==================== fifo_flagged
fifo_flagged/congestion_map.png
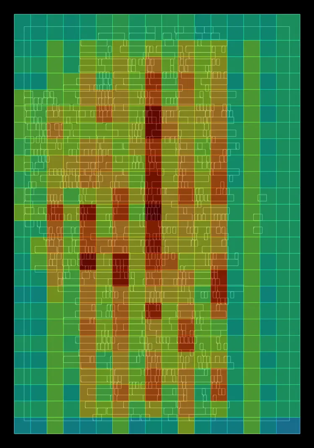

## src/rtl/fifo_flagged.sv

```systemverilog
// Show-ahead synchronous FIFO with extended pointers, programmable almost-full/almost-empty
// thresholds, sticky overflow/underflow flags and a synchronous flush.
module fifo_flagged #(
    parameter int FIFO_WIDTH         = 8,
    parameter int FIFO_DEPTH         = 4,
    parameter int ALMOST_FULL_LEVEL  = 12,
    parameter int ALMOST_EMPTY_LEVEL = 2
) (
    input  logic                  i_clk,
    input  logic                  i_reset_n_w,
    input  logic [FIFO_WIDTH-1:0] i_data_w,
    input  logic                  i_write_w,
    input  logic                  i_read_w,
    input  logic                  i_flush_w,
    input  logic                  i_clear_err_w,
    output logic [FIFO_WIDTH-1:0] o_data_w,
    output logic                  o_full_w,
    output logic                  o_empty_w,
    output logic                  o_almost_full_w,
    output logic                  o_almost_empty_w,
    output logic [FIFO_DEPTH:0]   o_fill_w,
    output logic                  o_overflow_w,
    output logic                  o_underflow_w
);
    localparam int ENTRIES = 1 << FIFO_DEPTH;
    localparam logic [FIFO_DEPTH:0] PTR_ONE = {{FIFO_DEPTH{1'b0}}, 1'b1};
    localparam logic [FIFO_DEPTH:0] AF_LVL  = ALMOST_FULL_LEVEL[FIFO_DEPTH:0];
    localparam logic [FIFO_DEPTH:0] AE_LVL  = ALMOST_EMPTY_LEVEL[FIFO_DEPTH:0];

    logic [FIFO_WIDTH-1:0] mem [ENTRIES];
    logic [FIFO_DEPTH:0]   wr_ptr_reg;
    logic [FIFO_DEPTH:0]   rd_ptr_reg;
    logic                  overflow_reg;
    logic                  underflow_reg;

    logic full;
    logic empty;
    logic push_ok;
    logic pop_ok;
    logic push_drop;
    logic pop_drop;

    assign full  = (wr_ptr_reg[FIFO_DEPTH] != rd_ptr_reg[FIFO_DEPTH]) &&
                   (wr_ptr_reg[FIFO_DEPTH-1:0] == rd_ptr_reg[FIFO_DEPTH-1:0]);
    assign empty = (wr_ptr_reg == rd_ptr_reg);

    // A write into a full FIFO still goes through when a pop frees the slot in the same edge.
    assign push_ok   = i_write_w && (!full || (i_read_w && !empty));
    assign pop_ok    = i_read_w && !empty;
    assign push_drop = i_write_w && !push_ok && !i_flush_w;
    assign pop_drop  = i_read_w && !pop_ok && !i_flush_w;

    always_ff @(posedge i_clk) begin
        if (push_ok && !i_flush_w) begin
            mem[wr_ptr_reg[FIFO_DEPTH-1:0]] <= i_data_w;
        end
    end

    always_ff @(posedge i_clk or negedge i_reset_n_w) begin
        if (!i_reset_n_w) begin
            wr_ptr_reg    <= '0;
            rd_ptr_reg    <= '0;
            overflow_reg  <= 1'b0;
            underflow_reg <= 1'b0;
        end else begin
            if (i_flush_w) begin
                wr_ptr_reg <= '0;
                rd_ptr_reg <= '0;
            end else begin
                if (push_ok) wr_ptr_reg <= wr_ptr_reg + PTR_ONE;
                if (pop_ok)  rd_ptr_reg <= rd_ptr_reg + PTR_ONE;
            end
            // Set beats clear when both happen in the same cycle.
            overflow_reg  <= push_drop || (overflow_reg && !i_clear_err_w);
            underflow_reg <= pop_drop || (underflow_reg && !i_clear_err_w);
        end
    end

    assign o_data_w         = mem[rd_ptr_reg[FIFO_DEPTH-1:0]];
    assign o_fill_w         = wr_ptr_reg - rd_ptr_reg;
    assign o_full_w         = full;
    assign o_empty_w        = empty;
    assign o_almost_full_w  = (o_fill_w >= AF_LVL);
    assign o_almost_empty_w = (o_fill_w <= AE_LVL);
    assign o_overflow_w     = overflow_reg;
    assign o_underflow_w    = underflow_reg;
endmodule

```

## config.mk

```make
export PLATFORM = sky130hd
export DESIGN_NAME = fifo_flagged
export DESIGN_NICKNAME = d
export VERILOG_FILES = /design/src/rtl/fifo_flagged.sv
export SDC_FILE = /design/constraint.sdc
export NUM_CORES = 1
export LEC_CHECK = 0
export ABC_AREA = 1
export ABC_CLOCK_PERIOD_IN_PS = 7200
export CORE_ASPECT_RATIO = 1.5
export CORE_MARGIN = 4
export CORE_UTILIZATION = 35
export CTS_CLUSTER_SIZE = 16
export DETAILED_ROUTE_END_ITERATION = 12
export PLACE_DENSITY_LB_ADDON = 0.3
export REMOVE_ABC_BUFFERS = 1
export SLEW_MARGIN = 20
export SYNTH_ARGS = -nofsm -noshare
export SYNTH_HDL_FRONTEND = slang
export SYNTH_SLANG_ARGS = --single-unit
```

## constraint.sdc

```tcl
create_clock -name i_clk -period 7.2 [get_ports i_clk]
set_clock_uncertainty 0.05 [all_clocks]
set_input_delay 1.44 -clock i_clk [delete_from_list [all_inputs] [get_ports i_clk]]
set_output_delay 1.44 -clock i_clk [all_outputs]
set_load 0.05 [all_outputs]
```

==================== ibuf_sync_filter
===== config.mk =====
export PLATFORM = sky130hd
export DESIGN_NAME = ibuf_sync_filter
export DESIGN_NICKNAME = d
export VERILOG_FILES = /design/src/rtl/ibuf_sync_pkg.sv /design/src/rtl/ibuf_sync_cdc.sv /design/src/rtl/ibuf_sync_filter.sv
export SDC_FILE = /design/constraint.sdc
export NUM_CORES = 1
export LEC_CHECK = 0
export ABC_AREA = 0
export CAP_MARGIN = 20
export CORE_MARGIN = 2
export CORE_UTILIZATION = 48
export CTS_CLUSTER_DIAMETER = 40
export DETAILED_ROUTE_END_ITERATION = 6
export GPL_TIMING_DRIVEN = 0
export PLACE_DENSITY = 0.74
export SLEW_MARGIN = 20
export SYNTH_ARGS = -nofsm -noshare
export SYNTH_HDL_FRONTEND = slang
export SYNTH_SLANG_ARGS = --single-unit

===== constraint.sdc =====
create_clock -name CLK -period 1.9 [get_ports CLK]
set_input_delay 0.475 -clock CLK [delete_from_list [all_inputs] [get_ports CLK]]
set_output_delay 0.475 -clock CLK [all_outputs]
set_load 0.01 [all_outputs]

===== src/rtl/ibuf_sync_pkg.sv =====
// ibuf_sync_pkg
//   Shared constants and helpers for the ibuf_sync_filter block.
//   - width_for(): number of bits needed to hold the value max_val (minimum 1),
//     i.e. ceil(log2(max_val+1)); used to size the filter and watchdog counters.
//   - *_MIN / *_MAX: legal parameter bounds, checked at elaboration.
package ibuf_sync_pkg;

  localparam int SYNC_STAGES_MIN = 2;
  localparam int SYNC_STAGES_MAX = 4;
  localparam int FILT_LEN_MIN    = 1;
  localparam int FILT_LEN_MAX    = 255;

  function automatic int width_for(input int max_val);
    int w;
    w = 1;
    for (int k = 1; k < 31; k++) begin
      if ((1 << k) <= max_val) w = k + 1;
    end
    return w;
  endfunction

endpackage


===== src/rtl/ibuf_sync_cdc.sv =====
// ibuf_sync_cdc
//   Plain multi-flop synchronizer for one asynchronous level. Kept in its own
//   module so the flop chain can be targeted by CDC timing constraints.
// Ports:
//   clk   - destination clock
//   rst_n - asynchronous active-low reset, clears every stage to 0
//   d     - asynchronous input level
//   q     - synchronized level (last stage of the chain)
module ibuf_sync_cdc #(
  parameter int STAGES = 2
) (
  input  logic clk,
  input  logic rst_n,
  input  logic d,
  output logic q
);

  logic [STAGES-1:0] sync_q;

  always_ff @(posedge clk or negedge rst_n) begin
    if (!rst_n) begin
      sync_q <= '0;
    end else begin
      sync_q <= {sync_q[STAGES-2:0], d};
    end
  end

  assign q = sync_q[STAGES-1];

endmodule


===== src/rtl/ibuf_sync_filter.sv =====
// ibuf_sync_filter
//   Brings the single-ended output of a differential input buffer into the
//   CLK domain, rejects glitches shorter than FILT_LEN synchronized samples,
//   and produces a clean level with registered rise/fall pulses. A watchdog
//   raises STALL when O has not changed for TIMEOUT enabled cycles.
//   There is no handshake: I is a free-running level, O/RISE/FALL/STALL are
//   registered outputs valid every cycle.
// Ports:
//   CLK     - core clock, all state on its rising edge
//   RST_N   - asynchronous active-low reset
//   I       - asynchronous input level
//   EN      - filter/watchdog enable (synchronizer always runs)
//   O       - filtered, synchronized level
//   RISE    - one-cycle pulse in the first cycle O reads 1
//   FALL    - one-cycle pulse in the first cycle O reads 0
//   STALL   - sticky no-transition flag, cleared by the next O transition
//   CNT_CLR - synchronous edge-counter clear
//   CNT     - saturating count of RISE cycles
// Build option:
//   IBUF_SYNC_EDGE_CNT_EN - builds the rising-edge counter; otherwise CNT is
//   tied to 0 and CNT_CLR is unused. The port list is the same either way.
module ibuf_sync_filter
  import ibuf_sync_pkg::*;
#(
  parameter int SYNC_STAGES = 2,
  parameter int FILT_LEN    = 4,
  parameter int TIMEOUT     = 1024,
  parameter int CNT_W       = 16
) (
  input  logic             CLK,
  input  logic             RST_N,
  input  logic             I,
  input  logic             EN,
  output logic             O,
  output logic             RISE,
  output logic             FALL,
  output logic             STALL,
  input  logic             CNT_CLR,
  output logic [CNT_W-1:0] CNT
);

  generate
    if (SYNC_STAGES < SYNC_STAGES_MIN || SYNC_STAGES > SYNC_STAGES_MAX) begin : g_bad_sync
      $error("ibuf_sync_filter: SYNC_STAGES out of range");
    end
    if (FILT_LEN < FILT_LEN_MIN || FILT_LEN > FILT_LEN_MAX) begin : g_bad_filt
      $error("ibuf_sync_filter: FILT_LEN out of range");
    end
  endgenerate

  localparam int             FW        = width_for(FILT_LEN);
  localparam logic [FW-1:0]  FILT_LAST = FW'(FILT_LEN - 1);

  logic          s;
  logic [FW-1:0] fcnt;
  logic          toggle;

  ibuf_sync_cdc #(
    .STAGES (SYNC_STAGES)
  ) u_cdc (
    .clk   (CLK),
    .rst_n (RST_N),
    .d     (I),
    .q     (s)
  );

  // O changes on the edge that would take fcnt past FILT_LEN-1, so FILT_LEN
  // disagreeing samples are needed; FILT_LEN=1 makes O follow S by one cycle.
  assign toggle = EN && (s != O) && (fcnt == FILT_LAST);

  always_ff @(posedge CLK or negedge RST_N) begin
    if (!RST_N) begin
      O    <= 1'b0;
      fcnt <= '0;
      RISE <= 1'b0;
      FALL <= 1'b0;
    end else begin
      RISE <= toggle && s;
      FALL <= toggle && !s;
      if (toggle) begin
        O    <= s;
        fcnt <= '0;
      end else if (EN && (s != O)) begin
        fcnt <= fcnt + FW'(1);
      end else begin
        // Any agreeing sample, or EN=0, restarts the count.
        fcnt <= '0;
      end
    end
  end

  generate
    if (TIMEOUT == 0) begin : g_no_wd
      assign STALL = 1'b0;
    end else begin : g_wd
      localparam int            WW      = width_for(TIMEOUT);
      localparam logic [WW-1:0] WD_MAX  = WW'(TIMEOUT);
      localparam logic [WW-1:0] WD_LAST = WW'(TIMEOUT - 1);

      logic [WW-1:0] wcnt;
      logic          stall_q;

      always_ff @(posedge CLK or negedge RST_N) begin
        if (!RST_N) begin
          wcnt    <= '0;
          stall_q <= 1'b0;
        end else if (toggle) begin
          wcnt    <= '0;
          stall_q <= 1'b0;
        end else if (EN && (wcnt != WD_MAX)) begin
          wcnt <= wcnt + WW'(1);
          // STALL rises on the same edge wcnt reaches TIMEOUT.
          if (wcnt == WD_LAST) stall_q <= 1'b1;
        end
      end

      assign STALL = stall_q;
    end
  endgenerate

`ifdef IBUF_SYNC_EDGE_CNT_EN
  logic [CNT_W-1:0] cnt_q;

  // Counts cycles in which RISE is high; a clear in a RISE cycle leaves 1.
  always_ff @(posedge CLK or negedge RST_N) begin
    if (!RST_N) begin
      cnt_q <= '0;
    end else if (CNT_CLR) begin
      cnt_q <= CNT_W'(RISE);
    end else if (RISE && (cnt_q != {CNT_W{1'b1}})) begin
      cnt_q <= cnt_q + CNT_W'(1);
    end
  end

  assign CNT = cnt_q;
`else
  logic unused_cnt_clr;
  assign unused_cnt_clr = CNT_CLR;
  assign CNT = '0;
`endif

endmodule

fifo_flagged/gates.png
Scale: 3 px per micron.
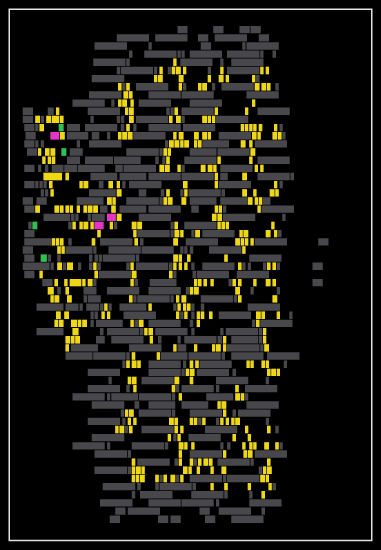
legend:
  nand cells:
    colour: yellow
    cells: 357
    most_used: nand2_1
  xor and xnor cells:
    colour: magenta
    cells: 3
    most_used: xor2_1
  aoi and oai cells:
    colour: green
    cells: 4
    most_used: a21oi_1

Notes on fifo_flagged/congestion_map.png above:
global route hottest layer: met2
WL/cell: 15.0 microns
total track usage: 14.7%

==> flow_summary.toml, fifo_flagged <==
# flow metrics
[run_status]
status = "finished, final reports clean"

[finish]
final_common_cell = "nand2_1"
syn_to_final_growth_pct = 16.8
sh_comb_area_pct = 23.4
logic_gates = 405
seqCellArea_sq_um = 4150
fill_cells = 1780
largest_register_ff_count = 128
seq_cells = 140

[power]
p_per_area_nw_per_um2 = 283
power_frac_seq_pct = 41.2
powerClk_mw = 0.860
peakVddDrop_mv = 0.188
power_leader = "sequential cells"
seq-power_mw = 0.903

[sta]
final-max-slew-violation-count = 0
timing.hold.ws_ns = 0.485
rsz0062_at_grt = "false"
worstMarginPinSlew_ns = 0.946
setup_viol = 0

[routing]
wl_met3_microns = 453
drt_iter0_markers = 228
drcViolationCount = 0

[worst_setup_path]
cp_data_arrival_time_ns = 3.40
cp_slowest_cell = "clkdlybuf4s50_1"
slowest_delay_ns = 0.80
cp.depth = 7
critPathCaptureType = "output port"
crit_path_start_kind = "register"
r2r-end = "mem[2][0]"

[global_route]
grt_pass1_wl_microns = 23900
grt-ovfl-total = 0
met3_usage_pct = 2.47

[synthesis]
syn_area_sq_um = 6630
synth_top_area_share_pct = 58.0
ys_ff = 140

[floorplan]
die_x_microns = 120
ios = 33
die_height_microns = 177

[min_path]
min_from = "o_underflow_w"

[placement]
dp.final_hpwl_microns = 9530
place_area_sq_um = 7160
-- fifo_flagged: synthesized netlist by cell type --
cell and number:
nand2_1 243, inv_1 139, edfxtp_1 128, nand3_1 107
nor2_1 29, buf_2 13, dfrtp_1 12, ha_1 9
buf_4 5, clkbuf_1 4, nand4_1 4, xor2_1 3
a21oi_1 2, clkinv_1 2, inv_2 2, and2_1 1
buf_1 1, buf_6 1, fa_1 1, nand2_4 1
nand3_4 1, nand3b_1 1, nor2_4 1, o21ai_0 1
o22ai_1 1
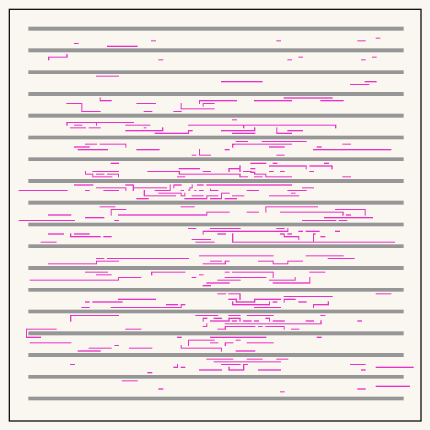
ibuf_sync_filter/m1.png
Scale: 8 px per micron. Supply wires on this layer in grey.
main direction: horizontal
nets with wire on the layer: 120
longest straight run: 20.2 microns
wire length on this layer: 700 microns

==> flow_summary.toml, ibuf_sync_filter <==
# flow metrics
[synthesis]
ys_warn_count = 0
mux_area_share_pct = 0
ys_sh_adder_pct = 4.66
yosysMostFrequentCell = "dfrtp_1"
synth.avg_cell_area_sq_um = 10.0

[run_status]
status = "finished, final reports clean"

[sta]
finalSetupTns_ns = 0
setup_viol = 0

[routing]
wl_met1_microns = 700
route.vias.total = 767
wl_per_cell_microns = 10.6
vias_per_cell = 4.79
firstDrtPassIters = 4

[job]
warning_count = 28

[finish]
seq_cells = 20
reg_top3 = "g_wd.wcnt x11, fcnt x3, u_cdc.sync_q x2"
fill_cells = 206

[worst_setup_path]
slowest_delay_ns = 0.55
crit_family = "buffers and inverters"

[floorplan]
die-area_sq_um = 2630

[global_route]
grt_usage_pct = 14.7
gr-usage-met2_pct = 26.4
antenna_found_initial = 0
grt_max_degree = 21

[min_path]
min_path_type = "register to register"

[power]
pwr-share-comb_pct = 22.3
peakVddDrop_mv = 0.611
power_frac_seq_pct = 49.4

[clock_network]
cts_buffer_depth = 2

[placement]
placed_cells = 156
## ibuf_sync_filter: worst paths after layout
path | startpoint | end | depth (start not counted)
worst max-delay path | O | O | 1
worst min-delay path | u_cdc.sync_q[0] | u_cdc.sync_q[1] | 0
worst max register to register | g_wd.wcnt[7] | g_wd.wcnt[0] | 4
worst min register to register | u_cdc.sync_q[0] | u_cdc.sync_q[1] | 0
max in group asynchronous | RST_N | g_wd.wcnt[2] | 1
min in group asynchronous | RST_N | g_wd.wcnt[8] | 1

==================== uart_num_tx
uart_num_tx/closeup.png
Window x 27 to 57, y 44 to 74 microns. Cells in grey, sequential cells in the stronger grey; small squares are vias.
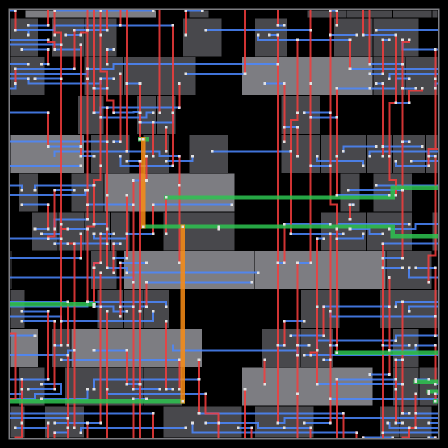

**src/rtl/uart_pkg.sv**
```systemverilog
// Shared constants, message states and digit helpers
// for the decimal-text UART transmitter.
`timescale 1ns/1ps
package uart_pkg;

  localparam logic [7:0] ASCII_ZERO = 8'h30;
  localparam logic [7:0] ASCII_CR   = 8'h0D;
  localparam logic [7:0] ASCII_LF   = 8'h0A;

  localparam int DEF_BAUD_DIV = 5208;

  typedef enum logic [2:0] {
    IDLE,
    DIG_H,
    DIG_T,
    DIG_U,
    CR,
    LF
  } msg_state_t;

  typedef struct packed {
    logic [3:0] h;
    logic [3:0] t;
    logic [3:0] u;
  } digits_t;

  function automatic digits_t split_digits(
    input logic [7:0] v
  );
    digits_t d;
    d.h = 4'(v / 8'd100);
    d.t = 4'((v % 8'd100) / 8'd10);
    d.u = 4'(v % 8'd10);
    return d;
  endfunction

  function automatic logic [7:0] to_ascii(
    input logic [3:0] d
  );
    return ASCII_ZERO + {4'h0, d};
  endfunction

endpackage

```
**src/rtl/uart_tx_byte.sv**
```systemverilog
// One 8N1 frame serializer; byte_ready is high when
// idle or in the final cycle of the stop bit.
`timescale 1ns/1ps
module uart_tx_byte
  import uart_pkg::*;
#(
  parameter int BAUD_DIV = DEF_BAUD_DIV
) (
  input  logic       CLK,
  input  logic       RST,
  input  logic [7:0] byte_data,
  input  logic       byte_valid,
  output logic       byte_ready,
  output logic       TX_Out
);

  localparam logic [15:0] CNT_MAX  = 16'(BAUD_DIV - 1);
  localparam logic [3:0]  STOP_IDX = 4'd9;

  logic       busy;
  logic [7:0] shreg;
  logic [15:0] cnt;
  logic [3:0] idx;
  logic       bit_end;
  logic       last;

  assign bit_end    = busy && (cnt == CNT_MAX);
  assign last       = bit_end && (idx == STOP_IDX);
  assign byte_ready = !busy || last;

  // idx is the frame bit on the line: 0 start, 1..8 data, 9 stop
  always_ff @(posedge CLK or posedge RST) begin
    if (RST) begin
      busy   <= 1'b0;
      shreg  <= '0;
      cnt    <= '0;
      idx    <= '0;
      TX_Out <= 1'b1;
    end else if (byte_valid && byte_ready) begin
      busy   <= 1'b1;
      shreg  <= byte_data;
      cnt    <= '0;
      idx    <= '0;
      TX_Out <= 1'b0;
    end else if (last) begin
      busy   <= 1'b0;
      cnt    <= '0;
      idx    <= '0;
      TX_Out <= 1'b1;
    end else if (bit_end) begin
      cnt    <= '0;
      idx    <= idx + 4'd1;
      TX_Out <= (idx == 4'd8) ? 1'b1 : shreg[idx[2:0]];
    end else if (busy) begin
      cnt <= cnt + 16'd1;
    end
  end

endmodule

```
**src/rtl/uart_num_tx.sv**
```systemverilog
// Sends an 8-bit value as decimal ASCII text plus CR LF
// over 8N1 UART, leading zeros suppressed.
`timescale 1ns/1ps
module uart_num_tx
  import uart_pkg::*;
#(
  parameter int BAUD_DIV = DEF_BAUD_DIV
) (
  input  logic       CLK,
  input  logic       RST,
  input  logic [7:0] TX_Data,
  input  logic       TX_Start,
  output logic       TX_Busy,
  output logic       TX_Done,
  output logic       TX_Out
);

  msg_state_t state;
  msg_state_t state_nxt;
  digits_t    in_dig;
  logic [3:0] dig_t;
  logic [3:0] dig_u;
  logic       done_nxt;
  logic       byte_valid;
  logic       byte_ready;
  logic [7:0] byte_data;

  assign in_dig  = split_digits(TX_Data);
  assign TX_Busy = (state != IDLE);

  always_ff @(posedge CLK or posedge RST) begin
    if (RST) begin
      state   <= IDLE;
      dig_t   <= '0;
      dig_u   <= '0;
      TX_Done <= 1'b0;
    end else begin
      state   <= state_nxt;
      TX_Done <= done_nxt;
      if (state == IDLE && TX_Start) begin
        dig_t <= in_dig.t;
        dig_u <= in_dig.u;
      end
    end
  end

  // Each state names the byte on the line; the next byte
  // is offered as that byte's stop bit ends.
  always_comb begin
    state_nxt  = state;
    done_nxt   = 1'b0;
    byte_valid = 1'b0;
    byte_data  = 8'h00;
    unique case (state)
      IDLE: begin
        if (TX_Start) begin
          byte_valid = 1'b1;
          if (in_dig.h != 4'd0) begin
            state_nxt = DIG_H;
            byte_data = to_ascii(in_dig.h);
          end else if (in_dig.t != 4'd0) begin
            state_nxt = DIG_T;
            byte_data = to_ascii(in_dig.t);
          end else begin
            state_nxt = DIG_U;
            byte_data = to_ascii(in_dig.u);
          end
        end
      end
      DIG_H: begin
        if (byte_ready) begin
          byte_valid = 1'b1;
          byte_data  = to_ascii(dig_t);
          state_nxt  = DIG_T;
        end
      end
      DIG_T: begin
        if (byte_ready) begin
          byte_valid = 1'b1;
          byte_data  = to_ascii(dig_u);
          state_nxt  = DIG_U;
        end
      end
      DIG_U: begin
        if (byte_ready) begin
          byte_valid = 1'b1;
          byte_data  = ASCII_CR;
          state_nxt  = CR;
        end
      end
      CR: begin
        if (byte_ready) begin
          byte_valid = 1'b1;
          byte_data  = ASCII_LF;
          state_nxt  = LF;
        end
      end
      LF: begin
        if (byte_ready) begin
          state_nxt = IDLE;
          done_nxt  = 1'b1;
        end
      end
      default: state_nxt = IDLE;
    endcase
  end

  uart_tx_byte #(
    .BAUD_DIV(BAUD_DIV)
  ) u_tx_byte (
    .CLK        (CLK),
    .RST        (RST),
    .byte_data  (byte_data),
    .byte_valid (byte_valid),
    .byte_ready (byte_ready),
    .TX_Out     (TX_Out)
  );

endmodule

```
**config.mk**
```make
export PLATFORM = sky130hd
export DESIGN_NAME = uart_num_tx
export DESIGN_NICKNAME = d
export VERILOG_FILES = /design/src/rtl/uart_pkg.sv /design/src/rtl/uart_tx_byte.sv /design/src/rtl/uart_num_tx.sv
export SDC_FILE = /design/constraint.sdc
export NUM_CORES = 1
export LEC_CHECK = 0
export ABC_CLOCK_PERIOD_IN_PS = 3700
export CORE_UTILIZATION = 50
export CTS_CLUSTER_DIAMETER = 100
export CTS_CLUSTER_SIZE = 12
export DETAILED_ROUTE_END_ITERATION = 10
export PLACE_DENSITY = 0.68
export SETUP_SLACK_MARGIN = 0.3
export SYNTH_ARGS = -nofsm -noshare
export SYNTH_HDL_FRONTEND = slang
export SYNTH_HIERARCHICAL = 1
export SYNTH_SLANG_ARGS = --single-unit
```
**constraint.sdc**
```tcl
create_clock -name CLK -period 3.7 [get_ports CLK]
set_clock_uncertainty 0.05 [all_clocks]
set_input_delay 0.74 -clock CLK [delete_from_list [all_inputs] [get_ports CLK]]
set_output_delay 0.74 -clock CLK [all_outputs]
set_load 0.01 [all_outputs]
```
==================== mem_port_arbiter
### src/rtl/mem_port_arbiter.sv
// mem_port_arbiter
//   Shares one single-ported memory between the instruction-fetch port
//   (read-only) and the data port (read/write). Accesses are serialised by
//   an IDLE -> BUSY -> RESP state machine. The winning requester gets a
//   one-cycle acknowledge. A watchdog aborts accesses that the memory never
//   acknowledges.
//
// Ports
//   clk, rst                  clock (rising edge), async active-low reset
//   if_req/if_addr            fetch request, held until if_ack
//   if_data/if_ack            fetched word and one-cycle completion pulse
//   dm_ren/dm_wen/dm_addr     data request (a write wins over a read), held
//   dm_din                    write data
//   dm_dout/dm_ack            read data and one-cycle completion pulse
//   mem_cs/mem_we/mem_addr    memory-side request, stable through BUSY
//   mem_dout                  memory write data
//   mem_din/mem_ack           memory read data and done (BUSY only)
//   if_stall/mem_stall        pipeline stall flags (combinational)
//   acc_err                   current ack was produced by a timeout abort
//   bus_err                   sticky timeout flag, cleared only by reset
module mem_port_arbiter #(
    parameter int ADDR_WIDTH = 32,
    parameter int DATA_WIDTH = 32,
    parameter int TIMEOUT    = 255
) (
    input  logic                  clk,
    input  logic                  rst,
    input  logic                  if_req,
    input  logic [ADDR_WIDTH-1:0] if_addr,
    output logic [DATA_WIDTH-1:0] if_data,
    output logic                  if_ack,
    input  logic                  dm_ren,
    input  logic                  dm_wen,
    input  logic [ADDR_WIDTH-1:0] dm_addr,
    input  logic [DATA_WIDTH-1:0] dm_din,
    output logic [DATA_WIDTH-1:0] dm_dout,
    output logic                  dm_ack,
    output logic                  mem_cs,
    output logic                  mem_we,
    output logic [ADDR_WIDTH-1:0] mem_addr,
    output logic [DATA_WIDTH-1:0] mem_dout,
    input  logic [DATA_WIDTH-1:0] mem_din,
    input  logic                  mem_ack,
    output logic                  if_stall,
    output logic                  mem_stall,
    output logic                  acc_err,
    output logic                  bus_err
);

    // The counter only has to reach TIMEOUT-1.
    localparam int CNT_W = (TIMEOUT < 2) ? 1 : $clog2(TIMEOUT);
    localparam logic [CNT_W-1:0] CNT_LAST = CNT_W'(TIMEOUT - 1);

    typedef enum logic [1:0] {
        IDLE = 2'd0,
        BUSY = 2'd1,
        RESP = 2'd2
    } state_t;

    state_t           state;
    logic             gnt;   // 0 = fetch, 1 = data
    logic             last;  // port granted by the previous access
    logic [CNT_W-1:0] cnt;
    logic             dm_req;
    logic             pick;  // port to grant if IDLE sees a request

    assign dm_req    = dm_ren | dm_wen;
    assign if_stall  = if_req & ~if_ack;
    assign mem_stall = dm_req & ~dm_ack;

    // On a conflict the port that did not win last time is served, so the
    // two ports alternate under sustained contention.
    // NOTE: every signal assigned in always_comb gets a default first so no
    // path can leave it unassigned and infer a latch.
    always_comb begin
        pick = 1'b0;
        if (if_req && dm_req) pick = ~last;
        else                  pick = dm_req;
    end

    // NOTE: sequential state uses non-blocking assignments so every flop
    // samples the pre-edge values regardless of statement order.
    always_ff @(posedge clk or negedge rst) begin
        if (!rst) begin
            state    <= IDLE;
            gnt      <= 1'b0;
            last     <= 1'b0;
            cnt      <= '0;
            mem_cs   <= 1'b0;
            mem_we   <= 1'b0;
            mem_addr <= '0;
            mem_dout <= '0;
            if_data  <= '0;
            dm_dout  <= '0;
            if_ack   <= 1'b0;
            dm_ack   <= 1'b0;
            acc_err  <= 1'b0;
            bus_err  <= 1'b0;
        end else begin
            case (state)
                IDLE: begin
                    if (if_req || dm_req) begin
                        gnt      <= pick;
                        mem_cs   <= 1'b1;
                        mem_we   <= pick & dm_wen;
                        mem_addr <= pick ? dm_addr : if_addr;
                        mem_dout <= pick ? dm_din : '0;
                        cnt      <= '0;
                        state    <= BUSY;
                    end
                end
                BUSY: begin
                    if (mem_ack) begin
                        // A real completion wins over a timeout in the same cycle.
                        mem_cs  <= 1'b0;
                        acc_err <= 1'b0;
                        if (!mem_we) begin
                            if (gnt) dm_dout <= mem_din;
                            else     if_data <= mem_din;
                        end
                        if (gnt) dm_ack <= 1'b1;
                        else     if_ack <= 1'b1;
                        state <= RESP;
                    end else if (cnt == CNT_LAST) begin
                        // Abort: the requester sees zero read data and acc_err.
                        mem_cs  <= 1'b0;
                        acc_err <= 1'b1;
                        bus_err <= 1'b1;
                        if (!mem_we) begin
                            if (gnt) dm_dout <= '0;
                            else     if_data <= '0;
                        end
                        if (gnt) dm_ack <= 1'b1;
                        else     if_ack <= 1'b1;
                        state <= RESP;
                    end else begin
                        cnt <= cnt + 1'b1;
                    end
                end
                RESP: begin
                    // Requests are not looked at here, so a request held
                    // through its ack cycle is only seen again in IDLE.
                    if_ack  <= 1'b0;
                    dm_ack  <= 1'b0;
                    acc_err <= 1'b0;
                    last    <= gnt;
                    state   <= IDLE;
                end
                default: state <= IDLE;
            endcase
        end
    end

endmodule
### config.mk
export PLATFORM = sky130hd
export DESIGN_NAME = mem_port_arbiter
export DESIGN_NICKNAME = d
export VERILOG_FILES = /design/src/rtl/mem_port_arbiter.sv
export SDC_FILE = /design/constraint.sdc
export NUM_CORES = 1
export LEC_CHECK = 0
export CORE_ASPECT_RATIO = 0.5
export CORE_MARGIN = 4
export CORE_UTILIZATION = 33
export CTS_BUF_LIST = sky130_fd_sc_hd__clkbuf_16
export CTS_CLUSTER_SIZE = 40
export DETAILED_ROUTE_END_ITERATION = 10
export GPL_TIMING_DRIVEN = 0
export MAX_ROUTING_LAYER = met4
export PLACE_DENSITY_LB_ADDON = 0.12
export SLEW_MARGIN = 20
export SYNTH_ARGS = -nofsm -noshare
export SYNTH_HDL_FRONTEND = slang
export SYNTH_SLANG_ARGS = --single-unit
### constraint.sdc
create_clock -name clk -period 3.51 [get_ports clk]
set_input_delay 0.702 -clock clk [delete_from_list [all_inputs] [get_ports clk]]
set_output_delay 0.702 -clock clk [all_outputs]
set_load 0.03 [all_outputs]
==================== subckt_test_sched_flat
## src/rtl/subckt_test_sched_if.sv

```systemverilog
// -----------------------------------------------------------------------------
// subckt_test_sched_if
// Bundle between the test scheduler and the subcircuit bank / signature
// consumer.
//   stim      : shared pseudo-random stimulus driven to every instance
//   dut_sel   : index of the instance whose response is being compacted
//   dut_resp  : one response bit per instance
//   sig       : MISR signature of the selected instance
//   sig_valid : signature valid (handshake with sig_ready)
//   sig_ready : consumer accepts the signature
// Modports: master = scheduler side, slave = bank/consumer side.
// -----------------------------------------------------------------------------
interface subckt_test_sched_if #(
   parameter int N_IN  = 6,
   parameter int N_DUT = 4
);
   localparam int SEL_W = $clog2(N_DUT);

   logic [N_IN-1:0]  stim;
   logic [SEL_W-1:0] dut_sel;
   logic [N_DUT-1:0] dut_resp;
   logic [15:0]      sig;
   logic             sig_valid;
   logic             sig_ready;

   modport master (
      output stim, dut_sel, sig, sig_valid,
      input  dut_resp, sig_ready
   );

   modport slave (
      input  stim, dut_sel, sig, sig_valid,
      output dut_resp, sig_ready
   );
endinterface

```

## src/rtl/subckt_test_sched.sv

```systemverilog
// -----------------------------------------------------------------------------
// subckt_test_sched
// Shares one LFSR stimulus bus among N_DUT subcircuit instances. For each
// instance in turn it applies vec_count vectors, holds each for SETTLE cycles,
// compacts the selected instance's response into a 16-bit MISR and reports the
// signature over a valid/ready handshake.
//
// Ports:
//   I1294_clk  : clock, rising edge
//   I1301_rst  : asynchronous active-high reset
//   start      : begin a run (sampled in IDLE only)
//   abort      : terminate the run from any state
//   vec_count  : vectors per instance, latched on start
//   seed       : LFSR seed, latched on start (0 selects 16'hACE1)
//   busy       : high in every state except IDLE
//   done       : one-cycle pulse after the last instance is reported
//   bus        : subckt_test_sched_if.master (stim/dut_sel/dut_resp/sig/...)
//
// Optional feature macro: SUBCKT_TEST_GOLDEN_CMP_EN
//   adds input golden (16 bits per instance) and sticky output mismatch.
// -----------------------------------------------------------------------------
module subckt_test_sched #(
   parameter int N_IN   = 6,
   parameter int N_DUT  = 4,
   parameter int SETTLE = 4
) (
   input  logic        I1294_clk,
   input  logic        I1301_rst,
   input  logic        start,
   input  logic        abort,
   input  logic [15:0] vec_count,
   input  logic [15:0] seed,
   output logic        busy,
   output logic        done,
   subckt_test_sched_if.master bus
`ifdef SUBCKT_TEST_GOLDEN_CMP_EN
   ,
   input  logic [16*N_DUT-1:0] golden,
   output logic                mismatch
`endif
);

   localparam int               SEL_W        = $clog2(N_DUT);
   localparam int               SIG_W        = 16;
   localparam logic [15:0]      DEFAULT_SEED = 16'hACE1;
   localparam logic [3:0]       SETTLE_LOAD  = 4'(SETTLE);
   localparam logic [SEL_W-1:0] LAST_SEL     = SEL_W'(N_DUT - 1);

   typedef enum logic [2:0] {
      ST_IDLE   = 3'd0,
      ST_APPLY  = 3'd1,
      ST_SETTLE = 3'd2,
      ST_REPORT = 3'd3,
      ST_DONE   = 3'd4
   } state_t;

   state_t state_r, state_d;

   logic [15:0]      lfsr_r, lfsr_d;
   logic [15:0]      misr_r, misr_d;
   logic [15:0]      vcnt_r, vcnt_d;
   logic [15:0]      vlim_r, vlim_d;
   logic [15:0]      seed_r, seed_d;
   logic [3:0]       settle_r, settle_d;
   logic [SEL_W-1:0] sel_r, sel_d;
   logic [N_IN-1:0]  stim_r, stim_d;
   logic             busy_r, busy_d;
   logic             done_r, done_d;
   logic             valid_r, valid_d;

   logic             start_ok_s;
   logic             settle_end_s;
   logic             last_vec_s;
   logic             last_dut_s;
   logic             accept_s;
   logic             resp_s;
   logic [15:0]      seed_eff_s;

   // Shift register step shared by the LFSR and the MISR (taps 15,13,12,10).
   function automatic logic [15:0] lfsr_step(input logic [15:0] v);
      return {v[14:0], v[15] ^ v[13] ^ v[12] ^ v[10]};
   endfunction

   // MISR step: LFSR shift with the response bit folded into bit 0.
   function automatic logic [15:0] misr_step(input logic [15:0] m, input logic r);
      return lfsr_step(m) ^ {15'b0, r};
   endfunction

   assign start_ok_s   = start && (vec_count != 16'h0000);
   assign settle_end_s = (settle_r == 4'h1);
   assign last_vec_s   = ((vcnt_r + 16'h0001) == vlim_r);
   assign last_dut_s   = (sel_r == LAST_SEL);
   assign accept_s     = valid_r && bus.sig_ready;
   assign resp_s       = bus.dut_resp[sel_r];
   assign seed_eff_s   = (seed == 16'h0000) ? DEFAULT_SEED : seed;

`ifdef SUBCKT_TEST_GOLDEN_CMP_EN
   logic        mism_r, mism_d;
   logic [15:0] golden_s;

   assign golden_s = golden[{sel_r, 4'b0000} +: SIG_W];
   assign mismatch = mism_r;
`endif

   // State register.
   always_ff @(posedge I1294_clk or posedge I1301_rst) begin
      if (I1301_rst) begin
         state_r <= ST_IDLE;
      end else begin
         state_r <= state_d;
      end
   end

   // Next-state logic; abort overrides every transition.
   always_comb begin
      state_d = state_r;
      if (abort) begin
         state_d = ST_IDLE;
      end else begin
         case (state_r)
            ST_IDLE: begin
               if (start_ok_s) state_d = ST_APPLY;
               else            state_d = ST_IDLE;
            end
            ST_APPLY: begin
               state_d = ST_SETTLE;
            end
            ST_SETTLE: begin
               if (!settle_end_s)   state_d = ST_SETTLE;
               else if (last_vec_s) state_d = ST_REPORT;
               else                 state_d = ST_APPLY;
            end
            ST_REPORT: begin
               if (!accept_s)       state_d = ST_REPORT;
               else if (last_dut_s) state_d = ST_DONE;
               else                 state_d = ST_APPLY;
            end
            ST_DONE: begin
               state_d = ST_IDLE;
            end
            default: begin
               state_d = ST_IDLE;
            end
         endcase
      end
   end

   // Datapath next values and the output values seen in the next state.
   always_comb begin
      lfsr_d   = lfsr_r;
      misr_d   = misr_r;
      vcnt_d   = vcnt_r;
      vlim_d   = vlim_r;
      seed_d   = seed_r;
      settle_d = settle_r;
      sel_d    = sel_r;
      stim_d   = stim_r;
`ifdef SUBCKT_TEST_GOLDEN_CMP_EN
      mism_d   = mism_r;
`endif
      if (abort) begin
         lfsr_d   = 16'h0000;
         misr_d   = 16'h0000;
         vcnt_d   = 16'h0000;
         settle_d = 4'h0;
         sel_d    = {SEL_W{1'b0}};
         stim_d   = {N_IN{1'b0}};
`ifdef SUBCKT_TEST_GOLDEN_CMP_EN
         mism_d   = 1'b0;
`endif
      end else begin
         case (state_r)
            ST_IDLE: begin
               if (start_ok_s) begin
                  seed_d = seed_eff_s;
                  vlim_d = vec_count;
                  lfsr_d = seed_eff_s;
                  misr_d = 16'h0000;
                  vcnt_d = 16'h0000;
                  sel_d  = {SEL_W{1'b0}};
`ifdef SUBCKT_TEST_GOLDEN_CMP_EN
                  mism_d = 1'b0;
`endif
               end else begin
                  seed_d = seed_r;
               end
            end
            ST_APPLY: begin
               settle_d = SETTLE_LOAD;
            end
            ST_SETTLE: begin
               settle_d = settle_r - 4'h1;
               // Last settle cycle: compact the response and step to the next vector.
               if (settle_end_s) begin
                  misr_d = misr_step(misr_r, resp_s);
                  lfsr_d = lfsr_step(lfsr_r);
                  if (last_vec_s) vcnt_d = vcnt_r;
                  else            vcnt_d = vcnt_r + 16'h0001;
               end else begin
                  misr_d = misr_r;
               end
            end
            ST_REPORT: begin
               if (accept_s) begin
`ifdef SUBCKT_TEST_GOLDEN_CMP_EN
                  if (misr_r != golden_s) mism_d = 1'b1;
                  else                    mism_d = mism_r;
`endif
                  // Next instance restarts from the same vector sequence.
                  if (!last_dut_s) begin
                     sel_d  = sel_r + SEL_W'(1);
                     misr_d = 16'h0000;
                     vcnt_d = 16'h0000;
                     lfsr_d = seed_r;
                  end else begin
                     sel_d = sel_r;
                  end
               end else begin
                  sel_d = sel_r;
               end
            end
            ST_DONE: begin
               sel_d = sel_r;
            end
            default: begin
               sel_d = sel_r;
            end
         endcase
         // stim only moves when a vector is applied, so it stays put through
         // SETTLE and REPORT even though the LFSR has already advanced.
         if (state_d == ST_APPLY) stim_d = lfsr_d[N_IN-1:0];
         else                     stim_d = stim_r;
      end
      busy_d  = (state_d != ST_IDLE);
      done_d  = (state_d == ST_DONE);
      valid_d = (state_d == ST_REPORT);
   end

   // Datapath and output registers.
   always_ff @(posedge I1294_clk or posedge I1301_rst) begin
      if (I1301_rst) begin
         lfsr_r   <= 16'h0000;
         misr_r   <= 16'h0000;
         vcnt_r   <= 16'h0000;
         vlim_r   <= 16'h0000;
         seed_r   <= 16'h0000;
         settle_r <= 4'h0;
         sel_r    <= {SEL_W{1'b0}};
         stim_r   <= {N_IN{1'b0}};
         busy_r   <= 1'b0;
         done_r   <= 1'b0;
         valid_r  <= 1'b0;
`ifdef SUBCKT_TEST_GOLDEN_CMP_EN
         mism_r   <= 1'b0;
`endif
      end else begin
         lfsr_r   <= lfsr_d;
         misr_r   <= misr_d;
         vcnt_r   <= vcnt_d;
         vlim_r   <= vlim_d;
         seed_r   <= seed_d;
         settle_r <= settle_d;
         sel_r    <= sel_d;
         stim_r   <= stim_d;
         busy_r   <= busy_d;
         done_r   <= done_d;
         valid_r  <= valid_d;
`ifdef SUBCKT_TEST_GOLDEN_CMP_EN
         mism_r   <= mism_d;
`endif
      end
   end

   assign bus.stim      = stim_r;
   assign bus.dut_sel   = sel_r;
   assign bus.sig       = misr_r;
   assign bus.sig_valid = valid_r;
   assign busy          = busy_r;
   assign done          = done_r;

endmodule

```

## src/flat_wrapper.sv

```systemverilog
// flat-port wrapper written by rule: the top's interface ports become plain ports
module subckt_test_sched_flat 
#(
   parameter int N_IN   = 6,
   parameter int N_DUT  = 4,
   parameter int SETTLE = 4
)
  (I1294_clk, I1301_rst, start, abort, vec_count, seed, busy, done, bus_stim, bus_dut_sel, bus_sig, bus_sig_valid, bus_dut_resp, bus_sig_ready);
  subckt_test_sched_if #(.N_IN(N_IN), .N_DUT(N_DUT)) bus_i ();
  input  logic I1294_clk;
  input  logic I1301_rst;
  input  logic start;
  input  logic abort;
  input  logic [15:0] vec_count;
  input  logic [15:0] seed;
  output logic busy;
  output logic done;
  output wire logic [$bits(bus_i.stim)-1:0] bus_stim;
  output wire logic [$bits(bus_i.dut_sel)-1:0] bus_dut_sel;
  output wire logic [$bits(bus_i.sig)-1:0] bus_sig;
  output wire logic [$bits(bus_i.sig_valid)-1:0] bus_sig_valid;
  input wire logic [$bits(bus_i.dut_resp)-1:0] bus_dut_resp;
  input wire logic [$bits(bus_i.sig_ready)-1:0] bus_sig_ready;
  assign bus_stim = bus_i.stim;
  assign bus_dut_sel = bus_i.dut_sel;
  assign bus_sig = bus_i.sig;
  assign bus_sig_valid = bus_i.sig_valid;
  assign bus_i.dut_resp = bus_dut_resp;
  assign bus_i.sig_ready = bus_sig_ready;
  subckt_test_sched #(.N_IN(N_IN), .N_DUT(N_DUT), .SETTLE(SETTLE)) u_core (.I1294_clk(I1294_clk), .I1301_rst(I1301_rst), .start(start), .abort(abort), .vec_count(vec_count), .seed(seed), .busy(busy), .done(done), .bus(bus_i));
endmodule
```

## config.mk

```make
export PLATFORM = sky130hd
export DESIGN_NAME = subckt_test_sched_flat
export DESIGN_NICKNAME = d
export VERILOG_FILES = /design/src/rtl/subckt_test_sched_if.sv /design/src/rtl/subckt_test_sched.sv /design/src/flat_wrapper.sv
export SDC_FILE = /design/constraint.sdc
export NUM_CORES = 1
export LEC_CHECK = 0
export ABC_CLOCK_PERIOD_IN_PS = 9400
export CAP_MARGIN = 5
export CELL_PAD_IN_SITES_DETAIL_PLACEMENT = 1
export CELL_PAD_IN_SITES_GLOBAL_PLACEMENT = 1
export CORE_MARGIN = 2
export CORE_UTILIZATION = 46
export CTS_CLUSTER_DIAMETER = 80
export DETAILED_ROUTE_END_ITERATION = 7
export GPL_ROUTABILITY_DRIVEN = 0
export PLACE_DENSITY_LB_ADDON = 0.25
export SYNTH_ARGS = -nofsm -noshare
export SYNTH_HDL_FRONTEND = slang
export SYNTH_SLANG_ARGS = --single-unit
export TNS_END_PERCENT = 1
```

## constraint.sdc

```tcl
create_clock -name I1294_clk -period 9.4 [get_ports I1294_clk]
set_input_delay 2.35 -clock I1294_clk [delete_from_list [all_inputs] [get_ports I1294_clk]]
set_output_delay 2.35 -clock I1294_clk [all_outputs]
set_load 0.02 [all_outputs]
```

uart_num_tx/gates.png
Scale: 6 px per micron.
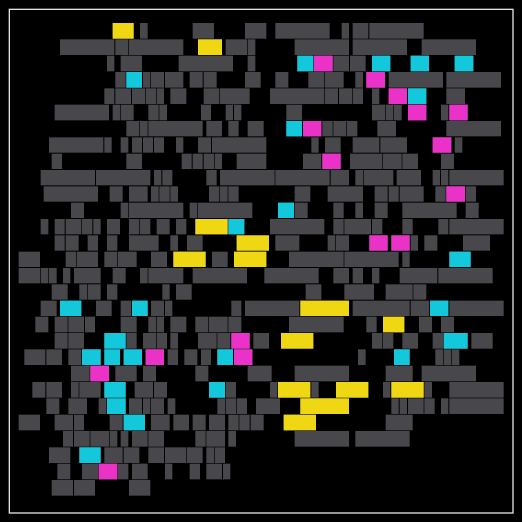
legend:
  mux cells:
    colour: yellow
    cells: 14
    most_used: mux2_4
  non-inverting ao/oa cells:
    colour: cyan
    cells: 25
    most_used: a21o_1
    where: all over the die
  xor and xnor cells:
    colour: magenta
    cells: 16
    most_used: xnor2_1

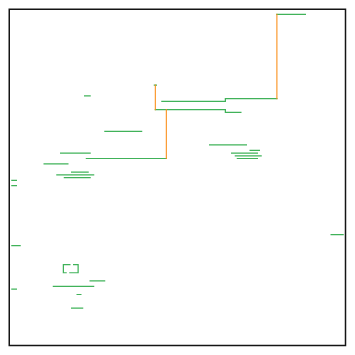
uart_num_tx/layers.png
Scale: 4 px per micron. Two of the layers only.
legend:
  M3:
    colour: green
    wire_length: 188 microns
  M4:
    colour: orange
    wire_length: 39.4 microns

About uart_num_tx/closeup.png:
legend:
  M3:
    colour: green
  M4:
    colour: orange
  M2:
    colour: red
  M1:
    colour: blue
sequential cells in the window: 7
netlist names of flops here include: `dig_t` (3), `u_tx_byte/cnt` (3)
cells with their middle in the window: 63
most frequent: o21ai_0 (7), dfrtp_1 (7), nand2_1 (6)

==> flow_summary.toml, uart_num_tx <==
# flow metrics
[worst_setup_path]
path_max_fanout = 13
startpoint = "TX_Data[6]"
path_buffers = 1
cp_slowest_cell = "clkdlybuf4s50_1"

[finish]
syn_to_final_growth_pct = 7.87
post-route-util_pct = 56.4
num-nonclk-inverters = 15
seq_cells = 42
largestClassByArea = "combinational gates"
signal_buffers = 25
nNetsFinal = 403

[global_route]
grt_pass1_wl_microns = 12600
grt_max_degree = 31

[min_path]
min_from = "dig_u[0]"
min_path_type = "register to register"
hold_path_depth = 2

[routing]
wl_per_cell_microns = 15.6
vias_per_cell = 6.05
drt_iter0_markers = 102
wl_microns = 7260

[synthesis]
edf_count = 0
synthArstFlopShare_pct = 100
yosys-stat-cells = 383
postSynthSeqShare_pct = 31.5
ys_sh_xor_pct = 4.20
ys_warn_count = 6

[power]
power_frac_seq_pct = 51.1
p_sw_mw = 0.254
peakVddDrop_mv = 0.167
p_int_mw = 0.650
pwr-share-clk_pct = 33.5

[floorplan]
fp_util_pct = 52.3

[sta]
rsz0062_at_grt = "false"
fmax_mhz = 319

[clock_network]
hold_buffers = 0
clk_pin_slew_ns = 0.07
cts_max_level = 2
cts_buffer_depth = 2
clk_latency_ns = 0.30

[run_status]
status = "finished, final reports clean"
==> uart_num_tx: flip-flops by register name, summed over array words and instances (netlist names) <==
signal,flops
dig_t,4
u_tx_byte/shreg,8
u_tx_byte/cnt,16
dig_u,4
state,3
TX_Done,1
u_tx_byte/idx,4
u_tx_byte/busy,1
u_tx_byte/TX_Out,1
==> uart_num_tx: per-layer routing <==
layer	track usage (%)	up-vias	share of wire, %
li1	-	1414	-
met1	29.0	1343	48
met2	37.3	50	49
met3	3.26	6	2.6
met4	4.31	0	0.54
met5	0	-	0
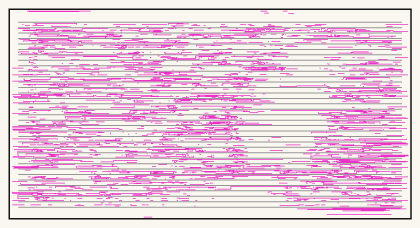
mem_port_arbiter/m1.png
Scale: 2 px per micron. Supply wires on this layer in grey.
wire length on this layer: 9320 microns
share of all routed wire: 47%
nets with wire on the layer: 803

==> flow_summary.toml, mem_port_arbiter <==
# flow metrics
[power]
power_mw = 9.50

[clock_network]
cts_buffer_depth = 2
hold_buffers = 0
cts_buffers = 17

[synthesis]
synth_top_area_share_pct = 60.0
ys_top_cells_by_count = "dfrtp_1, a32o_1, a22o_1"
ys_warn_count = 0

[worst_setup_path]
cp_data_arrival_time_ns = 2.23
cp_slowest_cell = "clkdlybuf4s50_1"

[finish]
largestClassByArea = "flip-flops and latches"
clkCellAreaFrac_pct = 5.82
signal_buffers = 306
seq_cells = 146

[sta]
finalCritPeriodShare_pct = 83.5
rsz0062_at_grt = "false"

[floorplan]
taps = 234
ios = 270

[run_status]
status = "finished, final reports clean"

[global_route]
met1_usage_pct = 25.9
-- mem_port_arbiter: layer usage --
metal	vias to the layer above	share of wire, %
li1	2331	-
met1	2511	47
met2	178	44
met3	18	7.5
met4	0	1.7
met5	-	0
-- mem_port_arbiter: registers in the layout (all words and copies together), names as in the netlist, 2 cells and up --
name and count:
mem_addr 32, mem_dout 32, state 2, dm_dout 32, cnt 8, if_data 32
-- mem_port_arbiter: stage by stage --
step	instance area, sq um	worst slack (ns)
floorplan	6090	1.64
global placement	9060	-4.41
detailed placement	9090	0.580
CTS	9660	0.574
global route	9660	0.528
finish	9660	0.579
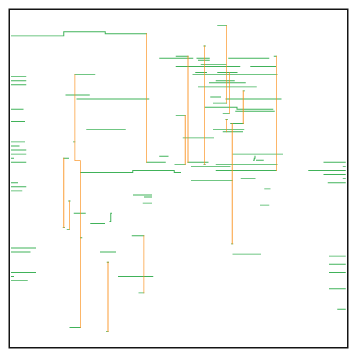
subckt_test_sched_flat/layers.png
Scale: 3 px per micron. Two of the layers only.
legend:
  M4:
    colour: orange
    wire_length: 428 microns
  M3:
    colour: green
    wire_length: 702 microns

==> flow_summary.toml, subckt_test_sched_flat <==
# flow metrics
[finish]
final_cell_mix = "dfrtp_1, clkdlybuf4s50_1, nand2_1"
final_cells = 766
logic_gates = 422
signal_buffers = 75
design_area_sq_um = 6450
seqCellArea_sq_um = 2450

[synthesis]
syn_area_sq_um = 5400
ys_sh_adder_pct = 0.927
logic_family = "simple AND/OR/NAND/NOR gates"
ys_area_sq_um = 5400
ys_warn_count = 0
yosys.cell_types.count = 59

[run_status]
status = "finished, final reports clean"

[power]
p_sw_mw = 0.310
peakVddDrop_mv = 0.120
comb_cell_power_mw = 0.197

[worst_setup_path]
crit_family = "buffers and inverters"
crit_chain = "clkdlybuf4s50_1 > or4_1 > o41ai_2 > or3_1 > a21oi_2 > buf_4 > nor2_1 > buf_4 > o21ai_0"
crit_path_start_kind = "input port"

[routing]
route.vias.total = 4722
vias_per_cell = 6.16
wl_microns = 15300

[global_route]
grt_pass1_vias = 5068
gr-usage-met2_pct = 42.7
met3_usage_pct = 4.00

[clock_network]
cts_resized = 0
cts_max_level = 3
clk_pin_slew_ns = 0.07

[sta]
fmax_mhz = 196
final-max-slew-violation-count = 0

[floorplan]
die-area_sq_um = 12600
## subckt_test_sched_flat: final timing paths
kind                       slack (ns)               endpoint          startpoint  cells past startpoint
setup / recovery                 4.29     u_core.bus.sig[10]        vec_count[8]                      9
hold / removal                   0.51      u_core.seed_r[14]   u_core.seed_r[14]                      1
setup reg to reg                 6.10     u_core.bus.sig[11]  u_core.settle_r[1]                     10
hold reg to reg                  0.51      u_core.seed_r[14]   u_core.seed_r[14]                      1
max in group asynchronous        5.90       u_core.vlim_r[3]           I1301_rst                      3
min in group asynchronous        2.43  u_core.bus.dut_sel[1]           I1301_rst                      2

==> screenshots <==
Routing congestion map.
shot_01.png
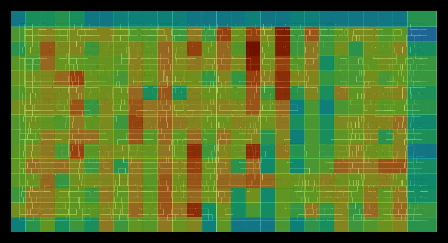
shot_02.png
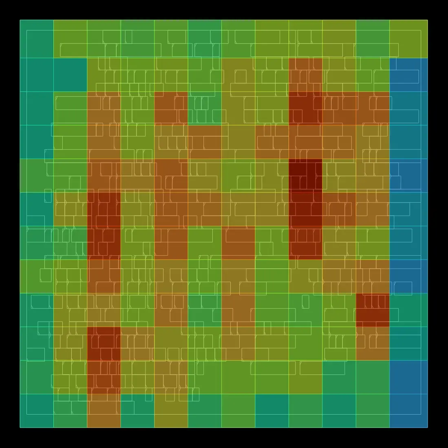
shot_03.png
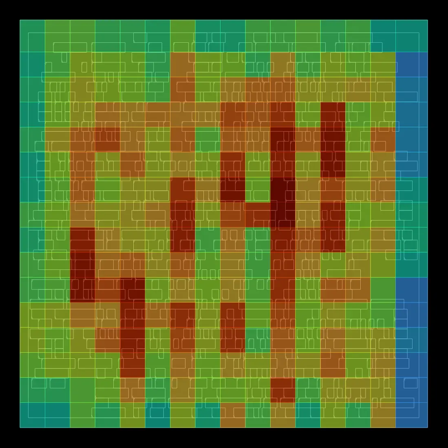
shot_03.png is subckt_test_sched_flat.
shot_01.png is mem_port_arbiter.
shot_02.png is uart_num_tx.
Of these, highest track usage: shot_03.png
Of these, least wire per cell: shot_02.png


==================== pwm_audio_demod
pwm_audio_demod/layers.png
Scale: 6 px per micron. Two of the layers only.
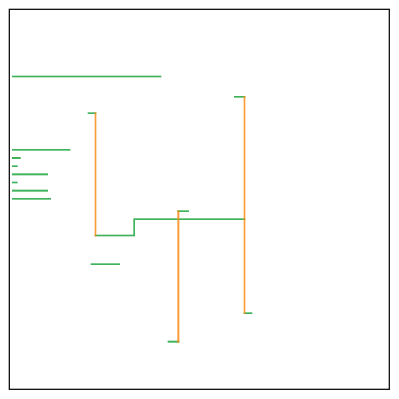

$ cat config.mk
export PLATFORM = sky130hd
export DESIGN_NAME = pwm_audio_demod
export DESIGN_NICKNAME = d
export VERILOG_FILES = /design/src/rtl/pwm_audio_demod.sv
export SDC_FILE = /design/constraint.sdc
export NUM_CORES = 1
export LEC_CHECK = 0
export CORE_MARGIN = 5
export CORE_UTILIZATION = 49
export DETAILED_ROUTE_END_ITERATION = 12
export MAX_ROUTING_LAYER = met4
export PLACE_DENSITY = 0.73
export SYNTH_ARGS = -nofsm -noshare
export SYNTH_HDL_FRONTEND = slang
export SYNTH_SLANG_ARGS = --single-unit
$ cat constraint.sdc
create_clock -name clk -period 1.9 [get_ports clk]
set_input_delay 0.38 -clock clk [delete_from_list [all_inputs] [get_ports clk]]
set_output_delay 0.38 -clock clk [all_outputs]
set_load 0.005 [all_outputs]
$ cat src/rtl/pwm_audio_demod.sv
// Recovers audio samples from a 1-bit PWM stream by counting high cycles per frame and summing
// 2^AVG_LOG frames per sample, delivered through a one-entry valid/ready buffer with overrun flag.
module pwm_audio_demod #(
  parameter int unsigned K       = 3,
  parameter int unsigned AVG_LOG = 4,
  localparam int unsigned OW     = K + AVG_LOG + 1
) (
  input  logic          clk,
  input  logic          reset,
  input  logic          pwm_in_i,
  input  logic          sync_i,
  output logic [OW-1:0] out_data_o,
  output logic          out_valid_o,
  input  logic          out_ready_i,
  output logic          overrun_o,
  input  logic          clr_overrun_i
);

  logic [K-1:0]       fc_q, fc_d;
  logic [K:0]         fa_q, fa_d;
  logic [AVG_LOG-1:0] sc_q, sc_d;
  logic [OW-1:0]      sa_q, sa_d;
  logic [OW-1:0]      data_q, data_d;
  logic               valid_q, valid_d;
  logic               ovr_q, ovr_d;

  logic          frame_done, sample_done, xfer, drop;
  logic [K:0]    fv;
  logic [OW-1:0] cs;

  assign frame_done  = (fc_q == '1);
  assign fv          = fa_q + (K+1)'(pwm_in_i);
  assign cs          = sa_q + OW'(fv);
  // A sample completing in a sync cycle is discarded.
  assign sample_done = frame_done & (sc_q == '1) & ~sync_i;
  assign xfer        = valid_q & out_ready_i;
  assign drop        = sample_done & valid_q & ~xfer;

  always_comb begin
    fc_d = fc_q + K'(1);
    fa_d = frame_done ? '0 : fv;
    sc_d = sc_q;
    sa_d = sa_q;
    if (frame_done) begin
      if (sc_q == '1) begin
        sc_d = '0;
        sa_d = '0;
      end else begin
        sc_d = sc_q + AVG_LOG'(1);
        sa_d = cs;
      end
    end
    if (sync_i) begin
      fc_d = '0;
      fa_d = '0;
      sc_d = '0;
      sa_d = '0;
    end
  end

  always_comb begin
    data_d  = data_q;
    valid_d = valid_q;
    if (sample_done && (!valid_q || xfer)) begin
      data_d  = cs;
      valid_d = 1'b1;
    end else if (xfer) begin
      valid_d = 1'b0;
    end
    // A drop wins over a simultaneous clear.
    ovr_d = drop | (ovr_q & ~clr_overrun_i);
  end

  always_ff @(posedge clk) begin
    if (reset) begin
      fc_q    <= '0;
      fa_q    <= '0;
      sc_q    <= '0;
      sa_q    <= '0;
      data_q  <= '0;
      valid_q <= 1'b0;
      ovr_q   <= 1'b0;
    end else begin
      fc_q    <= fc_d;
      fa_q    <= fa_d;
      sc_q    <= sc_d;
      sa_q    <= sa_d;
      data_q  <= data_d;
      valid_q <= valid_d;
      ovr_q   <= ovr_d;
    end
  end

  assign out_data_o  = data_q;
  assign out_valid_o = valid_q;
  assign overrun_o   = ovr_q;

endmodule

==================== alu_op_sequencer
<file path="config.mk">
export PLATFORM = sky130hd
export DESIGN_NAME = alu_op_sequencer
export DESIGN_NICKNAME = d
export VERILOG_FILES = /design/src/rtl/alu_seq_pkg.sv /design/src/rtl/onehot_dec.sv /design/src/rtl/alu_op_sequencer.sv
export SDC_FILE = /design/constraint.sdc
export NUM_CORES = 1
export LEC_CHECK = 0
export CORE_UTILIZATION = 53
export CTS_CLUSTER_DIAMETER = 150
export CTS_CLUSTER_SIZE = 25
export DETAILED_ROUTE_END_ITERATION = 10
export PLACE_DENSITY = 0.8
export SYNTH_ARGS = -nofsm -noshare
export SYNTH_HDL_FRONTEND = slang
export SYNTH_SLANG_ARGS = --single-unit
</file>
<file path="constraint.sdc">
create_clock -name Clock -period 3.2 [get_ports Clock]
set_input_delay 0.64 -clock Clock [delete_from_list [all_inputs] [get_ports Clock]]
set_output_delay 0.64 -clock Clock [all_outputs]
set_load 0.02 [all_outputs]
</file>
<file path="src/rtl/alu_seq_pkg.sv">
// Shared definitions for the ALU op sequencer: op encodings, FSM states and
// op-class helpers used by the control logic.
package alu_seq_pkg;

    localparam int unsigned OP_BITS = 5;

    typedef logic [OP_BITS-1:0] op_t;

    localparam op_t OP_ADD           = 5'b00000;
    localparam op_t OP_SUB           = 5'b00001;
    localparam op_t OP_OR            = 5'b00010;
    localparam op_t OP_AND           = 5'b00011;
    localparam op_t OP_SHR           = 5'b00100;
    localparam op_t OP_SHL           = 5'b00101;
    localparam op_t OP_ROR           = 5'b00110;
    localparam op_t OP_ROL           = 5'b00111;
    localparam op_t OP_MUL           = 5'b01000;
    localparam op_t OP_DIV           = 5'b01001;
    localparam op_t OP_NEG           = 5'b01010;
    localparam op_t OP_NOT           = 5'b01011;
    localparam op_t OP_FIRST_ILLEGAL = 5'b01100;

    typedef enum logic [2:0] {
        IDLE,
        LOAD_Y,
        EXEC,
        WB_LO,
        WB_HI,
        DONE
    } state_t;

    // Ops that produce a result in Z high as well as Z low.
    function automatic logic is_wide(input op_t op);
        return (op == OP_MUL) || (op == OP_DIV);
    endfunction

    // Ops with a single source operand; they skip the Y load.
    function automatic logic is_unary(input op_t op);
        return (op == OP_NEG) || (op == OP_NOT);
    endfunction

endpackage

</file>
<file path="src/rtl/onehot_dec.sv">
// Index to one-hot decoder with enable.
//   idx      : register index
//   en       : decoder enable; all zeros when low
//   onehot_c : combinational one-hot vector, N bits
module onehot_dec #(
    parameter int unsigned N = 16,
    parameter int unsigned W = 4
) (
    input  logic [W-1:0] idx,
    input  logic         en,
    output logic [N-1:0] onehot_c
);

    // Out-of-range indices (non-power-of-two N) decode to all zeros.
    always_comb begin
        onehot_c = '0;
        for (int i = 0; i < N; i++) begin
            onehot_c[i] = en && (idx == W'(i));
        end
    end

endmodule

</file>
<file path="src/rtl/alu_op_sequencer.sv">
// Control-step sequencer for register-register ALU instructions on the
// single-bus data path. A start request latches op/operands and steps through
// LOAD_Y, EXEC, WB_LO, optional WB_HI, DONE, driving one-cycle strobes.
//   Clock, clear           : clock, async active-high reset
//   start, op, ra..rhi     : request and latched instruction fields
//   Rout, Rin              : one-hot register drive / load strobes
//   Yin, Zlowin, Zhighin,
//   Zlowout, Zhighout      : data path strobes
//   alu_op                 : op presented to the ALU during EXEC only
//   busy, done, err        : handshake; done/err are one-cycle pulses
module alu_op_sequencer
    import alu_seq_pkg::*;
#(
    parameter int unsigned NUM_REGS = 16,
    parameter int unsigned REG_W    = $clog2(NUM_REGS),
    parameter int unsigned OP_W     = 5
) (
    input  logic                Clock,
    input  logic                clear,
    input  logic                start,
    input  logic [OP_W-1:0]     op,
    input  logic [REG_W-1:0]    ra,
    input  logic [REG_W-1:0]    rb,
    input  logic [REG_W-1:0]    rc,
    input  logic [REG_W-1:0]    rhi,
    output logic [NUM_REGS-1:0] Rout,
    output logic [NUM_REGS-1:0] Rin,
    output logic                Yin,
    output logic                Zlowin,
    output logic                Zhighin,
    output logic                Zlowout,
    output logic                Zhighout,
    output logic [OP_W-1:0]     alu_op,
    output logic                busy,
    output logic                done,
    output logic                err
);

    state_t             state;
    state_t             state_nxt;

    logic [OP_W-1:0]    op_q;
    logic [REG_W-1:0]   ra_q;
    logic [REG_W-1:0]   rb_q;
    logic [REG_W-1:0]   rc_q;
    logic [REG_W-1:0]   rhi_q;

    logic               accept_c;
    logic [OP_W-1:0]    op_sel_c;
    logic [REG_W-1:0]   ra_sel_c;
    logic [REG_W-1:0]   rb_sel_c;
    logic [REG_W-1:0]   rc_sel_c;
    logic [REG_W-1:0]   rhi_sel_c;
    logic               illegal_c;
    logic               unary_c;
    logic               wide_c;

    logic               rout_en_c;
    logic [REG_W-1:0]   rout_idx_c;
    logic               rin_en_c;
    logic [REG_W-1:0]   rin_idx_c;
    logic [NUM_REGS-1:0] rout_nxt_c;
    logic [NUM_REGS-1:0] rin_nxt_c;

    logic               yin_nxt;
    logic               zlowin_nxt;
    logic               zhighin_nxt;
    logic               zlowout_nxt;
    logic               zhighout_nxt;
    logic [OP_W-1:0]    alu_op_nxt;
    logic               busy_nxt;
    logic               done_nxt;
    logic               err_nxt;

    onehot_dec #(.N(NUM_REGS), .W(REG_W)) u_rout_dec (
        .idx      (rout_idx_c),
        .en       (rout_en_c),
        .onehot_c (rout_nxt_c)
    );

    onehot_dec #(.N(NUM_REGS), .W(REG_W)) u_rin_dec (
        .idx      (rin_idx_c),
        .en       (rin_en_c),
        .onehot_c (rin_nxt_c)
    );

    // Next state and next output values. Outputs are decoded from the state
    // being entered so they are registered alongside it; on the accepting
    // edge the live inputs are used because the latches are loaded that edge.
    always_comb begin
        state_nxt    = state;
        rout_en_c    = 1'b0;
        rout_idx_c   = '0;
        rin_en_c     = 1'b0;
        rin_idx_c    = '0;
        yin_nxt      = 1'b0;
        zlowin_nxt   = 1'b0;
        zhighin_nxt  = 1'b0;
        zlowout_nxt  = 1'b0;
        zhighout_nxt = 1'b0;
        alu_op_nxt   = '0;
        busy_nxt     = 1'b0;
        done_nxt     = 1'b0;
        err_nxt      = 1'b0;

        accept_c  = (state == IDLE) && start;
        op_sel_c  = accept_c ? op  : op_q;
        ra_sel_c  = accept_c ? ra  : ra_q;
        rb_sel_c  = accept_c ? rb  : rb_q;
        rc_sel_c  = accept_c ? rc  : rc_q;
        rhi_sel_c = accept_c ? rhi : rhi_q;
        illegal_c = (op_sel_c >= OP_W'(OP_FIRST_ILLEGAL));
        unary_c   = !illegal_c && is_unary(OP_BITS'(op_sel_c));
        wide_c    = !illegal_c && is_wide(OP_BITS'(op_sel_c));

        case (state)
            IDLE: begin
                if (start) begin
                    if (illegal_c) begin
                        state_nxt = DONE;
                        err_nxt   = 1'b1;
                    end else if (unary_c) begin
                        state_nxt = EXEC;
                    end else begin
                        state_nxt = LOAD_Y;
                    end
                end
            end
            LOAD_Y:  state_nxt = EXEC;
            EXEC:    state_nxt = WB_LO;
            WB_LO:   state_nxt = wide_c ? WB_HI : DONE;
            WB_HI:   state_nxt = DONE;
            DONE:    state_nxt = IDLE;
            default: state_nxt = IDLE;
        endcase

        case (state_nxt)
            LOAD_Y: begin
                rout_en_c  = 1'b1;
                rout_idx_c = rb_sel_c;
                yin_nxt    = 1'b1;
                busy_nxt   = 1'b1;
            end
            EXEC: begin
                rout_en_c   = 1'b1;
                rout_idx_c  = unary_c ? rb_sel_c : rc_sel_c;
                alu_op_nxt  = op_sel_c;
                zlowin_nxt  = 1'b1;
                zhighin_nxt = 1'b1;
                busy_nxt    = 1'b1;
            end
            WB_LO: begin
                rin_en_c    = 1'b1;
                rin_idx_c   = ra_sel_c;
                zlowout_nxt = 1'b1;
                busy_nxt    = 1'b1;
            end
            WB_HI: begin
                rin_en_c     = 1'b1;
                rin_idx_c    = rhi_sel_c;
                zhighout_nxt = 1'b1;
                busy_nxt     = 1'b1;
            end
            DONE:    done_nxt = 1'b1;
            default: ;
        endcase
    end

    // State, operand latches and registered outputs.
    always_ff @(posedge Clock or posedge clear) begin
        if (clear) begin
            state    <= IDLE;
            op_q     <= '0;
            ra_q     <= '0;
            rb_q     <= '0;
            rc_q     <= '0;
            rhi_q    <= '0;
            Rout     <= '0;
            Rin      <= '0;
            Yin      <= 1'b0;
            Zlowin   <= 1'b0;
            Zhighin  <= 1'b0;
            Zlowout  <= 1'b0;
            Zhighout <= 1'b0;
            alu_op   <= '0;
            busy     <= 1'b0;
            done     <= 1'b0;
            err      <= 1'b0;
        end else begin
            state    <= state_nxt;
            if (accept_c) begin
                op_q  <= op;
                ra_q  <= ra;
                rb_q  <= rb;
                rc_q  <= rc;
                rhi_q <= rhi;
            end
            Rout     <= rout_nxt_c;
            Rin      <= rin_nxt_c;
            Yin      <= yin_nxt;
            Zlowin   <= zlowin_nxt;
            Zhighin  <= zhighin_nxt;
            Zlowout  <= zlowout_nxt;
            Zhighout <= zhighout_nxt;
            alu_op   <= alu_op_nxt;
            busy     <= busy_nxt;
            done     <= done_nxt;
            err      <= err_nxt;
        end
    end

endmodule

</file>
==================== ring_fifo
### config.mk
export PLATFORM = sky130hd
export DESIGN_NAME = ring_fifo
export DESIGN_NICKNAME = d
export VERILOG_FILES = /design/src/rtl/ring_fifo.sv
export SDC_FILE = /design/constraint.sdc
export NUM_CORES = 1
export LEC_CHECK = 0
export CAP_MARGIN = 20
export CORE_UTILIZATION = 25
export CTS_BUF_LIST = sky130_fd_sc_hd__clkbuf_16
export CTS_CLUSTER_DIAMETER = 50
export DETAILED_ROUTE_END_ITERATION = 16
export SLEW_MARGIN = 30
export SYNTH_ARGS = -nofsm -noshare
export SYNTH_HDL_FRONTEND = slang
export SYNTH_SLANG_ARGS = --single-unit
export TNS_END_PERCENT = 5
### constraint.sdc
create_clock -name clk -period 6.7 [get_ports clk]
set_clock_uncertainty 0.1 [all_clocks]
set_input_delay 1.34 -clock clk [delete_from_list [all_inputs] [get_ports clk]]
set_output_delay 1.34 -clock clk [all_outputs]
set_load 0.01 [all_outputs]
### src/rtl/ring_fifo.sv
// Circular-buffer FIFO for any DEPTH >= 2 (power of two not required).
// Supports a registered-read mode and a first-word-fall-through mode.
module ring_fifo #(
   parameter int WIDTH     = 8,
   parameter int DEPTH     = 20,
   parameter bit FWFT      = 1'b0,
   parameter int AFULL_LVL = DEPTH - 2
) (
   input  logic                       clk,
   input  logic                       rst,
   input  logic                       wr_en,
   input  logic [WIDTH-1:0]           din,
   input  logic                       rd_en,
   output logic [WIDTH-1:0]           dout,
   output logic                       valid,
   output logic                       empty,
   output logic                       full,
   output logic                       almost_full,
   output logic [$clog2(DEPTH+1)-1:0] count,
   output logic                       overflow,
   output logic                       underflow
);

   localparam int PW = $clog2(DEPTH);
   localparam int CW = $clog2(DEPTH + 1);
   localparam logic [PW-1:0] LAST_PTR  = PW'(DEPTH - 1);
   localparam logic [CW-1:0] DEPTH_CNT = CW'(DEPTH);
   localparam logic [CW-1:0] AFULL_CNT = CW'(AFULL_LVL);

   logic [WIDTH-1:0] mem [DEPTH];
   logic [PW-1:0]    wp, rp, wp_nxt, rp_nxt;
   logic [CW-1:0]    count_nxt, cnt_after_rd;
   logic             rd_acc, wr_acc;
   logic [WIDTH-1:0] head_nxt;

   // A read frees a slot, so a full FIFO may still accept a write in the same cycle.
   always_comb begin
      rd_acc       = rd_en && !empty;
      wr_acc       = wr_en && (!full || rd_acc);
      wp_nxt       = wp;
      rp_nxt       = rp;
      if (wr_acc) wp_nxt = (wp == LAST_PTR) ? '0 : wp + 1'b1;
      if (rd_acc) rp_nxt = (rp == LAST_PTR) ? '0 : rp + 1'b1;
      cnt_after_rd = count - {{(CW-1){1'b0}}, rd_acc};
      count_nxt    = cnt_after_rd + {{(CW-1){1'b0}}, wr_acc};
      head_nxt     = dout;
      if (cnt_after_rd != '0)
         head_nxt = mem[rp_nxt];
      else if (wr_acc)
         head_nxt = din;
   end

   always_ff @(posedge clk) begin
      if (wr_acc) mem[wp] <= din;
   end

   // Flags are derived from the next count so they always agree with count.
   always_ff @(posedge clk or posedge rst) begin
      if (rst) begin
         wp          <= '0;
         rp          <= '0;
         count       <= '0;
         empty       <= 1'b1;
         full        <= 1'b0;
         almost_full <= 1'b0;
         valid       <= 1'b0;
         dout        <= '0;
         overflow    <= 1'b0;
         underflow   <= 1'b0;
      end else begin
         wp          <= wp_nxt;
         rp          <= rp_nxt;
         count       <= count_nxt;
         empty       <= (count_nxt == '0);
         full        <= (count_nxt == DEPTH_CNT);
         almost_full <= (count_nxt >= AFULL_CNT);
         overflow    <= wr_en && full && !rd_acc;
         underflow   <= rd_en && empty;
         if (FWFT) begin
            valid <= (count_nxt != '0);
            dout  <= head_nxt;
         end else begin
            valid <= rd_acc;
            if (rd_acc) dout <= mem[rp];
         end
      end
   end

endmodule

==================== alu_mc
--- src/rtl/alu_mc.sv ---
`timescale 1ns/1ps
// alu_mc: multi-cycle unsigned ALU with valid/ready handshakes.
// One-cycle logic ops and ADD/SUB, an iterative shift-add multiplier
// (one multiplier bit per cycle) and, when the macro ALU_DIV_EN is
// defined, a restoring divider (one quotient bit per cycle).
// Results are 2*WIDTH bits; zero_flag and err are registered with them.
//
// Handshake: an operation is accepted on a rising edge where
// in_valid & in_ready (in_ready is high only in IDLE); a result is
// presented with out_valid held high, outputs stable, until the edge
// where out_ready is high, which completes it and returns to IDLE.
module alu_mc #(
  parameter int WIDTH = 8
) (
  input  logic                 clk,
  input  logic                 rst,
  input  logic                 in_valid,
  output logic                 in_ready,
  input  logic [WIDTH-1:0]     a,
  input  logic [WIDTH-1:0]     b,
  input  logic [3:0]           control,
  output logic                 out_valid,
  input  logic                 out_ready,
  output logic [2*WIDTH-1:0]   alu_result,
  output logic                 zero_flag,
  output logic                 err,
  output logic [1:0]           dbg_state_o
);

  localparam int RW = 2 * WIDTH;
  localparam int CW = (WIDTH > 2) ? $clog2(WIDTH) : 1;
  localparam logic [CW-1:0] LAST = CW'(WIDTH - 1);

  localparam logic [3:0] OP_AND = 4'b0000;
  localparam logic [3:0] OP_OR  = 4'b0001;
  localparam logic [3:0] OP_ADD = 4'b0010;
  localparam logic [3:0] OP_SUB = 4'b0110;
  localparam logic [3:0] OP_NOR = 4'b1100;
  localparam logic [3:0] OP_MUL = 4'b1101;
`ifdef ALU_DIV_EN
  localparam logic [3:0] OP_DIV = 4'b1110;
`endif

  typedef enum logic [1:0] {
    S_IDLE = 2'd0,
    S_MUL  = 2'd1,
    S_DIV  = 2'd2,
    S_DONE = 2'd3
  } state_t;

  state_t             state_q;
  logic               in_ready_q;
  logic               out_valid_q;
  logic [RW-1:0]      result_q;
  logic               zero_q;
  logic               err_q;
  logic [CW-1:0]      cnt_q;

  // Multiplier: accumulator, left-shifting multiplicand, right-shifting multiplier
  logic [RW-1:0]      acc_q;
  logic [RW-1:0]      mcand_q;
  logic [WIDTH-1:0]   mplier_q;
  logic [RW-1:0]      acc_d;

  logic [WIDTH:0]     add_sum;
  logic [RW-1:0]      simple_res;
  logic               simple_err;

`ifdef ALU_DIV_EN
  // Divider: partial remainder, dividend bits shifting out / quotient in
  logic [WIDTH-1:0]   rem_q;
  logic [WIDTH-1:0]   quo_q;
  logic [WIDTH-1:0]   dsor_q;
  logic               dz_q;
  logic [WIDTH:0]     div_shift;
  logic               div_ge;
  logic [WIDTH-1:0]   rem_d;
  logic [WIDTH-1:0]   quo_d;

  // One restoring step: bring in next dividend bit, subtract if it fits.
  // rem_q < divisor, so the difference always fits in WIDTH bits.
  assign div_shift = {rem_q, quo_q[WIDTH-1]};
  assign div_ge    = (div_shift >= {1'b0, dsor_q});
  assign rem_d     = div_ge ? (div_shift[WIDTH-1:0] - dsor_q) : div_shift[WIDTH-1:0];
  assign quo_d     = {quo_q[WIDTH-2:0], div_ge};
`endif

  assign add_sum = {1'b0, a} + {1'b0, b};
  assign acc_d   = mplier_q[0] ? (acc_q + mcand_q) : acc_q;

  // Single-cycle opcode decode; anything not handled here is illegal
  always_comb begin
    simple_res = '0;
    simple_err = 1'b0;
    case (control)
      OP_AND:  simple_res = {{WIDTH{1'b0}}, a & b};
      OP_OR:   simple_res = {{WIDTH{1'b0}}, a | b};
      OP_ADD:  simple_res = {{(WIDTH-1){1'b0}}, add_sum};
      OP_SUB:  simple_res = {{WIDTH{1'b0}}, a} - {{WIDTH{1'b0}}, b};
      OP_NOR:  simple_res = {{WIDTH{1'b0}}, ~(a | b)};
      default: simple_err = 1'b1;
    endcase
  end

  // Control FSM with registered handshake and result outputs
  always_ff @(posedge clk) begin
    if (rst) begin
      state_q     <= S_IDLE;
      in_ready_q  <= 1'b1;
      out_valid_q <= 1'b0;
      result_q    <= '0;
      zero_q      <= 1'b0;
      err_q       <= 1'b0;
      cnt_q       <= '0;
      acc_q       <= '0;
      mcand_q     <= '0;
      mplier_q    <= '0;
`ifdef ALU_DIV_EN
      rem_q       <= '0;
      quo_q       <= '0;
      dsor_q      <= '0;
      dz_q        <= 1'b0;
`endif
    end else begin
      case (state_q)
        S_IDLE: begin
          if (in_valid) begin
            cnt_q      <= '0;
            in_ready_q <= 1'b0;
            if (control == OP_MUL) begin
              acc_q    <= '0;
              mcand_q  <= {{WIDTH{1'b0}}, a};
              mplier_q <= b;
              state_q  <= S_MUL;
            end
`ifdef ALU_DIV_EN
            else if (control == OP_DIV) begin
              rem_q   <= '0;
              quo_q   <= a;
              dsor_q  <= b;
              dz_q    <= (b == '0);
              state_q <= S_DIV;
            end
`endif
            else begin
              result_q    <= simple_res;
              zero_q      <= (simple_res == '0);
              err_q       <= simple_err;
              out_valid_q <= 1'b1;
              state_q     <= S_DONE;
            end
          end
        end
        S_MUL: begin
          acc_q    <= acc_d;
          mcand_q  <= mcand_q << 1;
          mplier_q <= mplier_q >> 1;
          cnt_q    <= cnt_q + CW'(1);
          if (cnt_q == LAST) begin
            result_q    <= acc_d;
            zero_q      <= (acc_d == '0);
            err_q       <= 1'b0;
            out_valid_q <= 1'b1;
            state_q     <= S_DONE;
          end
        end
`ifdef ALU_DIV_EN
        S_DIV: begin
          rem_q <= rem_d;
          quo_q <= quo_d;
          cnt_q <= cnt_q + CW'(1);
          if (cnt_q == LAST) begin
            result_q    <= {rem_d, quo_d};
            zero_q      <= ({rem_d, quo_d} == '0);
            err_q       <= dz_q;
            out_valid_q <= 1'b1;
            state_q     <= S_DONE;
          end
        end
`endif
        S_DONE: begin
          if (out_ready) begin
            out_valid_q <= 1'b0;
            in_ready_q  <= 1'b1;
            state_q     <= S_IDLE;
          end
        end
        default: begin
          out_valid_q <= 1'b0;
          in_ready_q  <= 1'b1;
          state_q     <= S_IDLE;
        end
      endcase
    end
  end

  assign in_ready    = in_ready_q;
  assign out_valid   = out_valid_q;
  assign alu_result  = result_q;
  assign zero_flag   = zero_q;
  assign err         = err_q;
  assign dbg_state_o = state_q;

endmodule

--- config.mk ---
export PLATFORM = sky130hd
export DESIGN_NAME = alu_mc
export DESIGN_NICKNAME = d
export VERILOG_FILES = /design/src/rtl/alu_mc.sv
export SDC_FILE = /design/constraint.sdc
export NUM_CORES = 1
export LEC_CHECK = 0
export CAP_MARGIN = 10
export CORE_ASPECT_RATIO = 1.5
export CORE_MARGIN = 2
export CORE_UTILIZATION = 64
export CTS_BUF_LIST = sky130_fd_sc_hd__clkbuf_8
export DETAILED_ROUTE_END_ITERATION = 8
export GPL_TIMING_DRIVEN = 0
export PLACE_DENSITY = 0.91
export SYNTH_ARGS = -nofsm -noshare
export SYNTH_HDL_FRONTEND = slang
export SYNTH_SLANG_ARGS = --single-unit
--- constraint.sdc ---
create_clock -name clk -period 4.37 [get_ports clk]
set_input_delay 0.6555 -clock clk [delete_from_list [all_inputs] [get_ports clk]]
set_output_delay 0.6555 -clock clk [all_outputs]
set_load 0.01 [all_outputs]
alu_mc/gates.png
Scale: 4 px per micron.
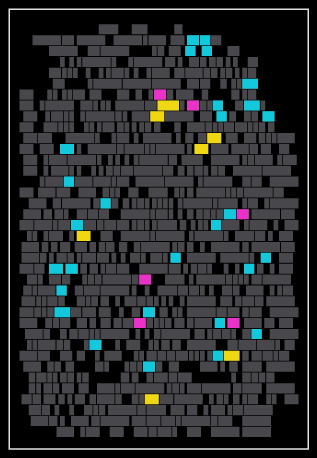
legend:
  non-inverting ao/oa cells:
    colour: cyan
    cells: 28
    most_used: a21o_1
    where: all over the die
  xor and xnor cells:
    colour: magenta
    cells: 6
    most_used: xnor2_1
  mux cells:
    colour: yellow
    cells: 7
    most_used: mux2i_1
Comb/total area: 57.7%
final cell count without fillers: 783
most numerous logic cell after layout: nand2_1

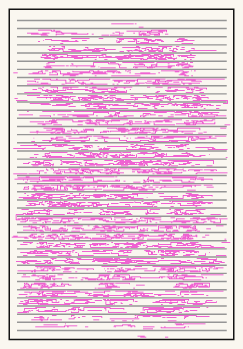
alu_mc/m1.png
Scale: 3 px per micron. Supply wires on this layer in grey.
main direction: horizontal
longest straight run: 25.3 microns
wire length on this layer: 5360 microns

==> flow_summary.toml, alu_mc <==
# flow metrics
[sta]
finalCritPeriodShare_pct = 83.3
timing.hold.ws_ns = 0.476

[power]
comb_cell_power_mw = 0.444
pwr-share-clk_pct = 29.6
powerClk_mw = 0.463
p_per_area_nw_per_um2 = 284
power_leader = "sequential cells"

[min_path]
min_to = "mplier_q[7]"

[routing]
wl_microns = 15100

[placement]
port_buffers = 44
routabilityCongestion = 1.00
dpl_worst_slack_ns = 0.451

[run_status]
status = "finished, final reports clean"

[synthesis]
ys_sh_xor_pct = 1.11
synthCells = 621

[worst_setup_path]
crit_path_start_kind = "input port"
cp.depth = 12
critPathCaptureType = "register"
required_ns = 4.65
startpoint = "b[0]"

[clock_network]
cts_max_level = 3
post_cts_buffers = 0

[global_route]
grt-ovfl-total = 0

[finish]
final_cell_mix = "nand2_1, nor2_1, dfxtp_1"
==> alu_mc: area by class of cell <==
type | count | area (sq um) | share of cell area [%]
multi-input cells | 486 | 3180 | 57.7
well taps | 100 | 125 | 2.27
plain buffers | 39 | 159 | 2.89
clock inverters | 5 | 22.5 | 0.409
flip-flops and latches | 65 | 1300 | 23.6
inverters | 31 | 116 | 2.11
clock buffers | 11 | 151 | 2.75
repair buffers | 46 | 450 | 8.19
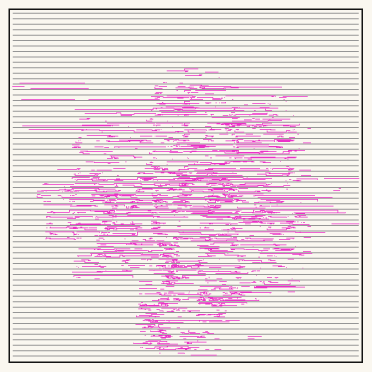
ring_fifo/m1.png
Scale: 2 px per micron. Supply wires on this layer in grey.
share of all routed wire: 45%
wire length on this layer: 7140 microns
longest straight run: 61.6 microns
nets with wire on the layer: 455

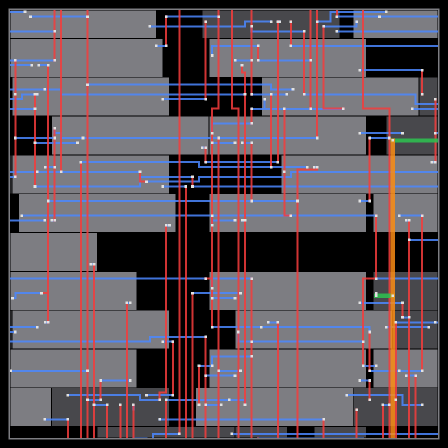
ring_fifo/closeup.png
Window x 73 to 103, y 108 to 138 microns. Cells in grey, sequential cells in the stronger grey; small squares are vias.
legend:
  M1:
    colour: blue
  M4:
    colour: orange
  M3:
    colour: green
  M2:
    colour: red
cells with their middle in the window: 23
netlist names of flops here include: `mem` (20)
sequential cells in the window: 20
most frequent: edfxtp_1 (20), mux4_2 (2), mux4_1 (1)

==> flow_summary.toml, ring_fifo <==
# flow metrics
[worst_setup_path]
cp_data_arrival_time_ns = 4.23
crit_chain = "clkdlybuf4s50_1 > nand2b_1 > a21boi_2 > inv_1 > ha_1 > inv_1 > ha_1 > fa_1 > a21o_1 > a21oi_1 > xnor2_1 > nor4b_1"
slowest_delay_ns = 0.51
startpoint = "rd_en"
timing.rr.start = "empty"
path_class = "input port to register"
reg2reg_slack_ns = 3.59

[synthesis]
yosysMostFrequentCell = "edfxtp_1"
yosys_most_used_dff = "edfxtp_1"

[global_route]
grt_pass1_wl_microns = 24300
grt_usage_pct = 10.8
grt_max_degree = 48
antenna_found_initial = 0

[finish]
fill_cells = 2929
num-nonclk-inverters = 14
regMostFlops = "mem"
largestClassByArea = "flip-flops and latches"
clkCellAreaFrac_pct = 6.44
syn_to_final_growth_pct = 16.6
largest_register_ff_count = 160
logic_gates = 200
signal_buffers = 34
final_common_cell = "edfxtp_1"

[power]
pwr-share-comb_pct = 31.2
p_sw_mw = 1.17
peakVddDrop_mv = 0.160

[run_status]
status = "finished, final reports clean"

[routing]
vias_per_cell = 4.45
firstDrtPassIters = 4

[placement]
dpl_worst_slack_ns = 2.28
place_area_sq_um = 8240
port_buffers = 30

[sta]
final-max-slew-violation-count = 0
fmax_mhz = 250
setup_viol = 0
relSlewSlack_pct = 34.7
finalCritPeriodShare_pct = 59.7

[min_path]
min_to = "underflow"

[clock_network]
cts_root_buffer = "clkbuf_16"
clock_sinks = 189

[floorplan]
fp_util_pct = 25.5
die_height_microns = 176
die-area_sq_um = 30900

[job]
maxCapViolations = 0
-- ring_fifo: cell families after synthesis --
kind of cell / share of synthesized area, %
AOI/OAI and AO/OA: 5.17
xor gates and xnor gates: 0.696
adders and majority gates: 1.92
buffers and inverters: 2.45
muxes: 11.9
DFF: 73.3
and+or+nand+nor: 4.58
-- ring_fifo: per-layer routing --
layer | global-route usage, % | up-vias | share of wire (%)
met2 | 17.6 | 84 | 49
li1 | - | 1735 | -
met5 | 0 | - | 0
met3 | 2.45 | 19 | 4.3
met4 | 3.26 | 0 | 1.1
met1 | 14.3 | 1979 | 45
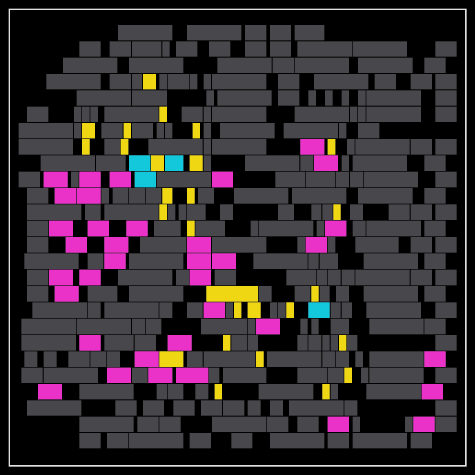
alu_op_sequencer/gates.png
Scale: 6 px per micron.
legend:
  non-inverting ao/oa cells:
    colour: cyan
    cells: 4
    most_used: a32o_1
  mux cells:
    colour: magenta
    cells: 36
    most_used: mux2i_1
  nand cells:
    colour: yellow
    cells: 27
    most_used: nand2_1

==> flow_summary.toml, alu_op_sequencer <==
# flow metrics
[placement]
dp.final_hpwl_microns = 4290

[worst_setup_path]
critPathCaptureType = "register"
path_class = "input port to register"

[floorplan]
core_sq_um = 5170
die-area_sq_um = 5750
die_height_microns = 75.9
fp_util_pct = 55.9

[synthesis]
ys_top_cells_by_count = "dfrtp_1, nor2_1, nand2_1"
postSynthSeqShare_pct = 58.8
ys_sh_aoi_pct = 8.14
ys_sh_adder_pct = 0
fp_nets = 265
synth-simple-area-share_pct = 16.5

[run_status]
status = "finished, final reports clean"

[min_path]
min_path_type = "register to register"

[finish]
syn_to_final_growth_pct = 34.1
sh_comb_area_pct = 28.3
reg_top3 = "Rin x16, Rout x16"
seq_cells = 68
design_area_sq_um = 3880

[power]
power_leader = "combinational logic"
sw_frac_of_total_pct = 37.7

[routing]
wl_per_cell_microns = 14.8
wl_microns = 5850
wl_met3_microns = 288

[global_route]
grt_max_degree = 42

[sta]
worst_clock_skew_ns = 0.00590
rsz0062_at_grt = "false"
setup_viol = 0
==> alu_op_sequencer: worst max path at each step <==
stage | end | slack (ns) | start
floorplan | Rin[0] | 0.85 | clear
global placement | Rin[8] | 0.30 | start
detailed placement | Rin[10] | 0.21 | start
CTS | Rin[10] | 0.59 | start
global route | Rin[10] | 0.33 | start
finish | Rin[10] | 0.52 | start
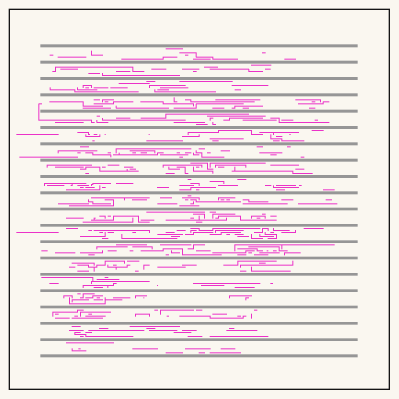
pwm_audio_demod/m1.png
Scale: 6 px per micron. Supply wires on this layer in grey.
share of all routed wire: 46%
main direction: horizontal

About pwm_audio_demod/layers.png:
legend:
  M4:
    colour: orange
    wire_length: 78.2 microns
  M3:
    colour: green
    wire_length: 93.6 microns

==> flow_summary.toml, pwm_audio_demod <==
# flow metrics
[clock_network]
cts_root_buffer = "clkbuf_4"
post_cts_buffers = 0
clock_sinks = 29
cts_buffers = 5
cts_max_level = 2
cts_resized = 6
clk_latency_ns = 0.34

[power]
seq-power_mw = 0.613
p_sw_mw = 0.263
peakVddDrop_mv = 0.653
powerClk_mw = 0.376
sw_frac_of_total_pct = 25.4
p_int_mw = 0.773
comb_cell_power_mw = 0.0457

[routing]
drt_iter0_markers = 29
wl_met1_microns = 1280
vias_per_cell = 5.37

[sta]
worstMarginPinSlew_ns = 0.275
final-max-slew-violation-count = 0
relSlewSlack_pct = 81.7
min_period_ns = 1.86

[synthesis]
mux_area_share_pct = 4.35
synthCells = 136
yosysMostFrequentCell = "dfxtp_1"
ys_top_cells_by_count = "dfxtp_1, nor2_1, ha_1"
synth_top_area_share_pct = 42.0
yosys-stat-cells = 136

[run_status]
status = "finished, final reports clean"

[global_route]
grt_usage_pct = 16.3
antenna_found_initial = 0
grt_pass1_wl_microns = 4970

[worst_setup_path]
path_max_fanout = 3
cp_data_arrival_time_ns = 2.09
slowest_delay_ns = 0.34

[floorplan]
die_height_microns = 63.1

[placement]
port_buffers = 15
placed_cells = 187

[finish]
seqCellArea_sq_um = 582
nNetsFinal = 180
fill_cells = 209
## pwm_audio_demod: layout make-up
| class | count | share of cell area [%] |
|---|---|---|
| multi-input cells | 101 | 49.4 |
| clock buffers | 5 | 2.10 |
| repair buffers | 25 | 12.5 |
| well taps | 31 | 2.17 |
| clock inverters | 3 | 0.980 |
| flip-flops and latches | 29 | 32.6 |
| inverters | 1 | 0.210 |
## pwm_audio_demod: cell families (layout without fill, tap and decap cells)
logic type	after synthesis	count (layout)
AOI/OAI and AO/OA	30	30
xor gates and xnor gates	9	9
adders and majority gates	11	11
buffers and inverters	6	34
DFF	29	29
muxes	6	6
and+or+nand+nor	45	45

## Gallery

Wiring by layer.
panel A
Scale: 4 px per micron. Two of the layers only.
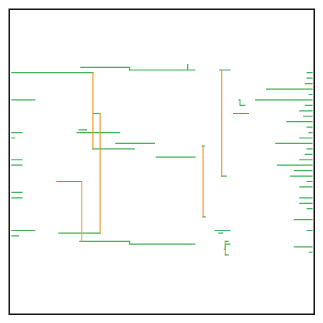
panel B
Scale: 3 px per micron. Two of the layers only.
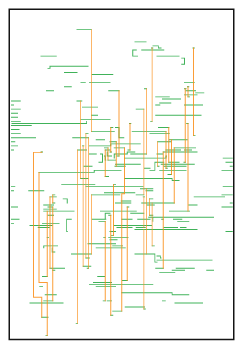
panel C
Scale: 2 px per micron. Two of the layers only.
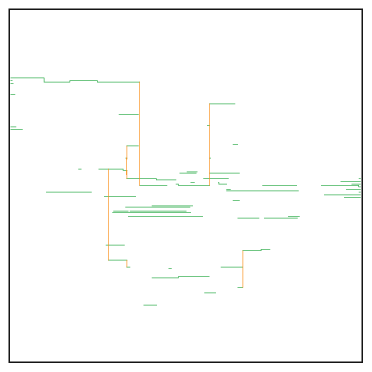
- panel A = alu_op_sequencer
- panel B = alu_mc
- panel C = ring_fifo
- largest die: panel C
- smallest die: panel A

Key to panel C:
legend:
  M3:
    colour: green
    wire_length: 684 microns
  M4:
    colour: orange
    wire_length: 179 microns



==> notes/layouts.md <==
Pictures saved along the way, in no particular order.

Signal wires on met1.
image #1
Scale: 3 px per micron. Supply wires on this layer in grey.
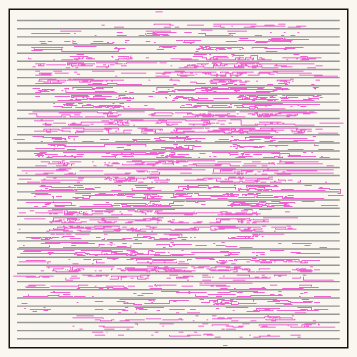
image #2
Scale: 4 px per micron. Supply wires on this layer in grey.
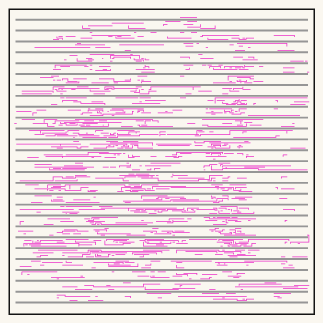
image #3
Scale: 4 px per micron. Supply wires on this layer in grey.
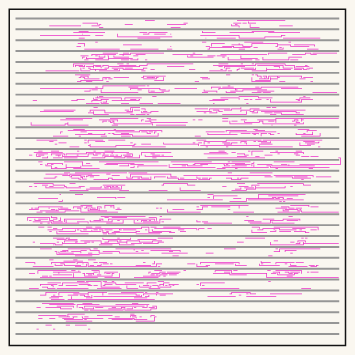
image #4
Scale: 2 px per micron. Supply wires on this layer in grey.
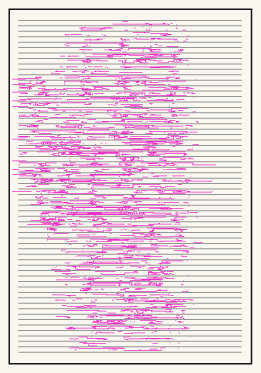
uart_num_tx: image #3
fifo_flagged: image #4
alu_op_sequencer: image #2
subckt_test_sched_flat: image #1
Of these, smallest die: image #2
Of these, largest die: image #4

Key to image #1:
nets with wire on the layer: 602
longest straight run: 37.7 microns
wire length on this layer: 6380 microns
share of all routed wire: 42%
main direction: horizontal


==> gallery <==
Selected gate families.
Plate I
Scale: 4 px per micron.
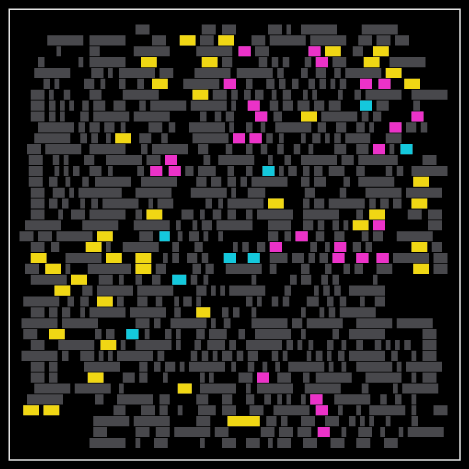
Plate II
Scale: 3 px per micron.
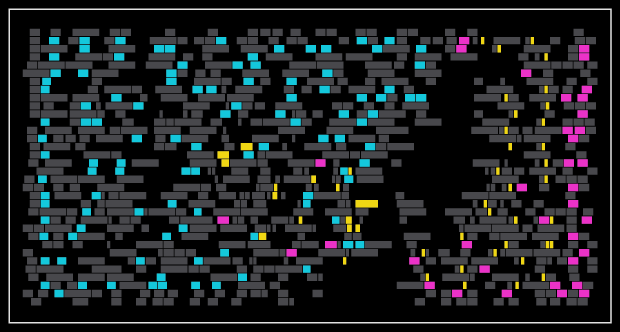
Plate III
Scale: 3 px per micron.
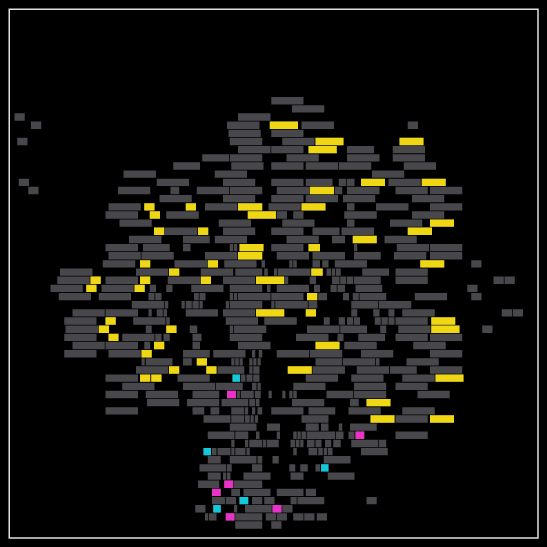
Plate IV
Scale: 10 px per micron.
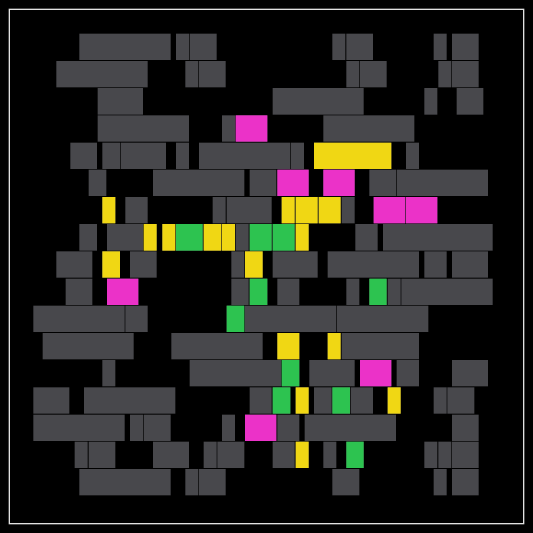
Plate V
Scale: 8 px per micron.
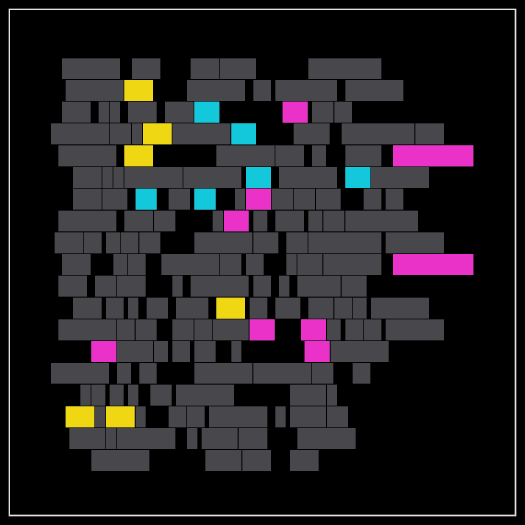
- Plate III = ring_fifo
- Plate II = mem_port_arbiter
- Plate I = subckt_test_sched_flat
- Plate IV = ibuf_sync_filter
- Plate V = pwm_audio_demod
- most cells: Plate II

Key to Plate IV:
legend:
  xor and xnor cells:
    colour: magenta
    cells: 8
    most_used: xnor2_1
  nand cells:
    colour: yellow
    cells: 17
    most_used: nand2_1
  aoi and oai cells:
    colour: green
    cells: 10
    most_used: a21oi_1

Power figures rest on the tool's default switching activity, not on a simulated workload.
